# fx2_stream_tx

===== config.mk =====
export PLATFORM = sky130hd
export DESIGN_NAME = fx2_stream_tx
export DESIGN_NICKNAME = d
export VERILOG_FILES = /design/src/rtl/fx2_stream_tx.sv
export SDC_FILE = /design/constraint.sdc
export NUM_CORES = 1
export LEC_CHECK = 0
export ABC_AREA = 1
export CORE_AREA = 2 2 112 114
export CTS_CLUSTER_SIZE = 12
export DETAILED_ROUTE_END_ITERATION = 8
export DIE_AREA = 0 0 114 116
export GPL_ROUTABILITY_DRIVEN = 0
export GPL_TIMING_DRIVEN = 0
export PLACE_DENSITY = 0.69
export SETUP_SLACK_MARGIN = 0.15
export SLEW_MARGIN = 10
export SYNTH_ARGS = -nofsm -noshare
export SYNTH_HDL_FRONTEND = slang
export SYNTH_SLANG_ARGS = --single-unit

===== constraint.sdc =====
create_clock -name STREAM_CLK -period 2.9 [get_ports STREAM_CLK]
set_clock_uncertainty 0.15 [all_clocks]
set_input_delay 0.435 -clock STREAM_CLK [delete_from_list [all_inputs] [get_ports STREAM_CLK]]
set_output_delay 0.435 -clock STREAM_CLK [all_outputs]
set_load 0.02 [all_outputs]

===== src/rtl/fx2_stream_tx.sv =====
// Moves words from a first-word-fall-through stream FIFO into the FX2 slave-FIFO IN endpoint.
// Short packets are committed with PKTEND after an idle timeout or when streaming is disabled.
module fx2_stream_tx #(
    parameter int         PACKET_WORDS  = 256,
    parameter int         FLUSH_TIMEOUT = 4096,
    parameter logic [1:0] EP_ADDR       = 2'b10
) (
    input  logic        STREAM_CLK,
    input  logic        STREAM_RST_N,
    input  logic        ENABLE,
    input  logic        FIFO_EMPTY_IN,
    input  logic [15:0] FIFO_DATA,
    output logic        FIFO_READ_NEXT_OUT,
    input  logic [2:0]  USB_STREAM_FLAGS_N,
    input  logic        USB_STREAM_FX2RDY,
    output logic [15:0] USB_STREAM_DATA,
    output logic        USB_STREAM_SLWR_n,
    output logic        USB_STREAM_PKTEND_N,
    output logic [1:0]  USB_STREAM_FIFOADDR,
    output logic        USB_STREAM_SLRD_n,
    output logic        USB_STREAM_SLOE_n,
    output logic [31:0] WORD_COUNT,
    output logic [15:0] PKTEND_COUNT
);

    localparam int          PW      = $clog2(PACKET_WORDS);
    localparam logic [15:0] TIMEOUT = 16'(FLUSH_TIMEOUT);

    typedef enum logic [1:0] {
        S_IDLE   = 2'd0,
        S_RUN    = 2'd1,
        S_PKTEND = 2'd2,
        S_GAP    = 2'd3
    } state_t;

    state_t        state, state_next;
    logic [PW-1:0] pkt_cnt;
    logic [15:0]   idle_cnt;
    logic          ready;
    logic          write;
    logic          unused_flags;

    assign unused_flags = ^{USB_STREAM_FLAGS_N[2], USB_STREAM_FLAGS_N[0]};

    assign USB_STREAM_FIFOADDR = EP_ADDR;
    assign USB_STREAM_SLRD_n   = 1'b1;
    assign USB_STREAM_SLOE_n   = 1'b1;

    // Only writes while enabled, so a disable never extends the packet being committed.
    assign ready              = USB_STREAM_FLAGS_N[1] & USB_STREAM_FX2RDY;
    assign write              = (state == S_RUN) & ENABLE & ready & ~FIFO_EMPTY_IN;
    assign FIFO_READ_NEXT_OUT = write;

    always_comb begin
        state_next = state;
        case (state)
            S_IDLE: begin
                if (ENABLE) state_next = S_RUN;
            end
            S_RUN: begin
                // A pending word always beats a commit; a commit never closes an empty packet.
                if (write) begin
                    state_next = S_RUN;
                end else if (!ENABLE) begin
                    if (pkt_cnt == '0)  state_next = S_IDLE;
                    else if (ready)     state_next = S_PKTEND;
                end else if (idle_cnt == TIMEOUT && ready && pkt_cnt != '0) begin
                    state_next = S_PKTEND;
                end
            end
            S_PKTEND: begin
                state_next = S_GAP;
            end
            S_GAP: begin
                state_next = ENABLE ? S_RUN : S_IDLE;
            end
            default: begin
                state_next = S_IDLE;
            end
        endcase
    end

    always_ff @(posedge STREAM_CLK or negedge STREAM_RST_N) begin
        if (!STREAM_RST_N) begin
            state <= S_IDLE;
        end else begin
            state <= state_next;
        end
    end

    always_ff @(posedge STREAM_CLK or negedge STREAM_RST_N) begin
        if (!STREAM_RST_N) begin
            pkt_cnt  <= '0;
            idle_cnt <= '0;
        end else begin
            if (state == S_PKTEND)  pkt_cnt <= '0;
            else if (write)         pkt_cnt <= pkt_cnt + PW'(1);

            if (state == S_PKTEND || write || pkt_cnt == '0)
                idle_cnt <= '0;
            else if (state == S_RUN && idle_cnt != TIMEOUT)
                idle_cnt <= idle_cnt + 16'd1;
        end
    end

    // PKTEND_N is registered from the next state so the strobe lines up with the PKTEND cycle.
    always_ff @(posedge STREAM_CLK or negedge STREAM_RST_N) begin
        if (!STREAM_RST_N) begin
            USB_STREAM_DATA     <= '0;
            USB_STREAM_SLWR_n   <= 1'b1;
            USB_STREAM_PKTEND_N <= 1'b1;
            WORD_COUNT          <= '0;
            PKTEND_COUNT        <= '0;
        end else begin
            USB_STREAM_SLWR_n   <= ~write;
            USB_STREAM_PKTEND_N <= ~(state_next == S_PKTEND);
            if (write) begin
                USB_STREAM_DATA <= FIFO_DATA;
                WORD_COUNT      <= WORD_COUNT + 32'd1;
            end
            if (state == S_PKTEND) PKTEND_COUNT <= PKTEND_COUNT + 16'd1;
        end
    end

endmodule


==> run summary <==
Vias in the first global route: 4,829
Max FFs per register: 32
Logic share of the area: 39.8%
Post-route cell area: 0.00667 mm²
Clock buf count: 12
Drt first-iter violations: 264
Slowest stage cell, crit path: clkdlybuf4s50_1
Inst Count DP: 983
Period utilization: 86.8%
Top cells excl fill/tap: 303 x nand2_1, 111 x nor2_1, 90 x dfrtp_1, 86 x clkdlybuf4s50_1, 55 x inv_1
Layout Area Growth over Synthesis: 26.9%
Worst Hold Slack: 0.329 ns
Bufs w/o clock: 107
Final WS setup: 0.383 ns
Commonest Layout Cell: nand2_1
Slew headroom: 62.5%
Reg2reg setup slack: 0.82 ns
Routed wire length: 13,100 µm
Dominant cell area share: 42.9%
Cells in synth_stat.txt: 745
Hold depth: 2
Met1 WL: 5930 µm
DR WL met3: 713 µm
Worst slack at placement: -0.109 ns
Status: finished, final reports clean
Post-synth EDFFs: 0
[cell families (layout without fill, tap and decap cells)]
family                   Yosys count  after routing  share of synthesized area (%)
XOR/XNOR                          34             34                           5.67
AND/OR/NAND/NOR                  510            510                           40.2
flip-flops                        92             92                           43.9
other                              2              4                          0.143
buffers and inverters             74            180                           5.95
AND-OR/OR-AND                     27             27                           2.71
adder cells (fa/ha/maj)            6              6                           1.43
[critical path: cells and delay by family]
kind          cells  cell delay, ns
buf+inv           5            1.15
simple gates      2            0.34
Fig. 1: fx2_stream_tx, routed clock nets over the placement
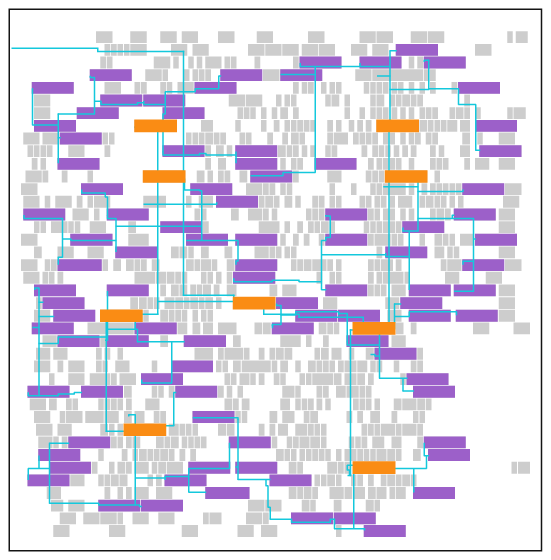
- orange: clock-net drivers (count 9)
- purple: flip-flops (count 92)
- cyan: clock wires (length 1,260 µm)
- flops lie: spread over the die
- routed clock nets: 10


# sram_banked_bridge

Fig. 2: sram_banked_bridge, drive-strength map
The bar under the picture is 20 µm long.
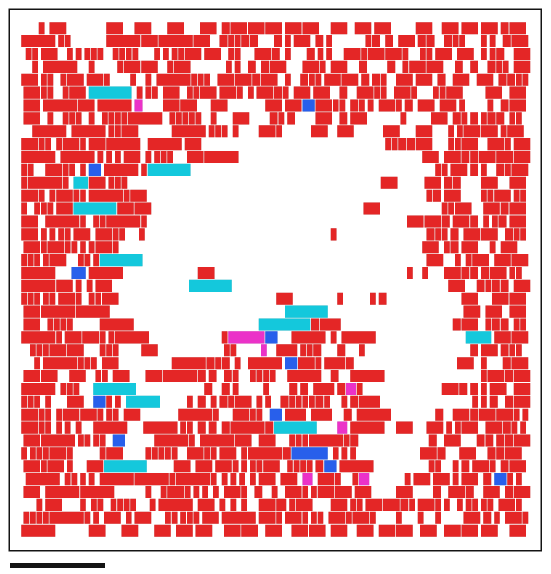
Fig. 3: sram_banked_bridge, the clock network
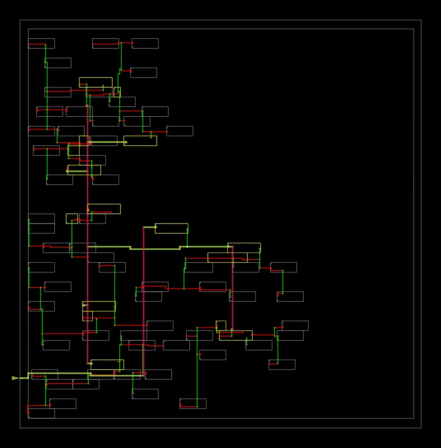
===== src/rtl/sram_bridge_pkg.sv =====
// Shared types and width helpers for the picorv32-to-OpenRAM banked bridge.
package sram_bridge_pkg;

    typedef enum logic [1:0] {IDLE, ISSUE, WAIT, RESP} state_t;

    function automatic int row_width(input int words_per_bank);
        return $clog2(words_per_bank);
    endfunction

    // A single bank still needs a 1-bit bank field so the ports stay legal.
    function automatic int bank_width(input int num_banks);
        return (num_banks > 1) ? $clog2(num_banks) : 1;
    endfunction

endpackage


===== src/rtl/sram_bank_decode.sv =====
// Combinational byte-address to {in_range, bank, row} decode for the banked SRAM window.
module sram_bank_decode
    import sram_bridge_pkg::*;
#(
    parameter int          NUM_BANKS      = 4,
    parameter int          WORDS_PER_BANK = 1024,
    parameter logic [31:0] BASE_ADDR      = 32'h0000_0000
)(
    input  logic [31:0]                         addr,
    output logic                                in_range,
    output logic [bank_width(NUM_BANKS)-1:0]    bank,
    output logic [$clog2(WORDS_PER_BANK)-1:0]   row
);

    localparam int          ROW_W       = row_width(WORDS_PER_BANK);
    localparam int          BANK_W      = bank_width(NUM_BANKS);
    localparam logic [30:0] TOTAL_WORDS = 31'(NUM_BANKS * WORDS_PER_BANK);

    // Word index with a borrow bit on top: idx[30] set means addr < BASE_ADDR.
    logic [30:0] idx;
    logic        unused_byte_lanes;

    assign idx               = {1'b0, addr[31:2]} - {1'b0, BASE_ADDR[31:2]};
    assign unused_byte_lanes = ^addr[1:0];

    assign in_range = !idx[30] && (idx < TOTAL_WORDS);
    assign row      = idx[ROW_W-1:0];
    assign bank     = idx[ROW_W +: BANK_W];

endmodule


===== src/rtl/sram_banked_bridge.sv =====
// picorv32 native bus to NUM_BANKS OpenRAM single-port macros with valid/ready handshake.
module sram_banked_bridge
    import sram_bridge_pkg::*;
#(
    parameter int          NUM_BANKS      = 4,
    parameter int          WORDS_PER_BANK = 1024,
    parameter logic [31:0] BASE_ADDR      = 32'h0000_0000,
    parameter int          READ_LATENCY   = 1
)(
    input  logic                              clk,
    input  logic                              rst,
    input  logic                              mem_valid,
    input  logic                              mem_instr,
    input  logic [31:0]                       mem_addr,
    input  logic [31:0]                       mem_wdata,
    input  logic [3:0]                        mem_wstrb,
    output logic [31:0]                       mem_rdata,
    output logic                              mem_ready,
    output logic                              mem_err,
    output logic [NUM_BANKS-1:0]              sram_csb,
    output logic                              sram_web,
    output logic [3:0]                        sram_wmask,
    output logic [$clog2(WORDS_PER_BANK)-1:0] sram_addr,
    output logic [31:0]                       sram_din,
    input  logic [32*NUM_BANKS-1:0]           sram_dout
);

    localparam int ROW_W  = row_width(WORDS_PER_BANK);
    localparam int BANK_W = bank_width(NUM_BANKS);

    state_t              state;
    logic [BANK_W-1:0]   bank_q;
    logic                is_write_q;
    logic                err_q;
    logic [1:0]          cnt;

    logic                dec_in_range;
    logic [BANK_W-1:0]   dec_bank;
    logic [ROW_W-1:0]    dec_row;
    logic                unused_instr;

    // Fetches and data reads share one path until fetch/data arbitration exists.
    assign unused_instr = mem_instr;

    sram_bank_decode #(
        .NUM_BANKS      (NUM_BANKS),
        .WORDS_PER_BANK (WORDS_PER_BANK),
        .BASE_ADDR      (BASE_ADDR)
    ) u_decode (
        .addr     (mem_addr),
        .in_range (dec_in_range),
        .bank     (dec_bank),
        .row      (dec_row)
    );

    // NOTE: read data is muxed straight from the macro in RESP; registering it would cost a cycle.
    always_comb begin
        mem_rdata = '0;
        if (state == RESP && !is_write_q && !err_q)
            mem_rdata = sram_dout[{bank_q, 5'd0} +: 32];
    end

    // NOTE: all state here uses non-blocking assignment so every register samples pre-edge values.
    always_ff @(posedge clk) begin
        if (rst) begin
            state      <= IDLE;
            bank_q     <= '0;
            is_write_q <= 1'b0;
            err_q      <= 1'b0;
            cnt        <= '0;
            sram_csb   <= '1;
            sram_web   <= 1'b1;
            sram_wmask <= '0;
            sram_addr  <= '0;
            sram_din   <= '0;
            mem_ready  <= 1'b0;
            mem_err    <= 1'b0;
        end else begin
            mem_ready <= 1'b0;
            mem_err   <= 1'b0;
            unique case (state)
                IDLE: begin
                    if (mem_valid) begin
                        if (dec_in_range) begin
                            bank_q     <= dec_bank;
                            is_write_q <= |mem_wstrb;
                            err_q      <= 1'b0;
                            sram_csb   <= ~(NUM_BANKS'(1) << dec_bank);
                            sram_web   <= ~|mem_wstrb;
                            sram_wmask <= mem_wstrb;
                            sram_addr  <= dec_row;
                            sram_din   <= mem_wdata;
                            state      <= ISSUE;
                        end else begin
                            is_write_q <= 1'b0;
                            err_q      <= 1'b1;
                            mem_ready  <= 1'b1;
                            mem_err    <= 1'b1;
                            state      <= RESP;
                        end
                    end
                end
                ISSUE: begin
                    // The macro has captured the access; release it so csb is low for one cycle only.
                    sram_csb <= '1;
                    sram_web <= 1'b1;
                    if (is_write_q || READ_LATENCY == 1) begin
                        mem_ready <= 1'b1;
                        state     <= RESP;
                    end else begin
                        cnt   <= 2'(READ_LATENCY - 2);
                        state <= WAIT;
                    end
                end
                WAIT: begin
                    if (cnt == 2'd0) begin
                        mem_ready <= 1'b1;
                        state     <= RESP;
                    end else begin
                        cnt <= cnt - 2'd1;
                    end
                end
                RESP: begin
                    state <= IDLE;
                end
                default: state <= IDLE;
            endcase
        end
    end

endmodule


===== config.mk =====
export PLATFORM = sky130hd
export DESIGN_NAME = sram_banked_bridge
export DESIGN_NICKNAME = d
export VERILOG_FILES = /design/src/rtl/sram_bridge_pkg.sv /design/src/rtl/sram_bank_decode.sv /design/src/rtl/sram_banked_bridge.sv
export SDC_FILE = /design/constraint.sdc
export NUM_CORES = 1
export LEC_CHECK = 0
export ABC_AREA = 1
export CAP_MARGIN = 20
export CORE_AREA = 2 2 110 112
export DETAILED_ROUTE_END_ITERATION = 16
export DIE_AREA = 0 0 112 114
export PLACE_DENSITY = 0.88
export SLEW_MARGIN = 20
export SYNTH_ARGS = -nofsm -noshare
export SYNTH_HDL_FRONTEND = slang
export SYNTH_SLANG_ARGS = --single-unit

===== constraint.sdc =====
create_clock -name clk -period 4.4 [get_ports clk]
set_input_delay 0.88 -clock clk [delete_from_list [all_inputs] [get_ports clk]]
set_output_delay 0.88 -clock clk [all_outputs]
set_load 0.01 [all_outputs]

==> run summary <==
Total tool warning count: 34
Sequential share of power: 35.0%
Setup TNS: 0 ns
Register bit total from synthesis: 61
TritonCTS Buffers: 9
CP Capture Point: mem_rdata[30]
Worst min-delay path startpoint: is_write_q
CORE AREA: 0.0117 mm²
Post-route cell area: 0.00694 mm²
Grt met1 use: 21.4%
Slew @ Worst Pin: 0.855 ns
Top cells excl fill/tap: 281 x clkdlybuf4s50_1, 237 x nor2_1, 116 x nand2_1, 69 x o21ai_0, 65 x inv_1
Routed wire length: 13,400 µm
Status: finished, final reports clean
Dominant synthesized flop cell: dfxtp_1
# nets final: 1,125
Notes on Fig. 2 above:
- magenta: x2 (cells 7)
- blue: x3 and x4 (cells 11; most used buf_4)
- cyan: x6 and larger (cells 13; most used clkbuf_16)
- red: x1 and smaller (cells 892; most used clkdlybuf4s50_1)

Notes on Fig. 3 above:
Clock Skew: 0.00459 ns
clock network power: 0.000700 W
Skew-Pair Late Insertion Delay: 0.33 ns
clock buf count: 9

==> final cells by class <==
type / count / area share, %
Multi-Input combinational cell: 491 / 30.1
Clock buffer: 9 / 3.25
Tap cell: 147 / 2.65
Timing Repair Buffer: 289 / 41.7
Sequential cell: 61 / 17.6
Inverter: 66 / 3.57
Clock inverter: 7 / 1.08
==> through the flow <==
stage	setup WS, ns	hold WS [ns]	power [W]
after global placement	1.04	0.452	0.000944
after CTS	0.713	0.474	0.00166
after global routing	0.533	0.491	0.00172
after detailed placement	1.05	0.465	0.000954
after floorplan	2.24	0.438	0.000698
final	0.740	0.471	0.00164

# sw_job_scheduler

Fig. 4: sw_job_scheduler, cells colored by class
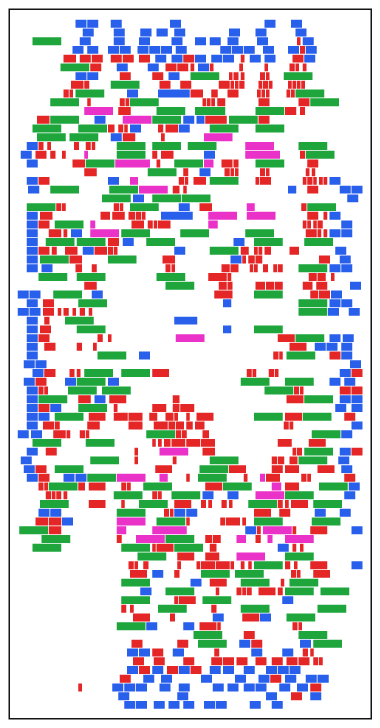
Fig. 5: sw_job_scheduler, where the registers sit
The bar under the picture is 20 µm long. Other sequential cells in the stronger gray, the rest of the logic in the fainter gray.
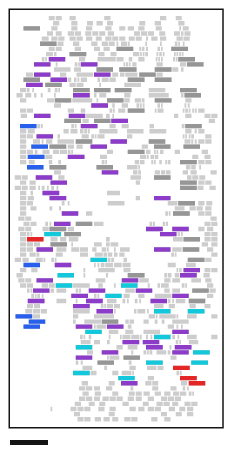
`src/rtl/sw_sched_pkg.sv`:
```
// Shared constants for the Smith-Waterman job scheduler: state encoding, status codes,
// default widths and a small modular-increment helper used by the arbiter.
package sw_sched_pkg;

  localparam int N_REQ_DEF       = 2;
  localparam int MATCH_W_DEF     = 8;
  localparam int SCORE_W_DEF     = 16;
  localparam int TAG_W_DEF       = 4;
  localparam int TIMEOUT_CYC_DEF = 1 << 20;

  localparam logic [2:0] ST_IDLE  = 3'd0;
  localparam logic [2:0] ST_LOAD  = 3'd1;
  localparam logic [2:0] ST_START = 3'd2;
  localparam logic [2:0] ST_RUN   = 3'd3;
  localparam logic [2:0] ST_RESP  = 3'd4;

  localparam logic [1:0] ERR_OK      = 2'b00;
  localparam logic [1:0] ERR_TIMEOUT = 2'b01;
  localparam logic [1:0] ERR_PARAM   = 2'b10;

  // v is at most 2*n-1, so one conditional subtract replaces a modulo.
  function automatic int rr_wrap(input int v, input int n);
    return (v >= n) ? v - n : v;
  endfunction

endpackage

```
`src/rtl/sw_rr_arbiter.sv`:
```
// Round-robin grant: lowest requester strictly after ptr, wrapping; purely combinational,
// the pointer register lives in the parent. en low forces an all-zero grant.
module sw_rr_arbiter
  import sw_sched_pkg::*;
#(
  parameter int N_REQ = N_REQ_DEF
) (
  input  logic [N_REQ-1:0]         req,
  input  logic [$clog2(N_REQ)-1:0] ptr,
  input  logic                     en,
  output logic [N_REQ-1:0]         gnt,
  output logic [$clog2(N_REQ)-1:0] idx
);

  localparam int ID_W = $clog2(N_REQ);

  logic found;

  always_comb begin
    gnt   = '0;
    idx   = '0;
    found = 1'b0;
    for (int off = 1; off <= N_REQ; off++) begin
      for (int i = 0; i < N_REQ; i++) begin
        if (!found && req[i] && (i == rr_wrap(int'(ptr) + off, N_REQ))) begin
          gnt[i] = 1'b1;
          idx    = ID_W'(i);
          found  = 1'b1;
        end
      end
    end
    if (!en) begin
      gnt = '0;
    end
  end

endmodule

```
`src/rtl/sw_job_scheduler.sv`:
```
// Job front-end for the SW PE array: RR grant, param latch, start pulse, result; resp_valid 2 cycles
// after accept on param error, same edge as i_valid otherwise; holds in RESP until resp_ready. Watchdog: SW_SCHED_TIMEOUT_EN.
module sw_job_scheduler
  import sw_sched_pkg::*;
#(
  parameter int N_REQ       = N_REQ_DEF,
  parameter int MATCH_W     = MATCH_W_DEF,
  parameter int SCORE_W     = SCORE_W_DEF,
  parameter int TAG_W       = TAG_W_DEF,
  parameter int TIMEOUT_CYC = TIMEOUT_CYC_DEF
) (
  input  logic                       clk,
  input  logic                       rst,
  input  logic [N_REQ-1:0]           req_valid,
  output logic [N_REQ-1:0]           req_ready,
  input  logic [N_REQ*MATCH_W-1:0]   req_match,
  input  logic [N_REQ*SCORE_W-1:0]   req_mismatch,
  input  logic [N_REQ*SCORE_W-1:0]   req_minus_alpha,
  input  logic [N_REQ*SCORE_W-1:0]   req_minus_beta,
  input  logic [N_REQ*TAG_W-1:0]     req_tag,
  output logic                       resp_valid,
  input  logic                       resp_ready,
  output logic [$clog2(N_REQ)-1:0]   resp_id,
  output logic [TAG_W-1:0]           resp_tag,
  output logic [SCORE_W-1:0]         resp_score,
  output logic [1:0]                 resp_err,
  output logic [MATCH_W-1:0]         o_match,
  output logic [SCORE_W-1:0]         o_mismatch,
  output logic [SCORE_W-1:0]         o_minus_alpha,
  output logic [SCORE_W-1:0]         o_minus_beta,
  output logic                       o_start,
  input  logic                       i_busy,
  input  logic                       i_valid,
  input  logic [SCORE_W-1:0]         i_result
`ifdef SW_SCHED_TIMEOUT_EN
 ,output logic                       o_abort
`endif
);

  localparam int ID_W = $clog2(N_REQ);

  if (N_REQ < 2 || N_REQ > 8 || TIMEOUT_CYC < 2) begin : g_bad_param
    $error("sw_job_scheduler: N_REQ must be 2..8 and TIMEOUT_CYC at least 2");
  end

  typedef struct packed {
    logic [MATCH_W-1:0] match;
    logic [SCORE_W-1:0] mismatch;
    logic [SCORE_W-1:0] minus_alpha;
    logic [SCORE_W-1:0] minus_beta;
    logic [TAG_W-1:0]   tag;
  } job_t;

  logic [2:0]       state;
  logic [ID_W-1:0]  ptr;
  logic [ID_W-1:0]  win_idx;
  logic [N_REQ-1:0] gnt;
  logic             accept;
  logic             param_ok;
  job_t             job;
  job_t             req_job [N_REQ];

  for (genvar g = 0; g < N_REQ; g++) begin : g_unpack
    assign req_job[g].match       = req_match[g*MATCH_W +: MATCH_W];
    assign req_job[g].mismatch    = req_mismatch[g*SCORE_W +: SCORE_W];
    assign req_job[g].minus_alpha = req_minus_alpha[g*SCORE_W +: SCORE_W];
    assign req_job[g].minus_beta  = req_minus_beta[g*SCORE_W +: SCORE_W];
    assign req_job[g].tag         = req_tag[g*TAG_W +: TAG_W];
  end

  // Grants are masked while rst is high so req_ready shows its reset value immediately.
  sw_rr_arbiter #(
    .N_REQ (N_REQ)
  ) u_arb (
    .req (req_valid),
    .ptr (ptr),
    .en  ((state == ST_IDLE) && !rst),
    .gnt (gnt),
    .idx (win_idx)
  );

  assign req_ready  = gnt;
  assign accept     = |(req_valid & gnt);
  assign o_start    = (state == ST_START);
  assign resp_valid = (state == ST_RESP);

  // Signed check: alpha no larger than beta, mismatch non-positive, match nonzero.
  assign param_ok = ($signed(job.minus_alpha) <= $signed(job.minus_beta))
                 && (job.mismatch[SCORE_W-1] || (job.mismatch == '0))
                 && (job.match != '0);

  // i_busy is array status only and never gates the sequencing.
  logic unused_busy;
  assign unused_busy = i_busy;

`ifdef SW_SCHED_TIMEOUT_EN
  localparam int CNT_W = $clog2(TIMEOUT_CYC);
  logic [CNT_W-1:0] run_cnt;
  logic             run_expired;
  assign run_expired = (run_cnt == CNT_W'(TIMEOUT_CYC - 1));
`endif

  always_ff @(posedge clk or posedge rst) begin
    if (rst) begin
      state         <= ST_IDLE;
      ptr           <= ID_W'(N_REQ - 1);
      job           <= '0;
      resp_id       <= '0;
      resp_tag      <= '0;
      resp_score    <= '0;
      resp_err      <= ERR_OK;
      o_match       <= '0;
      o_mismatch    <= '0;
      o_minus_alpha <= '0;
      o_minus_beta  <= '0;
`ifdef SW_SCHED_TIMEOUT_EN
      run_cnt       <= '0;
      o_abort       <= 1'b0;
`endif
    end else begin
`ifdef SW_SCHED_TIMEOUT_EN
      o_abort <= 1'b0;
`endif
      case (state)
        ST_IDLE: begin
          if (accept) begin
            job      <= req_job[win_idx];
            resp_id  <= win_idx;
            resp_tag <= req_job[win_idx].tag;
            ptr      <= win_idx;
            state    <= ST_LOAD;
          end
        end
        ST_LOAD: begin
          if (param_ok) begin
            o_match       <= job.match;
            o_mismatch    <= job.mismatch;
            o_minus_alpha <= job.minus_alpha;
            o_minus_beta  <= job.minus_beta;
            state         <= ST_START;
          end else begin
            resp_err   <= ERR_PARAM;
            resp_score <= '0;
            state      <= ST_RESP;
          end
        end
        ST_START: begin
`ifdef SW_SCHED_TIMEOUT_EN
          run_cnt <= '0;
`endif
          state <= ST_RUN;
        end
        ST_RUN: begin
          if (i_valid) begin
            resp_score <= i_result;
            resp_err   <= ERR_OK;
            state      <= ST_RESP;
          end
`ifdef SW_SCHED_TIMEOUT_EN
          else if (run_expired) begin
            o_abort    <= 1'b1;
            resp_score <= '0;
            resp_err   <= ERR_TIMEOUT;
            state      <= ST_RESP;
          end else begin
            run_cnt <= run_cnt + 1'b1;
          end
`endif
        end
        ST_RESP: begin
          if (resp_ready) begin
            state <= ST_IDLE;
          end
        end
        default: state <= ST_IDLE;
      endcase
    end
  end

endmodule

```
`config.mk`:
```
export PLATFORM = sky130hd
export DESIGN_NAME = sw_job_scheduler
export DESIGN_NICKNAME = d
export VERILOG_FILES = /design/src/rtl/sw_sched_pkg.sv /design/src/rtl/sw_rr_arbiter.sv /design/src/rtl/sw_job_scheduler.sv
export SDC_FILE = /design/constraint.sdc
export NUM_CORES = 1
export LEC_CHECK = 0
export CORE_ASPECT_RATIO = 2
export CORE_MARGIN = 2
export CORE_UTILIZATION = 28
export DETAILED_ROUTE_END_ITERATION = 10
export PLACE_DENSITY = 0.51
export SLEW_MARGIN = 30
export SYNTH_ARGS = -nofsm -noshare
export SYNTH_HDL_FRONTEND = slang
export SYNTH_SLANG_ARGS = --single-unit
```
`constraint.sdc`:
```
create_clock -name clk -period 6.59 [get_ports clk]
set_clock_uncertainty 0.1 [all_clocks]
set_input_delay 1.318 -clock clk [delete_from_list [all_inputs] [get_ports clk]]
set_output_delay 1.318 -clock clk [all_outputs]
set_load 0.01 [all_outputs]
```
==> run summary <==
Dominant synthesized flop cell: dfrtp_1
Post-synth EDFFs: 0
Status: finished, final reports clean
H-tree lvl count: 4
I/O pin total: 226
Worst Hold Slack: 0.387 ns
Syn Std Cell Area: 0.00656 mm²
DIE AREA: 0.0248 mm²
PortBufs: 223
Die x size: 112 µm
Most used cell along the critical path: clkdlybuf4s50_1
Mean Syn Cell Area: 11.3 µm²
Psw: 0.00155 W
Grt met3 use: 3.70%
Slowest stage cell, crit path: clkdlybuf4s50_1
Ys async rst share: 100%
CTS tree: yes
Post-synthesis sequential area ratio: 52.6%
Post-DP Area: 0.00913 mm²
Die y size: 221 µm
CTS max path bufs: 2
Max FFs per register: 56
Clk network pwr share: 22.2%
Commonest Layout Cell: clkdlybuf4s50_1
Max_cap viols: 0
Register bit total from synthesis: 138
Max IR drop VDD: 186 µV
Hold depth: 2
Post-synth top cells: 137 x dfrtp_1, 77 x nand2_1, 73 x o21ai_0
Notes on Fig. 4 above:
- magenta: clock drivers and dummy loads (cells 32; share of their area 6.4%)
- red: remaining logic cells (cells 407; share of their area 32%)
- blue: remaining buffers and delay cells (cells 230; share of their area 25%)
- green: sequential cells (cells 138; share of their area 37%)

Notes on Fig. 5 above:
- cyan: o_minus_beta (sequential cells 16)
- blue: o_match (sequential cells 8; where west)
- red: resp_tag (sequential cells 4)
- purple: job (sequential cells 56; where spread over the die)
- not colored: 54

-- kinds of logic (layout without fill, tap and decap cells) --
group / count (synthesis) / count (layout) / share of synthesized area, %
DFF: 138 / 138 / 52.6
and+or+nand+nor: 125 / 125 / 8.47
muxes: 116 / 116 / 20.4
AOI/OAI and AO/OA: 113 / 113 / 10.8
buffers and inverters: 70 / 298 / 4.58
adders and majority gates: 16 / 16 / 3.05
other: 1 / 1 / 0.0571
-- critical path, delay by kind of cell --
family / cells / cell delay, ns
buffers and inverters: 2 / 1.08
AND/OR/NAND/NOR: 2 / 0.88

# pipeline_fetch_unit_flat

==> src/rtl/pipeline_fetch_unit_pkg.sv <==
// Shared pipeline definitions: default widths, instruction field layout,
// opcode encodings and the fetch-entry record passed from fetch to decode.
package pipeline_pkg;

   localparam int unsigned DEF_PC_WIDTH    = 8;
   localparam int unsigned DEF_INSTR_WIDTH = 16;

   // Instruction field bit positions: opcode | rs1 | rs2 | rd
   localparam int unsigned OPCODE_MSB = 15;
   localparam int unsigned OPCODE_LSB = 12;
   localparam int unsigned RS1_MSB    = 11;
   localparam int unsigned RS1_LSB    = 8;
   localparam int unsigned RS2_MSB    = 7;
   localparam int unsigned RS2_LSB    = 4;
   localparam int unsigned RD_MSB     = 3;
   localparam int unsigned RD_LSB     = 0;

   typedef enum logic [3:0] {
      OP_NOP   = 4'h0,
      OP_ADD   = 4'h1,
      OP_SUB   = 4'h2,
      OP_LOAD  = 4'h3,
      OP_STORE = 4'h4
   } opcode_e;

   // One buffered instruction tagged with the PC it was fetched from
   typedef struct packed {
      logic [DEF_PC_WIDTH-1:0]    pc;
      logic [DEF_INSTR_WIDTH-1:0] instr;
   } fetch_entry_t;

   function automatic logic [3:0] get_opcode(input logic [DEF_INSTR_WIDTH-1:0] instr);
      return instr[OPCODE_MSB:OPCODE_LSB];
   endfunction

   function automatic logic [DEF_INSTR_WIDTH-1:0] make_instr(
      input opcode_e    op,
      input logic [3:0] rs1,
      input logic [3:0] rs2,
      input logic [3:0] rd
   );
      return {op, rs1, rs2, rd};
   endfunction

endpackage

==> src/rtl/pipeline_fetch_unit_if.sv <==
// Fetch-stage bus: instruction-memory request/response, redirect control
// and the valid/ready handshake towards decode.
interface pipeline_fetch_unit_if
   import pipeline_pkg::*;
#(
   parameter int unsigned PC_WIDTH    = DEF_PC_WIDTH,
   parameter int unsigned INSTR_WIDTH = DEF_INSTR_WIDTH
);

   logic                   fetch_en;
   logic                   imem_req;
   logic [PC_WIDTH-1:0]    imem_addr;
   logic [INSTR_WIDTH-1:0] imem_rdata;
   logic                   redirect_valid;
   logic [PC_WIDTH-1:0]    redirect_pc;
   logic                   if_valid;
   logic [INSTR_WIDTH-1:0] if_instr;
   logic [PC_WIDTH-1:0]    if_pc;
   logic                   id_ready;

   // Fetch unit side
   modport master (
      input  fetch_en, imem_rdata, redirect_valid, redirect_pc, id_ready,
      output imem_req, imem_addr, if_valid, if_instr, if_pc
   );

   // Environment side: memory, branch unit and decode
   modport slave (
      output fetch_en, imem_rdata, redirect_valid, redirect_pc, id_ready,
      input  imem_req, imem_addr, if_valid, if_instr, if_pc
   );

endinterface

==> src/rtl/pipeline_fetch_unit_fifo.sv <==
// Generic synchronous FIFO with push/pop/clear, full/empty flags and an
// occupancy count. Pointers carry one extra wrap bit so full and empty are
// distinguished without a separate counter.
module fetch_fifo
   import pipeline_pkg::*;
#(
   parameter int unsigned WIDTH = $bits(fetch_entry_t),
   parameter int unsigned DEPTH = 4
)(
   input  logic                   clk,
   input  logic                   reset,
   input  logic                   clear,
   input  logic                   push,
   input  logic                   pop,
   input  logic [WIDTH-1:0]       din,
   output logic [WIDTH-1:0]       dout,
   output logic                   full,
   output logic                   empty,
   output logic [$clog2(DEPTH):0] count
);

   localparam int unsigned AW = $clog2(DEPTH);

   logic [AW:0]      wr_ptr;
   logic [AW:0]      rd_ptr;
   logic [WIDTH-1:0] mem [DEPTH];
   logic             do_push;
   logic             do_pop;

   // Status flags and guarded push/pop; a push into a full FIFO is only
   // accepted when the head leaves in the same cycle
   always_comb begin
      empty   = (wr_ptr == rd_ptr);
      full    = (wr_ptr[AW] != rd_ptr[AW]) && (wr_ptr[AW-1:0] == rd_ptr[AW-1:0]);
      count   = wr_ptr - rd_ptr;
      do_pop  = pop && !empty;
      do_push = push && (!full || do_pop);
      dout    = mem[rd_ptr[AW-1:0]];
   end

   // Pointer update; clear empties the FIFO and wins over push/pop
   always_ff @(posedge clk or posedge reset) begin
      if (reset) begin
         wr_ptr <= '0;
         rd_ptr <= '0;
      end else if (clear) begin
         wr_ptr <= '0;
         rd_ptr <= '0;
      end else begin
         if (do_push) wr_ptr <= wr_ptr + (AW+1)'(1);
         if (do_pop)  rd_ptr <= rd_ptr + (AW+1)'(1);
      end
   end

   // Storage write; contents need no reset since empty masks them
   always_ff @(posedge clk) begin
      if (do_push && !clear) mem[wr_ptr[AW-1:0]] <= din;
   end

endmodule

==> src/rtl/pipeline_fetch_unit.sv <==
// Instruction fetch stage: owns the PC, issues word reads to a 1-cycle
// latency instruction memory, buffers returned instructions with their PC
// and hands them to decode over valid/ready. Supports redirect/flush,
// fetch enable and back-pressure.
module pipeline_fetch_unit
   import pipeline_pkg::*;
#(
   parameter int unsigned PC_WIDTH    = DEF_PC_WIDTH,
   parameter int unsigned INSTR_WIDTH = DEF_INSTR_WIDTH,
   parameter int unsigned DEPTH       = 4
)(
   input logic                   clk,
   input logic                   reset,
   pipeline_fetch_unit_if.master bus
);

   localparam int unsigned CW = $clog2(DEPTH) + 1;
   localparam int unsigned EW = PC_WIDTH + INSTR_WIDTH;
   localparam logic [CW:0] DEPTH_LIMIT = (CW+1)'(DEPTH);

   logic [PC_WIDTH-1:0] pc;
   logic [PC_WIDTH-1:0] inflight_pc;
   logic                inflight;

   logic                issue;
   logic                push;
   logic                pop;
   logic                head_valid;
   logic                fifo_full;
   logic                fifo_empty;
   logic [CW-1:0]       occupancy;
   logic [CW:0]         credit_used;
   logic [EW-1:0]       push_entry;
   logic [EW-1:0]       head_entry;

   // Credit check counts buffered plus in-flight entries; a same-cycle pop
   // is deliberately ignored so credit never depends on decode's ready.
   // Reset gates the request and valid outputs so they drop immediately.
   always_comb begin
      credit_used = {1'b0, occupancy} + {{CW{1'b0}}, inflight};
      issue       = !reset && bus.fetch_en && !bus.redirect_valid &&
                    (credit_used < DEPTH_LIMIT);
      push        = inflight && !bus.redirect_valid;
      head_valid  = !reset && !fifo_empty && !bus.redirect_valid;
      pop         = head_valid && bus.id_ready;
      push_entry  = {inflight_pc, bus.imem_rdata};
   end

   assign bus.imem_req  = issue;
   assign bus.imem_addr = pc;
   assign bus.if_valid  = head_valid;
   assign bus.if_pc     = fifo_empty ? '0 : head_entry[EW-1:INSTR_WIDTH];
   assign bus.if_instr  = fifo_empty ? '0 : head_entry[INSTR_WIDTH-1:0];

   // PC and in-flight tracking; redirect reloads the PC and drops any
   // outstanding response so the data returned next cycle is ignored
   always_ff @(posedge clk or posedge reset) begin
      if (reset) begin
         pc          <= '0;
         inflight    <= 1'b0;
         inflight_pc <= '0;
      end else if (bus.redirect_valid) begin
         pc       <= bus.redirect_pc;
         inflight <= 1'b0;
      end else begin
         inflight <= issue;
         if (issue) begin
            pc          <= pc + PC_WIDTH'(1);
            inflight_pc <= pc;
         end
      end
   end

   fetch_fifo #(
      .WIDTH (EW),
      .DEPTH (DEPTH)
   ) u_fifo (
      .clk   (clk),
      .reset (reset),
      .clear (bus.redirect_valid),
      .push  (push),
      .pop   (pop),
      .din   (push_entry),
      .dout  (head_entry),
      .full  (fifo_full),
      .empty (fifo_empty),
      .count (occupancy)
   );

   // A response only arrives against a reserved credit, so it can never
   // land in a full buffer
   assert property (@(posedge clk) disable iff (reset) !(push && fifo_full));

endmodule

==> src/flat_wrapper.sv <==
// flat-port wrapper written by rule: the top's interface ports become plain ports
module pipeline_fetch_unit_flat import pipeline_pkg::*;
#(
   parameter int unsigned PC_WIDTH    = DEF_PC_WIDTH,
   parameter int unsigned INSTR_WIDTH = DEF_INSTR_WIDTH,
   parameter int unsigned DEPTH       = 4
)
  (clk, reset, bus_fetch_en, bus_imem_rdata, bus_redirect_valid, bus_redirect_pc, bus_id_ready, bus_imem_req, bus_imem_addr, bus_if_valid, bus_if_instr, bus_if_pc);
  pipeline_fetch_unit_if #(.PC_WIDTH(PC_WIDTH), .INSTR_WIDTH(INSTR_WIDTH)) bus_i ();
  input logic clk;
  input logic reset;
  input wire logic [$bits(bus_i.fetch_en)-1:0] bus_fetch_en;
  input wire logic [$bits(bus_i.imem_rdata)-1:0] bus_imem_rdata;
  input wire logic [$bits(bus_i.redirect_valid)-1:0] bus_redirect_valid;
  input wire logic [$bits(bus_i.redirect_pc)-1:0] bus_redirect_pc;
  input wire logic [$bits(bus_i.id_ready)-1:0] bus_id_ready;
  output wire logic [$bits(bus_i.imem_req)-1:0] bus_imem_req;
  output wire logic [$bits(bus_i.imem_addr)-1:0] bus_imem_addr;
  output wire logic [$bits(bus_i.if_valid)-1:0] bus_if_valid;
  output wire logic [$bits(bus_i.if_instr)-1:0] bus_if_instr;
  output wire logic [$bits(bus_i.if_pc)-1:0] bus_if_pc;
  assign bus_i.fetch_en = bus_fetch_en;
  assign bus_i.imem_rdata = bus_imem_rdata;
  assign bus_i.redirect_valid = bus_redirect_valid;
  assign bus_i.redirect_pc = bus_redirect_pc;
  assign bus_i.id_ready = bus_id_ready;
  assign bus_imem_req = bus_i.imem_req;
  assign bus_imem_addr = bus_i.imem_addr;
  assign bus_if_valid = bus_i.if_valid;
  assign bus_if_instr = bus_i.if_instr;
  assign bus_if_pc = bus_i.if_pc;
  pipeline_fetch_unit #(.PC_WIDTH(PC_WIDTH), .INSTR_WIDTH(INSTR_WIDTH), .DEPTH(DEPTH)) u_core (.clk(clk), .reset(reset), .bus(bus_i));
endmodule
==> config.mk <==
export PLATFORM = sky130hd
export DESIGN_NAME = pipeline_fetch_unit_flat
export DESIGN_NICKNAME = d
export VERILOG_FILES = /design/src/rtl/pipeline_fetch_unit_pkg.sv /design/src/rtl/pipeline_fetch_unit_if.sv /design/src/rtl/pipeline_fetch_unit_fifo.sv /design/src/rtl/pipeline_fetch_unit.sv /design/src/flat_wrapper.sv
export SDC_FILE = /design/constraint.sdc
export NUM_CORES = 1
export LEC_CHECK = 0
export CAP_MARGIN = 25
export CORE_MARGIN = 10
export CORE_UTILIZATION = 29
export CTS_BUF_LIST = sky130_fd_sc_hd__clkbuf_8
export DETAILED_ROUTE_END_ITERATION = 10
export GPL_ROUTABILITY_DRIVEN = 0
export PLACE_DENSITY_LB_ADDON = 0.2
export SYNTH_ARGS = -nofsm -noshare
export SYNTH_HDL_FRONTEND = slang
export SYNTH_SLANG_ARGS = --single-unit
==> constraint.sdc <==
create_clock -name clk -period 6.5 [get_ports clk]
set_input_delay 1.95 -clock clk [delete_from_list [all_inputs] [get_ports clk]]
set_output_delay 1.95 -clock clk [all_outputs]
set_load 0.03 [all_outputs]
Fig. 6: pipeline_fetch_unit_flat, routed clock nets over the placement
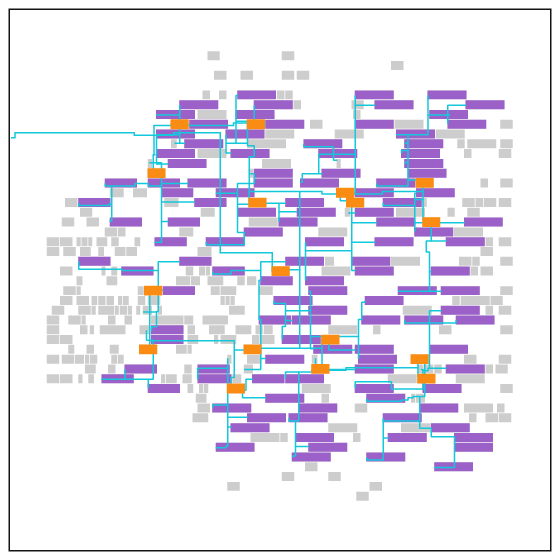
- purple: flip-flops (count 119)
- orange: clock-net drivers (count 17)
- cyan: clock wires (length 1,460 µm)
- routed clock nets: 18

Fig. 7: pipeline_fetch_unit_flat, where the registers sit
The bar under the picture is 50 µm long. Other sequential cells in the stronger gray, the rest of the logic in the fainter gray.
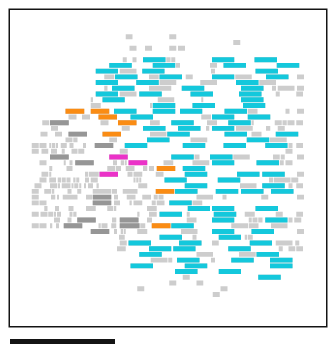
- orange: u_core.inflight_pc (sequential cells 8)
- magenta: u_core.u_fifo.wr_ptr (sequential cells 3)
- cyan: u_core.u_fifo.mem (sequential cells 96)
- not colored: 12

==> run summary <==
Finish-stage setup viols: 0
Logic share of the area: 22.4%
Fillers: 1,587
CTS max path bufs: 2
Vias/cell: 4.43
Status: finished, final reports clean
Bufs w/o clock: 70
Met1 WL: 4730 µm
Root buffer cell: clkbuf_8
Clock network power: 0.000562 W
DR WL/cell: 17.5 µm
Worst Hold Slack: 0.518 ns
DR WL met3: 677 µm
Post-synthesis sequential area ratio: 70.5%
Sequential share of power: 55.1%
CTS tree: yes
Syn Std Cell Area: 0.00491 mm²
Worst slack at placement: 0.497 ns
Post-Synth Adder-Cell Area: 2.45%
Post-synth EDFFs: 96
Fraction of area in registers: 56.3%
Drt first-iter violations: 105
Clock buf count: 17
Hold depth: 0
Vias in the first global route: 2,843
Mux share: 13.7%
Residual DRC count: 0
Total tool warning count: 30
==> worst max path at each step <==
stage	slack [ns]	cells after the start	endpoint	from
4_1_cts	0.48	5	bus_imem_req	reset
6_report	0.49	5	bus_imem_req	reset
2_1_floorplan	1.41	3	bus_if_valid	bus_redirect_valid
3_5_place_dp	0.50	5	bus_imem_req	reset
5_1_grt	0.37	5	bus_imem_req	reset
3_3_place_gp	0.51	5	bus_imem_req	reset
==> worst max-delay path: stages <==
cell and delay (ns):
clkdlybuf4s50_1 0.46, nand2b_1 0.24, or3_1 0.56, nor2_1 0.16
clkdlybuf4s50_1 0.69

# dcim_bitserial_mac

Fig. 8: dcim_bitserial_mac, drive-strength map
The bar under the picture is 50 µm long.
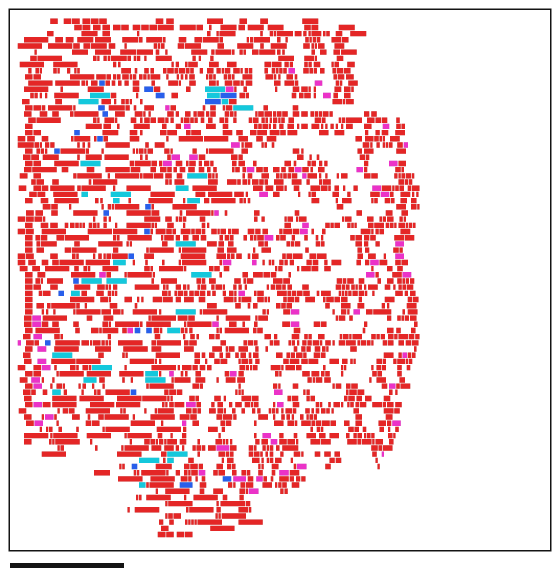
Fig. 9: dcim_bitserial_mac, the clock network
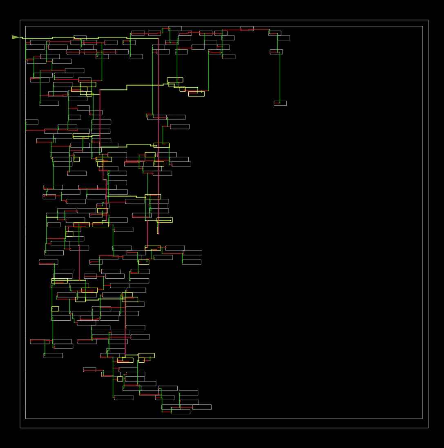
--- src/rtl/dcim_bitserial_mac.sv ---
// Bit-serial compute-in-memory MAC: N_CH weight words, one input bit-plane per cycle, shift-add accumulate.
// Optional DCIM_RELU_EN clamps negative signed results to zero when loading nout.
//
// state | meaning
// IDLE  | weights writable, waiting for start
// RUN   | one bit-plane per cycle, MSB first, until plane counter reaches 0
module dcim_bitserial_mac #(
    parameter int N_CH  = 8,
    parameter int WBITS = 8,
    parameter int XBITS = 8,
    localparam int OUTW = WBITS + XBITS + $clog2(N_CH)
) (
    input  logic                    clk,
    input  logic                    rstn,
    input  logic [N_CH-1:0]         WA,
    input  logic [WBITS-1:0]        D,
    input  logic                    start,
    input  logic                    sgn,
    input  logic                    prec,
    input  logic [N_CH*XBITS-1:0]   xin,
    output logic [OUTW-1:0]         nout,
    output logic                    st,
    output logic                    busy
);
    localparam int CW = (XBITS > 2) ? $clog2(XBITS) : 1;

    typedef enum logic {IDLE, RUN} state_t;

    state_t            state;
    logic [WBITS-1:0]  w   [N_CH];
    logic [XBITS-1:0]  x_q [N_CH];
    logic              sgn_q;
    logic              first;
    logic [CW-1:0]     cnt;
    logic [OUTW-1:0]   acc;
    logic [OUTW-1:0]   pp;
    logic [OUTW-1:0]   acc_next;
    logic [OUTW-1:0]   res;

    // Channels are left-aligned at latch time so the current plane is always the channel MSB.
    always_comb begin
        pp = '0;
        for (int c = 0; c < N_CH; c++) begin
            if (x_q[c][XBITS-1]) begin
                pp = pp + {{(OUTW-WBITS){sgn_q & w[c][WBITS-1]}}, w[c]};
            end
        end
    end

    always_comb begin
        acc_next = (first && sgn_q) ? ('0 - pp) : ((acc << 1) + pp);
`ifdef DCIM_RELU_EN
        res = (sgn_q && acc_next[OUTW-1]) ? '0 : acc_next;
`else
        res = acc_next;
`endif
    end

    always_ff @(posedge clk) begin
        if (!rstn) begin
            state <= IDLE;
            for (int c = 0; c < N_CH; c++) begin
                w[c]   <= '0;
                x_q[c] <= '0;
            end
            sgn_q <= 1'b0;
            first <= 1'b0;
            cnt   <= '0;
            acc   <= '0;
            nout  <= '0;
            st    <= 1'b0;
            busy  <= 1'b0;
        end else begin
            st <= 1'b0;
            case (state)
                IDLE: begin
                    for (int c = 0; c < N_CH; c++) begin
                        if (WA[c]) begin
                            w[c] <= D;
                        end
                    end
                    if (start) begin
                        for (int c = 0; c < N_CH; c++) begin
                            x_q[c] <= prec ? (xin[c*XBITS +: XBITS] << (XBITS/2))
                                           : xin[c*XBITS +: XBITS];
                        end
                        sgn_q <= sgn;
                        first <= 1'b1;
                        cnt   <= prec ? CW'(XBITS/2 - 1) : CW'(XBITS - 1);
                        acc   <= '0;
                        busy  <= 1'b1;
                        state <= RUN;
                    end
                end
                RUN: begin
                    for (int c = 0; c < N_CH; c++) begin
                        x_q[c] <= x_q[c] << 1;
                    end
                    acc   <= acc_next;
                    first <= 1'b0;
                    cnt   <= cnt - 1'b1;
                    if (cnt == '0) begin
                        nout  <= res;
                        st    <= 1'b1;
                        busy  <= 1'b0;
                        state <= IDLE;
                    end
                end
                default: state <= IDLE;
            endcase
        end
    end
endmodule

--- config.mk ---
export PLATFORM = sky130hd
export DESIGN_NAME = dcim_bitserial_mac
export DESIGN_NICKNAME = d
export VERILOG_FILES = /design/src/rtl/dcim_bitserial_mac.sv
export SDC_FILE = /design/constraint.sdc
export NUM_CORES = 1
export LEC_CHECK = 0
export CORE_MARGIN = 3
export CORE_UTILIZATION = 30
export CTS_CLUSTER_SIZE = 8
export DETAILED_ROUTE_END_ITERATION = 6
export MAX_ROUTING_LAYER = met4
export PLACE_DENSITY = 0.55
export SYNTH_ARGS = -nofsm -noshare
export SYNTH_HDL_FRONTEND = slang
export SYNTH_SLANG_ARGS = --single-unit
--- constraint.sdc ---
create_clock -name clk -period 30.9 [get_ports clk]
set_clock_uncertainty 0.1 [all_clocks]
set_input_delay 6.18 -clock clk [delete_from_list [all_inputs] [get_ports clk]]
set_output_delay 6.18 -clock clk [all_outputs]
set_load 0.05 [all_outputs]
==> run summary <==
Post-route cell area: 0.0184 mm²
Cell type with the largest total area: edfxtp_1
Final core utilization: 34.9%
Psw: 0.000410 W
Post-DP Area: 0.0178 mm²
Status: finished, final reports clean
R2r endpoint: nout[18]
Routed wire length: 48,900 µm
Syn Inst Count: 1,905
GRT Resource Usage Total: 17.6%
Reg2reg setup slack: 16.38 ns
Logic pwr share: 48.4%
H-tree lvl count: 4
Finished Layout Cells: 2,666
Initial antenna violation count: 1
Main power group: combinational cells
Top cells by area: edfxtp_1 23%, ha_1 11%, dfxtp_1 6.1%, nand2_1 4.4%, nor2_1 4.4%
About Fig. 8:
- blue: x3 and x4 (cells 23; most used buf_4)
- cyan: x6 and larger (cells 31; most used clkbuf_16)
- red: x1 and smaller (cells 1,854)
- magenta: x2 (cells 69; most used mux2_2)

About Fig. 9:
FFs & Latches: 173
TritonCTS Buffers: 17
clock buf count: 17
Skew-Pair Late Insertion Delay: 0.44 ns
Clock Sinks: 173

flip-flops by register name (all words and copies together) (netlist names):
signal and flops:
acc 18, busy 1, cnt 3, first 1, nout 19, sgn_q 1, st 1, state 1
w 64, x_q 64
cells in the final DEF (no fill, tap or decap), types with 47 or more instances in the layout:
| cell type | instances |
|---|---|
| ha_1 | 136 |
| o21ai_0 | 139 |
| xnor2_1 | 60 |
| a21oi_1 | 113 |
| nor2_1 | 187 |
| edfxtp_1 | 124 |
| dfxtp_1 | 49 |
| inv_1 | 92 |
| clkdlybuf4s50_1 | 104 |
| nand2_1 | 187 |
| mux2i_1 | 47 |

# cla_serial_adder_ctrl

<file path="src/rtl/cla_serial_adder_ctrl.sv">
// Multi-cycle WIDTH-bit adder/subtractor that walks one shared 4-bit
// carry-look-ahead adder across the operands, one nibble per clock.

module carry_look_ahead_adder (
  input  logic [3:0] a_i,
  input  logic [3:0] b_i,
  input  logic       cin_i,
  output logic [3:0] sum_o,
  output logic       cout_o
);
  logic [3:0] p;
  logic [3:0] g;
  logic [4:0] c;

  always_comb begin
    p    = a_i ^ b_i;
    g    = a_i & b_i;
    c[0] = cin_i;
    c[1] = g[0] | (p[0] & c[0]);
    c[2] = g[1] | (p[1] & g[0]) | (p[1] & p[0] & c[0]);
    c[3] = g[2] | (p[2] & g[1]) | (p[2] & p[1] & g[0])
         | (p[2] & p[1] & p[0] & c[0]);
    c[4] = g[3] | (p[3] & g[2]) | (p[3] & p[2] & g[1])
         | (p[3] & p[2] & p[1] & g[0]) | (p[3] & p[2] & p[1] & p[0] & c[0]);
    sum_o  = p ^ c[3:0];
    cout_o = c[4];
  end
endmodule

module cla_serial_adder_ctrl #(
  parameter int WIDTH = 16  // must be a multiple of 4 and at least 4
) (
  input  logic             clk,
  input  logic             rst_n,
  input  logic             start_i,
  input  logic [WIDTH-1:0] a_i,
  input  logic [WIDTH-1:0] b_i,
  input  logic             cin_i,
  input  logic             sub_i,
  output logic             busy_o,
  output logic             done_o,
  output logic [WIDTH-1:0] sum_o,
  output logic             cout_o,
  output logic             overflow_o,
  output logic [1:0]       dbg_state_o
);
  localparam int NIB  = WIDTH / 4;
  localparam int IDXW = (NIB > 1) ? $clog2(NIB) : 1;

  // Handshake: start_i is a request honoured only in IDLE or DONE; done_o is
  // a one-cycle pulse and sum/cout/overflow stay valid until the next accept.
  typedef enum logic [1:0] {
    S_IDLE = 2'd0,
    S_RUN  = 2'd1,
    S_DONE = 2'd2
  } state_e;

  state_e            state_q;
  logic [WIDTH-1:0]  a_q;
  logic [WIDTH-1:0]  b_q;
  logic              carry_q;
  logic [IDXW-1:0]   idx_q;
  logic              busy_q;
  logic              done_q;
  logic [WIDTH-1:0]  sum_q;
  logic              cout_q;
  logic              ovf_q;

  logic [3:0]        nib_a;
  logic [3:0]        nib_b;
  logic [3:0]        cla_sum;
  logic              cla_cout;
  logic              last_nib;

  always_comb begin
    nib_a = 4'h0;
    nib_b = 4'h0;
    for (int k = 0; k < NIB; k++) begin
      if (idx_q == IDXW'(k)) begin
        nib_a = a_q[4*k +: 4];
        nib_b = b_q[4*k +: 4];
      end
    end
    last_nib = (idx_q == IDXW'(NIB - 1));
  end

  carry_look_ahead_adder u_cla (
    .a_i    (nib_a),
    .b_i    (nib_b),
    .cin_i  (carry_q),
    .sum_o  (cla_sum),
    .cout_o (cla_cout)
  );

  always_ff @(posedge clk or negedge rst_n) begin
    if (!rst_n) begin
      state_q <= S_IDLE;
      a_q     <= '0;
      b_q     <= '0;
      carry_q <= 1'b0;
      idx_q   <= '0;
      busy_q  <= 1'b0;
      done_q  <= 1'b0;
      sum_q   <= '0;
      cout_q  <= 1'b0;
      ovf_q   <= 1'b0;
    end else begin
      case (state_q)
        S_IDLE, S_DONE: begin
          done_q <= 1'b0;
          if (start_i) begin
            // Subtraction is a + ~b + 1, so the inversion happens at latch time.
            a_q     <= a_i;
            b_q     <= sub_i ? ~b_i : b_i;
            carry_q <= sub_i | cin_i;
            idx_q   <= '0;
            busy_q  <= 1'b1;
            state_q <= S_RUN;
          end else begin
            state_q <= S_IDLE;
          end
        end
        S_RUN: begin
          for (int k = 0; k < NIB; k++) begin
            if (idx_q == IDXW'(k)) sum_q[4*k +: 4] <= cla_sum;
          end
          carry_q <= cla_cout;
          if (last_nib) begin
            idx_q   <= '0;
            cout_q  <= cla_cout;
            ovf_q   <= (a_q[WIDTH-1] == b_q[WIDTH-1]) &&
                       (cla_sum[3] != a_q[WIDTH-1]);
            busy_q  <= 1'b0;
            done_q  <= 1'b1;
            state_q <= S_DONE;
          end else begin
            idx_q <= idx_q + IDXW'(1);
          end
        end
        default: begin
          busy_q  <= 1'b0;
          done_q  <= 1'b0;
          state_q <= S_IDLE;
        end
      endcase
    end
  end

  assign busy_o      = busy_q;
  assign done_o      = done_q;
  assign sum_o       = sum_q;
  assign cout_o      = cout_q;
  assign overflow_o  = ovf_q;
  assign dbg_state_o = state_q;
endmodule

</file>
<file path="config.mk">
export PLATFORM = sky130hd
export DESIGN_NAME = cla_serial_adder_ctrl
export DESIGN_NICKNAME = d
export VERILOG_FILES = /design/src/rtl/cla_serial_adder_ctrl.sv
export SDC_FILE = /design/constraint.sdc
export NUM_CORES = 1
export LEC_CHECK = 0
export CAP_MARGIN = 20
export CORE_MARGIN = 5
export CORE_UTILIZATION = 40
export CTS_BUF_LIST = sky130_fd_sc_hd__clkbuf_8
export CTS_CLUSTER_DIAMETER = 120
export CTS_CLUSTER_SIZE = 12
export DETAILED_ROUTE_END_ITERATION = 8
export PLACE_DENSITY = 0.66
export SYNTH_ARGS = -nofsm -noshare
export SYNTH_HDL_FRONTEND = slang
export SYNTH_SLANG_ARGS = --single-unit
</file>
<file path="constraint.sdc">
create_clock -name clk -period 3.6 [get_ports clk]
set_input_delay 0.54 -clock clk [delete_from_list [all_inputs] [get_ports clk]]
set_output_delay 0.54 -clock clk [all_outputs]
set_load 0.02 [all_outputs]
</file>
Fig. 10: cla_serial_adder_ctrl, cells colored by class
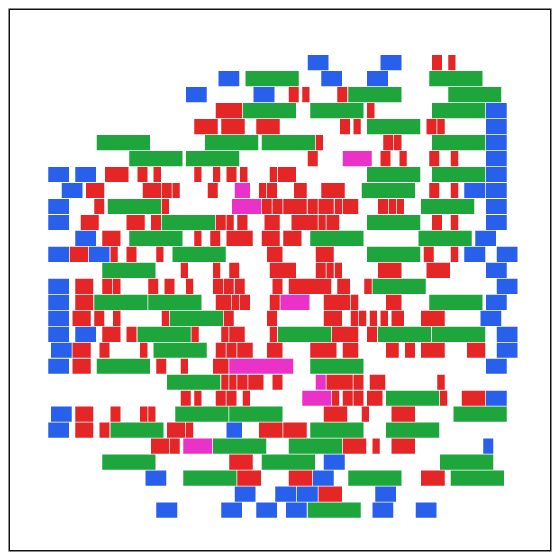
- blue: remaining buffers and delay cells (cells 59; share of their area 18%)
- magenta: clock drivers and dummy loads (cells 8; share of their area 3.4%)
- green: sequential cells (cells 56; share of their area 42%)
- red: remaining logic cells (cells 191; share of their area 37%)

==> run summary <==
Slowest stage delay, CP: 0.41 ns
DR WL/cell: 14.2 µm
Non-clock buffer share: 17.1%
Status: finished, final reports clean
Syn Inst Count: 263
TritonCTS Buffers: 5
Dominant cell area share: 52.2%
Sequential Power: 0.00113 W
DR WL met3: 280 µm
Slowest stage cell, crit path: dfrtp_1
1st-pass router iterations: 4
Uppermost layer routed: met4
Skew-Pair Late Insertion Delay: 0.31 ns
Worst Hold Slack: 0.251 ns
Internal power: 0.00191 W
Inst Count DP: 383
Met1 WL: 2700 µm
Critical Path, Cell by Cell: inv_1 -> ha_1 -> nand3b_1 -> a21oi_1 -> a21oi_1 -> o21ai_0 -> ha_1 -> a21o_2 -> and4_4 -> or3_4 -> o211ai_1
Vias: 1,925
Max_cap viols: 0
Top cell category: flip-flops and latches
Fraction of area in registers: 41.1%
Antenna cells: 0
Die y size: 91.9 µm
Post-DP Area: 0.00330 mm²
DIE AREA: 0.00845 mm²
Ys async rst share: 100%
Fig. 11: cla_serial_adder_ctrl, routed clock nets over the placement
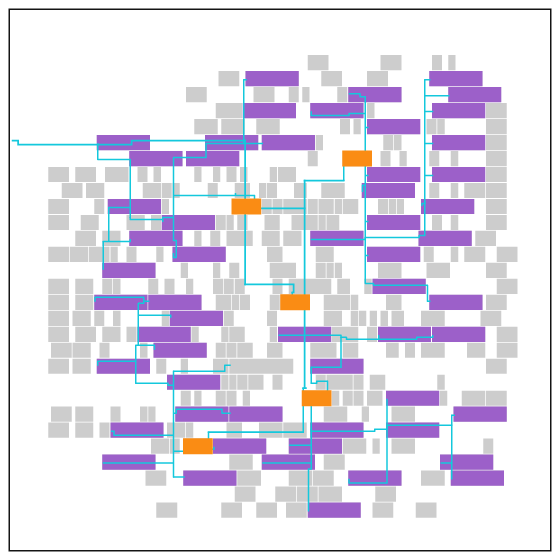
- orange: clock-net drivers (count 5)
- cyan: clock wires (length 659 µm)
- purple: flip-flops (count 56)
- routed clock nets: 6

## final timing paths
path / from / endpoint / slack [ns]
worst min-delay path: rst_n / busy_o / 0.25
min in group clk: b_q[14] / b_q[14] / 0.49
max in group asynchronous: rst_n / b_q[14] / 2.54
worst max register to register: idx_q[1] / overflow_o / 0.64
worst min register to register: b_q[14] / b_q[14] / 0.49
worst max-delay path: idx_q[1] / overflow_o / 0.64
## critical path, delay by kind of cell (launching register included)
kind | cells | cell delay (ns)
AOI/OAI and AO/OA | 5 | 0.90
and+or+nand+nor | 3 | 0.82
adders and majority gates | 2 | 0.66
DFF | 1 | 0.41
buffers and inverters | 1 | 0.08

# program_loader

Fig. 12: program_loader, drive-strength map
The bar under the picture is 20 µm long.
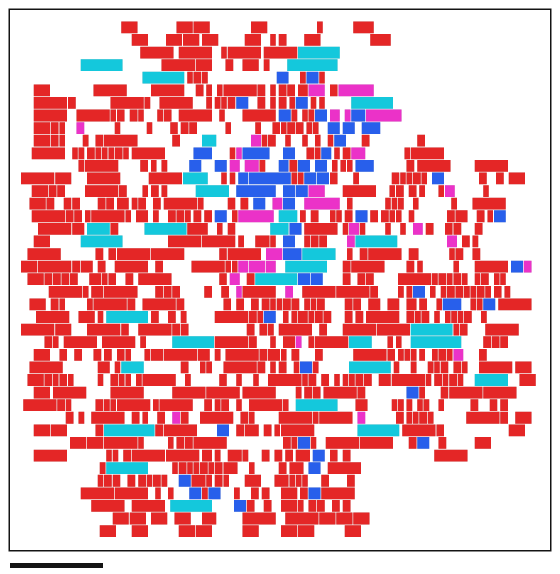
Fig. 13: program_loader, where the registers sit
The bar under the picture is 20 µm long. Other sequential cells in the stronger gray, the rest of the logic in the fainter gray.
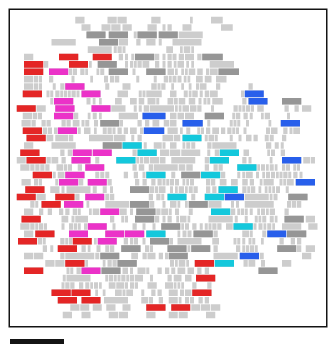
**src/rtl/program_loader.sv**
```systemverilog
// program_loader: frames a host byte stream into instruction words and holds the CPU in reset until the image verifies
// Ports:
//   clk, reset           rising-edge clock, synchronous active-low reset
//   rx_valid, rx_byte    offered stream byte; a transfer happens when rx_valid & rx_ready
//   reload               restart loading from DONE or ERR
//   rx_ready             loader accepts a byte (registered)
//   imem_we/addr/wdata   one-cycle instruction-memory write per assembled word
//   cpu_reset            CPU held in reset until the image is verified
//   done, error          image verified / framing or checksum failure (sticky)
module program_loader #(
    parameter int ADDR_W = 10
) (
    input  logic              clk,
    input  logic              reset,
    input  logic              rx_valid,
    input  logic [7:0]        rx_byte,
    input  logic              reload,
    output logic              rx_ready,
    output logic              imem_we,
    output logic [ADDR_W-1:0] imem_addr,
    output logic [31:0]       imem_wdata,
    output logic              cpu_reset,
    output logic              done,
    output logic              error
);
    typedef enum logic [2:0] {HDR_HI, HDR_LO, DATA, CHECK, DONE, ERR} state_t;
    localparam logic [16:0] CAP = 17'(1) << ADDR_W;
    state_t state;
    logic [7:0] cnt_hi;
    logic [15:0] cnt;
    logic [1:0] idx;
    logic [ADDR_W:0] wcnt;
    logic [23:0] shreg;
    logic [7:0] chk;
    logic xfer;
    logic [16:0] n_new;
    logic last_word;
    assign xfer = rx_valid & rx_ready;
    assign n_new = {1'b0, cnt_hi, rx_byte};
    // word counter is one bit wider than the address so a full 2^ADDR_W image can be counted
    assign last_word = (17'(wcnt) + 17'd1) == {1'b0, cnt};
    always_ff @(posedge clk) begin
        if (!reset) begin
            state <= HDR_HI;
            rx_ready <= 1'b0;
            imem_we <= 1'b0;
            imem_addr <= '0;
            imem_wdata <= '0;
            cpu_reset <= 1'b1;
            done <= 1'b0;
            error <= 1'b0;
            cnt_hi <= '0;
            cnt <= '0;
            idx <= '0;
            wcnt <= '0;
            shreg <= '0;
            chk <= '0;
        end else begin
            imem_we <= 1'b0;
            case (state)
                HDR_HI: begin
                    rx_ready <= 1'b1;
                    if (xfer) begin
                        cnt_hi <= rx_byte;
                        state <= HDR_LO;
                    end
                end
                HDR_LO: if (xfer) begin
                    cnt <= n_new[15:0];
                    if (n_new == 17'd0) begin
                        state <= CHECK;
                    end else if (n_new > CAP) begin
                        state <= ERR;
                        rx_ready <= 1'b0;
                        error <= 1'b1;
                    end else begin
                        state <= DATA;
                    end
                end
                DATA: if (xfer) begin
                    shreg <= {shreg[15:0], rx_byte};
                    chk <= chk ^ rx_byte;
                    idx <= idx + 2'd1;
                    if (idx == 2'd3) begin
                        imem_we <= 1'b1;
                        imem_wdata <= {shreg, rx_byte};
                        imem_addr <= wcnt[ADDR_W-1:0];
                        wcnt <= wcnt + 1'b1;
                        if (last_word) state <= CHECK;
                    end
                end
                CHECK: if (xfer) begin
                    rx_ready <= 1'b0;
                    if (rx_byte == chk) begin
                        state <= DONE;
                        done <= 1'b1;
                        cpu_reset <= 1'b0;
                    end else begin
                        state <= ERR;
                        error <= 1'b1;
                    end
                end
                DONE, ERR: if (reload) begin
                    state <= HDR_HI;
                    rx_ready <= 1'b1;
                    cpu_reset <= 1'b1;
                    done <= 1'b0;
                    error <= 1'b0;
                    cnt_hi <= '0;
                    cnt <= '0;
                    idx <= '0;
                    wcnt <= '0;
                    shreg <= '0;
                    chk <= '0;
                end
                default: state <= HDR_HI;
            endcase
        end
    end
endmodule

```
**config.mk**
```make
export PLATFORM = sky130hd
export DESIGN_NAME = program_loader
export DESIGN_NICKNAME = d
export VERILOG_FILES = /design/src/rtl/program_loader.sv
export SDC_FILE = /design/constraint.sdc
export NUM_CORES = 1
export LEC_CHECK = 0
export ABC_AREA = 1
export CAP_MARGIN = 30
export CORE_MARGIN = 2
export CORE_UTILIZATION = 40
export CTS_CLUSTER_DIAMETER = 30
export DETAILED_ROUTE_END_ITERATION = 16
export PLACE_DENSITY = 0.66
export SYNTH_ARGS = -nofsm -noshare
export SYNTH_HDL_FRONTEND = slang
export SYNTH_SLANG_ARGS = --single-unit
```
**constraint.sdc**
```tcl
create_clock -name clk -period 1.8 [get_ports clk]
set_input_delay 0.18 -clock clk [delete_from_list [all_inputs] [get_ports clk]]
set_output_delay 0.18 -clock clk [all_outputs]
set_load 0.05 [all_outputs]
```
==> run summary <==
Status: finished, final reports clean
Antenna cells: 0
Peak Freq: 558 MHz
Ys async rst share: 0%
Global-route wire length before repair: 21,800 µm
Final core utilization: 54.0%
Vias: 4,815
Slew @ Worst Pin: 0.644 ns
Dominant synthesized flop cell: dfxtp_1
Switch share: 37.9%
Residual DRC count: 0
FFs & Latches: 119
Nonclk inv count: 62
Slowest stage delay, CP: 0.35 ns
Fillers: 1,217
Hold depth: 3
Register bit total from synthesis: 119
Pwr dens: 1700 mW/mm²
H-tree lvl count: 4
Worst-path clk slew: 0.05 ns
Clock Sinks: 119
About Fig. 12:
- blue: x3 and x4 (cells 56; most used buf_4)
- cyan: x6 and larger (cells 30; most used clkbuf_16)
- red: x1 and smaller (cells 669; most used dfxtp_1)
- magenta: x2 (cells 32; most used nand2_2)

About Fig. 13:
- cyan: cnt (sequential cells 16)
- red: imem_wdata (sequential cells 32)
- magenta: shreg (sequential cells 24; where west)
- blue: wcnt (sequential cells 11)
- not colored: 36

per-layer routing:
layer / GRT usage, % / wire length [µm] / part of all wire [%] / vias to the layer above
li1: - / - / - / 2456
met1: 26.5 / 6180 / 46 / 2207
met2: 33.7 / 6370 / 47 / 122
met3: 5.29 / 547 / 4.1 / 30
met4: 9.33 / 399 / 3.0 / 0
met5: 0 / 0 / 0 / -
state kept, by name (all words and copies together) (netlist names):
register    flops
shreg          24
state           3
rx_ready        1
imem_addr      10
cpu_reset       1
error           1
chk             8
imem_wdata     32
wcnt           11
idx             2
cnt_hi          8
imem_we         1
done            1
cnt            16

# press_pattern_decoder

**config.mk**
```make
export PLATFORM = sky130hd
export DESIGN_NAME = press_pattern_decoder
export DESIGN_NICKNAME = d
export VERILOG_FILES = /design/src/rtl/press_pattern_decoder.sv
export SDC_FILE = /design/constraint.sdc
export NUM_CORES = 1
export LEC_CHECK = 0
export ABC_AREA = 1
export CAP_MARGIN = 20
export CORE_ASPECT_RATIO = 1.1
export CORE_MARGIN = 3
export CORE_UTILIZATION = 50
export DETAILED_ROUTE_END_ITERATION = 6
export PLACE_DENSITY = 0.72
export SLEW_MARGIN = 20
export SYNTH_ARGS = -nofsm -noshare
export SYNTH_HDL_FRONTEND = slang
export SYNTH_SLANG_ARGS = --single-unit
```
**constraint.sdc**
```tcl
create_clock -name clk5 -period 1.6 [get_ports clk5]
set_input_delay 0.32 -clock clk5 [delete_from_list [all_inputs] [get_ports clk5]]
set_output_delay 0.32 -clock clk5 [all_outputs]
set_load 0.005 [all_outputs]
```
**src/rtl/press_pattern_decoder.sv**
```systemverilog
// Classifies cleaned button presses as single or double presses with a timed
// second-press window, a post-double lockout, one-cycle event pulses and a wrapping event counter.
//
// state      | meaning
// -----------+-----------------------------------------------------------
// ST_IDLE    | waiting for a first press
// ST_WAIT2   | first press seen, timing the second-press window
// ST_LOCKOUT | double press decoded, presses ignored until timer expires
module press_pattern_decoder #(
    parameter int WINDOW_CYCLES  = 1250000,
    parameter int LOCKOUT_CYCLES = 500000,
    parameter int TW             = 21
) (
    input  logic       clk5,
    input  logic       reset,
    input  logic       clean_in,
    output logic       single_press,
    output logic       double_press,
    output logic       busy,
    output logic [7:0] event_count
);

    typedef enum logic [1:0] {
        ST_IDLE    = 2'd0,
        ST_WAIT2   = 2'd1,
        ST_LOCKOUT = 2'd2
    } state_t;

    localparam logic [TW-1:0] WIN_LAST  = TW'(WINDOW_CYCLES - 1);
    localparam logic [TW-1:0] LOCK_LAST = TW'(LOCKOUT_CYCLES - 1);

    state_t        r_state;
    state_t        w_state_nxt;
    logic [TW-1:0] r_timer;
    logic [TW-1:0] w_timer_nxt;
    logic          r_clean_d;
    logic          r_single;
    logic          r_double;
    logic          r_busy;
    logic [7:0]    r_count;
    logic          w_press;
    logic          w_single_nxt;
    logic          w_double_nxt;

    assign w_press = clean_in & ~r_clean_d;

    always_comb begin
        w_state_nxt  = r_state;
        w_timer_nxt  = r_timer;
        w_single_nxt = 1'b0;
        w_double_nxt = 1'b0;
        case (r_state)
            ST_IDLE: begin
                if (w_press) begin
                    w_state_nxt = ST_WAIT2;
                    w_timer_nxt = '0;
                end
            end
            ST_WAIT2: begin
                // A press on the final window cycle still counts as a double.
                if (w_press) begin
                    w_double_nxt = 1'b1;
                    w_state_nxt  = ST_LOCKOUT;
                    w_timer_nxt  = '0;
                end else if (r_timer == WIN_LAST) begin
                    w_single_nxt = 1'b1;
                    w_state_nxt  = ST_IDLE;
                end else begin
                    w_timer_nxt = r_timer + TW'(1);
                end
            end
            ST_LOCKOUT: begin
                if (r_timer == LOCK_LAST) begin
                    w_state_nxt = ST_IDLE;
                end else begin
                    w_timer_nxt = r_timer + TW'(1);
                end
            end
            default: begin
                w_state_nxt = ST_IDLE;
                w_timer_nxt = '0;
            end
        endcase
    end

    always_ff @(posedge clk5 or posedge reset) begin
        if (reset) begin
            r_state   <= ST_IDLE;
            r_timer   <= '0;
            r_clean_d <= 1'b0;
            r_single  <= 1'b0;
            r_double  <= 1'b0;
            r_busy    <= 1'b0;
            r_count   <= 8'd0;
        end else begin
            r_state   <= w_state_nxt;
            r_timer   <= w_timer_nxt;
            r_clean_d <= clean_in;
            r_single  <= w_single_nxt;
            r_double  <= w_double_nxt;
            r_busy    <= (w_state_nxt != ST_IDLE);
            if (w_single_nxt | w_double_nxt) begin
                r_count <= r_count + 8'd1;
            end
        end
    end

    assign single_press = r_single;
    assign double_press = r_double;
    assign busy         = r_busy;
    assign event_count  = r_count;

endmodule

```
Fig. 14: press_pattern_decoder, drive-strength map
The bar under the picture is 20 µm long.
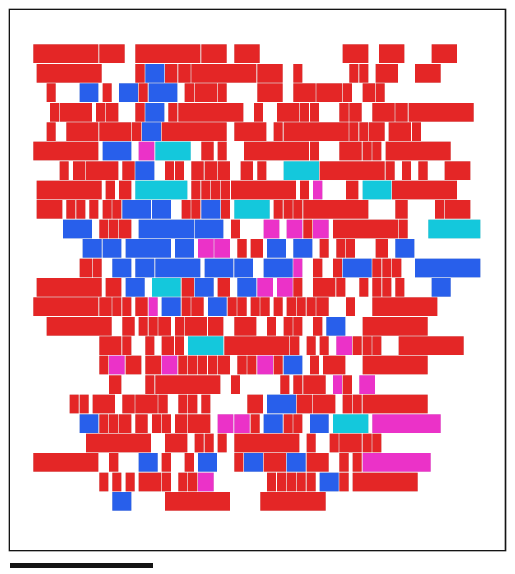
- magenta: x2 (cells 22; most used nor2_2)
- red: x1 and smaller (cells 272; most used nand2_1)
- blue: x3 and x4 (cells 47; most used buf_4)
- cyan: x6 and larger (cells 9; most used clkbuf_8)

Fig. 15: press_pattern_decoder, cells colored by class
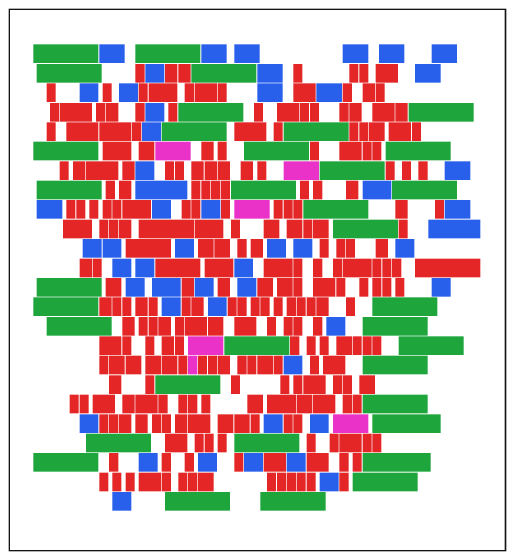
- blue: remaining buffers and delay cells (cells 51; share of their area 16%)
- green: sequential cells (cells 35; share of their area 32%)
- magenta: clock drivers and dummy loads (cells 6; share of their area 2.6%)
- red: remaining logic cells (cells 258; share of their area 49%)

==> run summary <==
Status: finished, final reports clean
Fillers: 359
PnR Total Power: 0.00279 W
Peak Freq: 630 MHz
Die x size: 69.2 µm
Finished Layout Cells: 402
Combinational gate area: 0.00120 mm²
# Taps: 52
Finish-stage setup viols: 0
Critical Path, Cell by Cell: nor2_1 -> nand3_1 -> nor2_1 -> nand4_4 -> nand3_4 -> nor2_4 -> buf_12 -> nand2_1 -> nand2_1
Final core utilization: 69.1%
Clock Skew: 0.00695 ns
Bufs w/o clock: 51
Type of the worst setup path: flop to flop
Top cells excl fill/tap: 100 x nand2_1, 37 x inv_1, 34 x buf_4, 33 x dfrtp_1, 19 x xor2_1
Crit. path cell count: 9
Leak: 1.37 nW
Fraction of area in registers: 31.1%
Slowest stage delay, CP: 0.44 ns
Routed wire length: 4830 µm
Worst Hold Slack: 0.384 ns
Die y size: 75.5 µm
Post-Synth Adder-Cell Area: 3.42%
Met1 WL: 2210 µm
YS chip area: 0.00219 mm²
Distinct cell type count after synthesis: 23
Non-clock buffer share: 15.9%
Fig. 16: press_pattern_decoder, where the registers sit
The bar under the picture is 20 µm long. Other sequential cells in the stronger gray, the rest of the logic in the fainter gray.
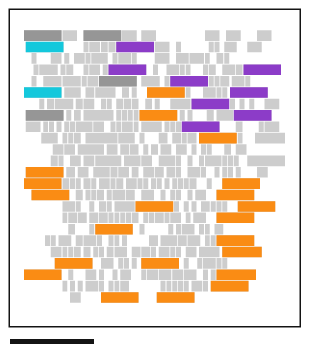
- purple: event_count (sequential cells 8)
- orange: r_timer (sequential cells 21)
- cyan: r_state (sequential cells 2)
- not colored: 4

## power by group
| group | total [W] | switching, W | leakage [nW] | internal [W] |
|---|---|---|---|---|
| combinational | 0.00109 | 0.000563 | 0.864 | 0.000527 |
| sequential | 0.00113 | 0.000110 | 0.466 | 0.00102 |
| clock | 0.000572 | 0.000283 | 0.0371 | 0.000290 |
| total | 0.00279 | 0.000956 | 1.37 | 0.00184 |
## sequential cells by signal (all words and copies together) (netlist names)
name and count:
busy 1, double_press 1, event_count 8, r_clean_d 1
r_state 2, r_timer 21, single_press 1

# d_split

--- config.mk ---
export PLATFORM = sky130hd
export DESIGN_NAME = d_split
export DESIGN_NICKNAME = d
export VERILOG_FILES = /design/src/rtl/d_split.sv
export SDC_FILE = /design/constraint.sdc
export NUM_CORES = 1
export LEC_CHECK = 0
export CAP_MARGIN = 40
export CORE_MARGIN = 2
export CORE_UTILIZATION = 50
export CTS_CLUSTER_DIAMETER = 80
export DETAILED_ROUTE_END_ITERATION = 16
export HOLD_SLACK_MARGIN = 0.02
export MAX_ROUTING_LAYER = met4
export PLACE_DENSITY = 0.83
export SYNTH_ARGS = -nofsm -noshare
export SYNTH_HDL_FRONTEND = slang
export SYNTH_SLANG_ARGS = --single-unit
--- constraint.sdc ---
create_clock -name clk -period 7.8 [get_ports clk]
set_input_delay 1.56 -clock clk [delete_from_list [all_inputs] [get_ports clk]]
set_output_delay 1.56 -clock clk [all_outputs]
set_load 0.02 [all_outputs]
--- src/rtl/d_split.sv ---
// ============================================================================
// Module   : d_split
// Purpose  : Dcache request splitter. Buffers LSQ ops and steers each one to the
//            even/odd bank pipe, splitting line-crossing LD/ST ops across both.
// Options  : D_SPLIT_ALIGN_CHECK_EN adds misaligned-access rejection outputs.
// Revision : 1.0 - initial release
// ============================================================================
`default_nettype none

module d_split #(
    parameter int OOO_TAG_SIZE = 10,
    parameter int FIFO_DEPTH   = 2
) (
    input  logic                    clk,
    input  logic                    rst,
    input  logic                    req_valid,
    output logic                    req_ready,
    input  logic [31:0]             req_addr,
    input  logic [31:0]             req_data,
    input  logic [1:0]              req_size,
    input  logic [2:0]              req_op,
    input  logic                    req_sext,
    input  logic [OOO_TAG_SIZE-1:0] req_tag,
    output logic                    e_valid,
    input  logic                    e_ready,
    output logic [31:0]             e_addr,
    output logic [31:0]             e_data,
    output logic [1:0]              e_size,
    output logic [2:0]              e_op,
    output logic [OOO_TAG_SIZE-1:0] e_tag,
    output logic                    o_valid,
    input  logic                    o_ready,
    output logic [31:0]             o_addr,
    output logic [31:0]             o_data,
    output logic [1:0]              o_size,
    output logic [2:0]              o_op,
    output logic [OOO_TAG_SIZE-1:0] o_tag,
    output logic                    meta_valid,
    output logic [1:0]              meta_size,
    output logic                    meta_sext,
    output logic                    meta_split,
    output logic [OOO_TAG_SIZE-1:0] meta_tag
`ifdef D_SPLIT_ALIGN_CHECK_EN
    ,
    output logic                    misalign_valid,
    output logic [OOO_TAG_SIZE-1:0] misalign_tag
`endif
);

    localparam int       PTR_W   = $clog2(FIFO_DEPTH);
    localparam int       CNT_W   = PTR_W + 1;
    localparam bit [2:0] OP_NOOP = 3'd0;
    localparam bit [2:0] OP_LD   = 3'd1;
    localparam bit [2:0] OP_ST   = 3'd2;

    typedef struct packed {
        logic [31:0]             addr;
        logic [31:0]             data;
        logic [1:0]              size;
        logic [2:0]              op;
        logic                    sext;
        logic [OOO_TAG_SIZE-1:0] tag;
    } entry_t;

    typedef enum logic [1:0] {
        S_IDLE   = 2'd0,
        S_ISSUE  = 2'd1,
        S_WAIT_O = 2'd2,
        S_WAIT_E = 2'd3
    } state_t;

    state_t            state_q, state_d;
    logic [PTR_W-1:0]  wr_ptr_q, rd_ptr_q;
    logic [CNT_W-1:0]  count_q;
    entry_t            mem_q [FIFO_DEPTH];

    logic              full, push, pop;
    entry_t            head;
    logic              is_ldst, split, misalign, primary_odd;
    logic              need_e, need_o, acc_e, acc_o;
    logic [4:0]        cross_sum;
    logic [2:0]        neg_lo;
    logic [5:0]        shamt;
    logic [31:0]       sec_addr, sec_data;
    logic              e_fire, o_fire, meta_fire, mis_fire;

    assign full      = (count_q == CNT_W'(FIFO_DEPTH));
    assign req_ready = ~full;
    assign push      = req_valid & req_ready;
    assign head      = mem_q[rd_ptr_q];

    // ---------------- head decode ----------------
    assign is_ldst     = (head.op == OP_LD) || (head.op == OP_ST);
    assign cross_sum   = {1'b0, head.addr[3:0]} + {3'b000, head.size};
    assign split       = is_ldst && (cross_sum >= 5'd16);
    assign primary_odd = head.addr[4];
    assign sec_addr    = {head.addr[31:4] + 28'd1, 4'b0000};
    // (16 - addr[3:0]) * 8 truncated to 6 bits only depends on -addr[2:0] mod 8
    assign neg_lo      = 3'd0 - head.addr[2:0];
    assign shamt       = {neg_lo, 3'b000};
    assign sec_data    = head.data >> shamt;
    assign need_e      = split | ~primary_odd;
    assign need_o      = split | primary_odd;
    assign acc_e       = need_e & e_ready;
    assign acc_o       = need_o & o_ready;

`ifdef D_SPLIT_ALIGN_CHECK_EN
    assign misalign = is_ldst &&
                      (((head.size == 2'd1) && head.addr[0]) ||
                       ((head.size == 2'd3) && (head.addr[1:0] != 2'b00)));
`else
    assign misalign = 1'b0;
`endif

    // ---------------- FSM ----------------
    always_ff @(posedge clk or negedge rst) begin
        if (!rst) state_q <= S_IDLE;
        else      state_q <= state_d;
    end

    always_comb begin
        state_d   = state_q;
        pop       = 1'b0;
        e_fire    = 1'b0;
        o_fire    = 1'b0;
        meta_fire = 1'b0;
        mis_fire  = 1'b0;
        case (state_q)
            S_IDLE: begin
                if (push) state_d = S_ISSUE;
            end
            S_ISSUE: begin
                if ((head.op == OP_NOOP) || misalign) begin
                    pop      = 1'b1;
                    mis_fire = misalign;
                end else begin
                    e_fire = need_e;
                    o_fire = need_o;
                    if ((~need_e | acc_e) && (~need_o | acc_o)) begin
                        pop       = 1'b1;
                        meta_fire = 1'b1;
                    end else if (split && acc_e) begin
                        state_d = S_WAIT_O;
                    end else if (split && acc_o) begin
                        state_d = S_WAIT_E;
                    end
                end
            end
            S_WAIT_O: begin
                o_fire = 1'b1;
                if (o_ready) begin
                    pop       = 1'b1;
                    meta_fire = 1'b1;
                end
            end
            S_WAIT_E: begin
                e_fire = 1'b1;
                if (e_ready) begin
                    pop       = 1'b1;
                    meta_fire = 1'b1;
                end
            end
            default: state_d = S_IDLE;
        endcase
        if (pop) state_d = ((count_q > CNT_W'(1)) || push) ? S_ISSUE : S_IDLE;
    end

    // ---------------- input FIFO ----------------
    always_ff @(posedge clk or negedge rst) begin
        if (!rst) begin
            wr_ptr_q <= '0;
            rd_ptr_q <= '0;
            count_q  <= '0;
        end else begin
            if (push) wr_ptr_q <= wr_ptr_q + PTR_W'(1);
            if (pop)  rd_ptr_q <= rd_ptr_q + PTR_W'(1);
            if (push && !pop)      count_q <= count_q + CNT_W'(1);
            else if (pop && !push) count_q <= count_q - CNT_W'(1);
        end
    end

    always_ff @(posedge clk) begin
        if (push) mem_q[wr_ptr_q] <= '{addr: req_addr, data: req_data, size: req_size,
                                       op: req_op, sext: req_sext, tag: req_tag};
    end

    // ---------------- outputs (zeroed when not valid) ----------------
    assign e_valid = e_fire;
    assign e_addr  = e_fire ? (primary_odd ? sec_addr : head.addr) : 32'd0;
    assign e_data  = e_fire ? (primary_odd ? sec_data : head.data) : 32'd0;
    assign e_size  = e_fire ? head.size : 2'd0;
    assign e_op    = e_fire ? head.op   : 3'd0;
    assign e_tag   = e_fire ? head.tag  : '0;

    assign o_valid = o_fire;
    assign o_addr  = o_fire ? (primary_odd ? head.addr : sec_addr) : 32'd0;
    assign o_data  = o_fire ? (primary_odd ? head.data : sec_data) : 32'd0;
    assign o_size  = o_fire ? head.size : 2'd0;
    assign o_op    = o_fire ? head.op   : 3'd0;
    assign o_tag   = o_fire ? head.tag  : '0;

    assign meta_valid = meta_fire;
    assign meta_size  = meta_fire ? head.size : 2'd0;
    assign meta_sext  = meta_fire & head.sext;
    assign meta_split = meta_fire & split;
    assign meta_tag   = meta_fire ? head.tag : '0;

`ifdef D_SPLIT_ALIGN_CHECK_EN
    assign misalign_valid = mis_fire;
    assign misalign_tag   = mis_fire ? head.tag : '0;
`else
    logic unused_mis;
    assign unused_mis = mis_fire;
`endif

endmodule

`default_nettype wire

Fig. 17: d_split, the clock network
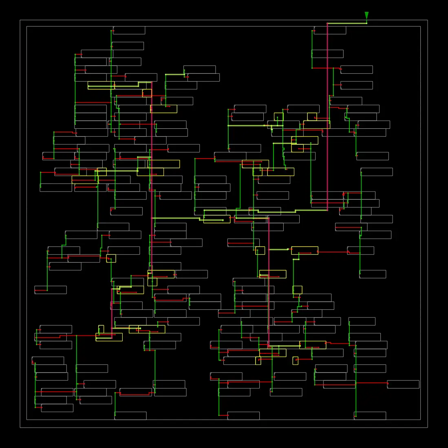
TritonCTS Buffers: 17
FFs & Latches: 166
Clock Sinks: 166
Clock Skew: 0.00607 ns

==> run summary <==
Worst min-delay path startpoint: count_q[0]
Mux share: 13.1%
Comb. pwr: 0.00372 W
Switch share: 45.4%
Type of the worst setup path: flop to output pin
Post-Synth Adder-Cell Area: 1.47%
Main power group: combinational cells
Simple Share, Synth: 15.5%
Post-DP HPWL: 19,500 µm
Post-DP Area: 0.0122 mm²
Met1 WL: 10,700 µm
Status: finished, final reports clean
Hold Path Sink: count_q[0]
WL met2: 13,500 µm
R2R cell count: 14
Max IR drop VDD: 224 µV
Top cell category: flip-flops and latches
Bufs w/o clock: 276
Yosys xor share: 2.62%
Clk network pwr share: 13.8%
Post-route cell area: 0.0128 mm²
==> metrics by stage <==
| step | worst slack (ns) | hold slack (ns) |
|---|---|---|
| global route | 1.26 | 0.538 |
| detailed placement | 2.00 | 0.499 |
| CTS | 1.53 | 0.509 |
| finish | 1.50 | 0.511 |
| global placement | 1.77 | 0.487 |
| floorplan | 2.25 | 0.461 |
==> sequential cells by signal (all words and copies together), names as in the netlist <==
| register | count |
|---|---|
| count_q | 2 |
| mem_q | 160 |
| rd_ptr_q | 1 |
| state_q | 2 |
| wr_ptr_q | 1 |


==> layout pictures side by side <==
The clock network.
picture 1
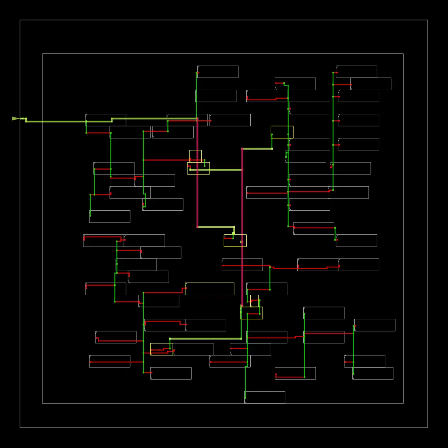
picture 2
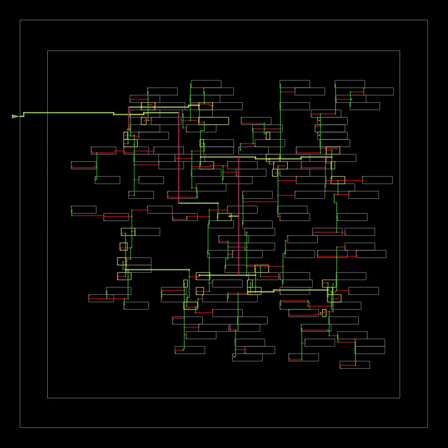
picture 3
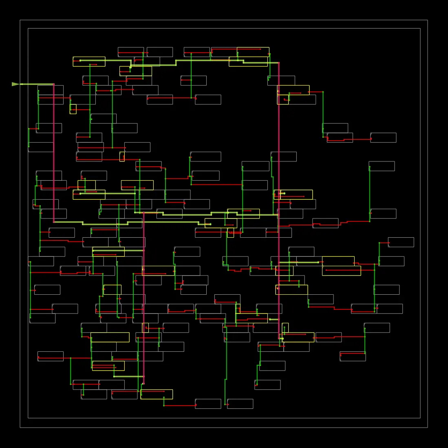
picture 4
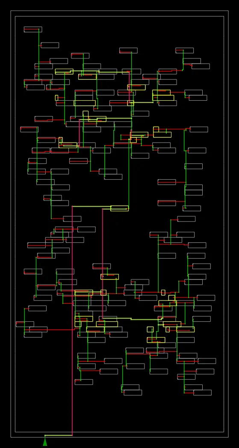
picture 5
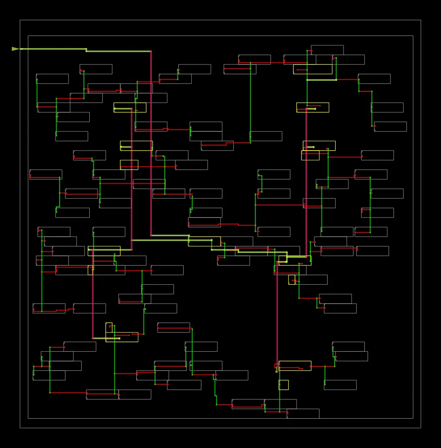
Picture 4 is sw_job_scheduler.
Picture 3 is program_loader.
Picture 1 is cla_serial_adder_ctrl.
Picture 5 is fx2_stream_tx.
Picture 2 is pipeline_fetch_unit_flat.
Of these, fewest sequential cells: picture 1


==> layout pictures side by side <==
Drive-strength map.
panel A
The bar under the picture is 50 µm long.
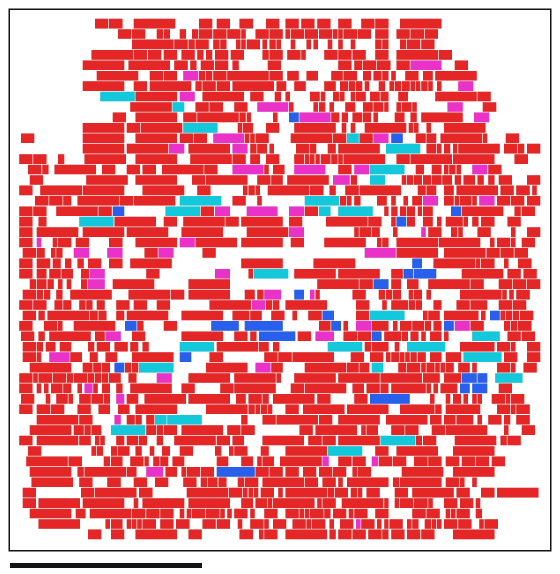
panel B
The bar under the picture is 50 µm long.
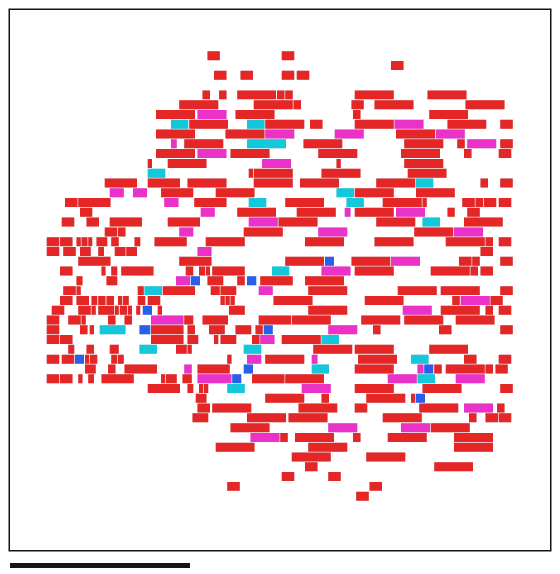
panel C
The bar under the picture is 20 µm long.
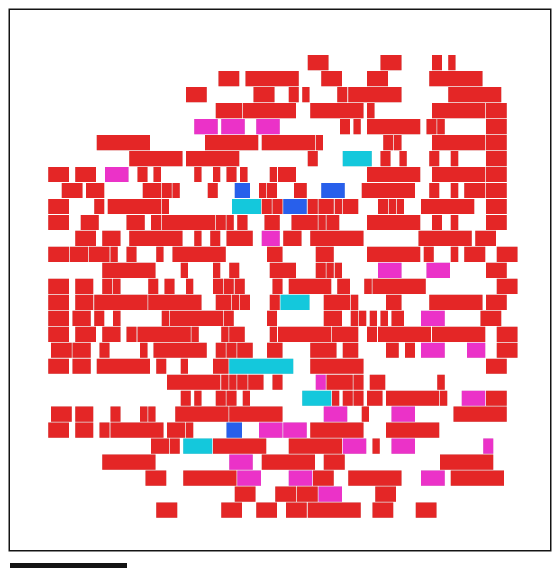
panel D
The bar under the picture is 20 µm long.
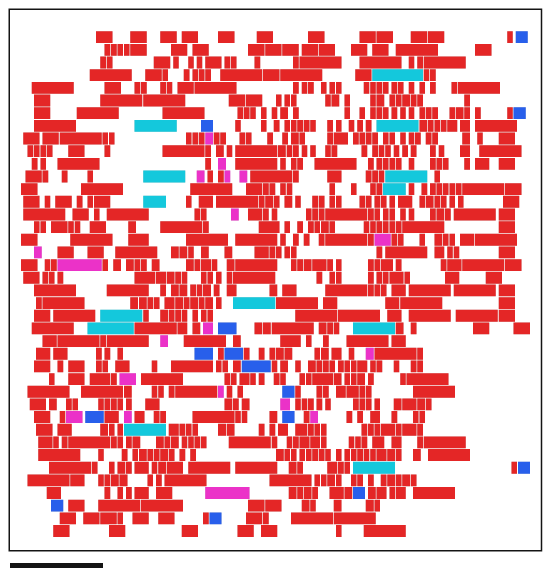
panel E
The bar under the picture is 20 µm long.
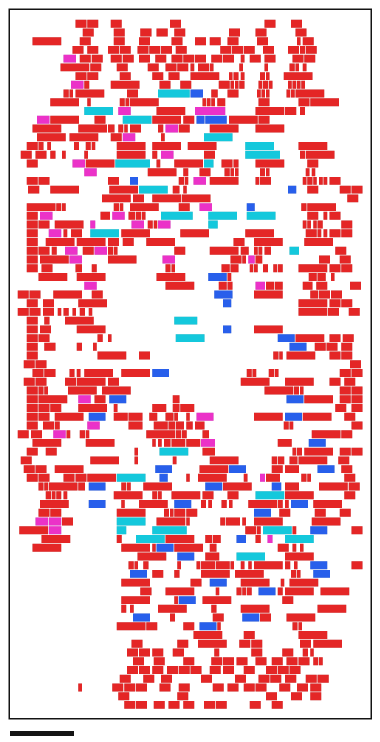
- cla_serial_adder_ctrl = panel C
- d_split = panel A
- pipeline_fetch_unit_flat = panel B
- sw_job_scheduler = panel E
- fx2_stream_tx = panel D

Power and IR drop assume default switching activity.
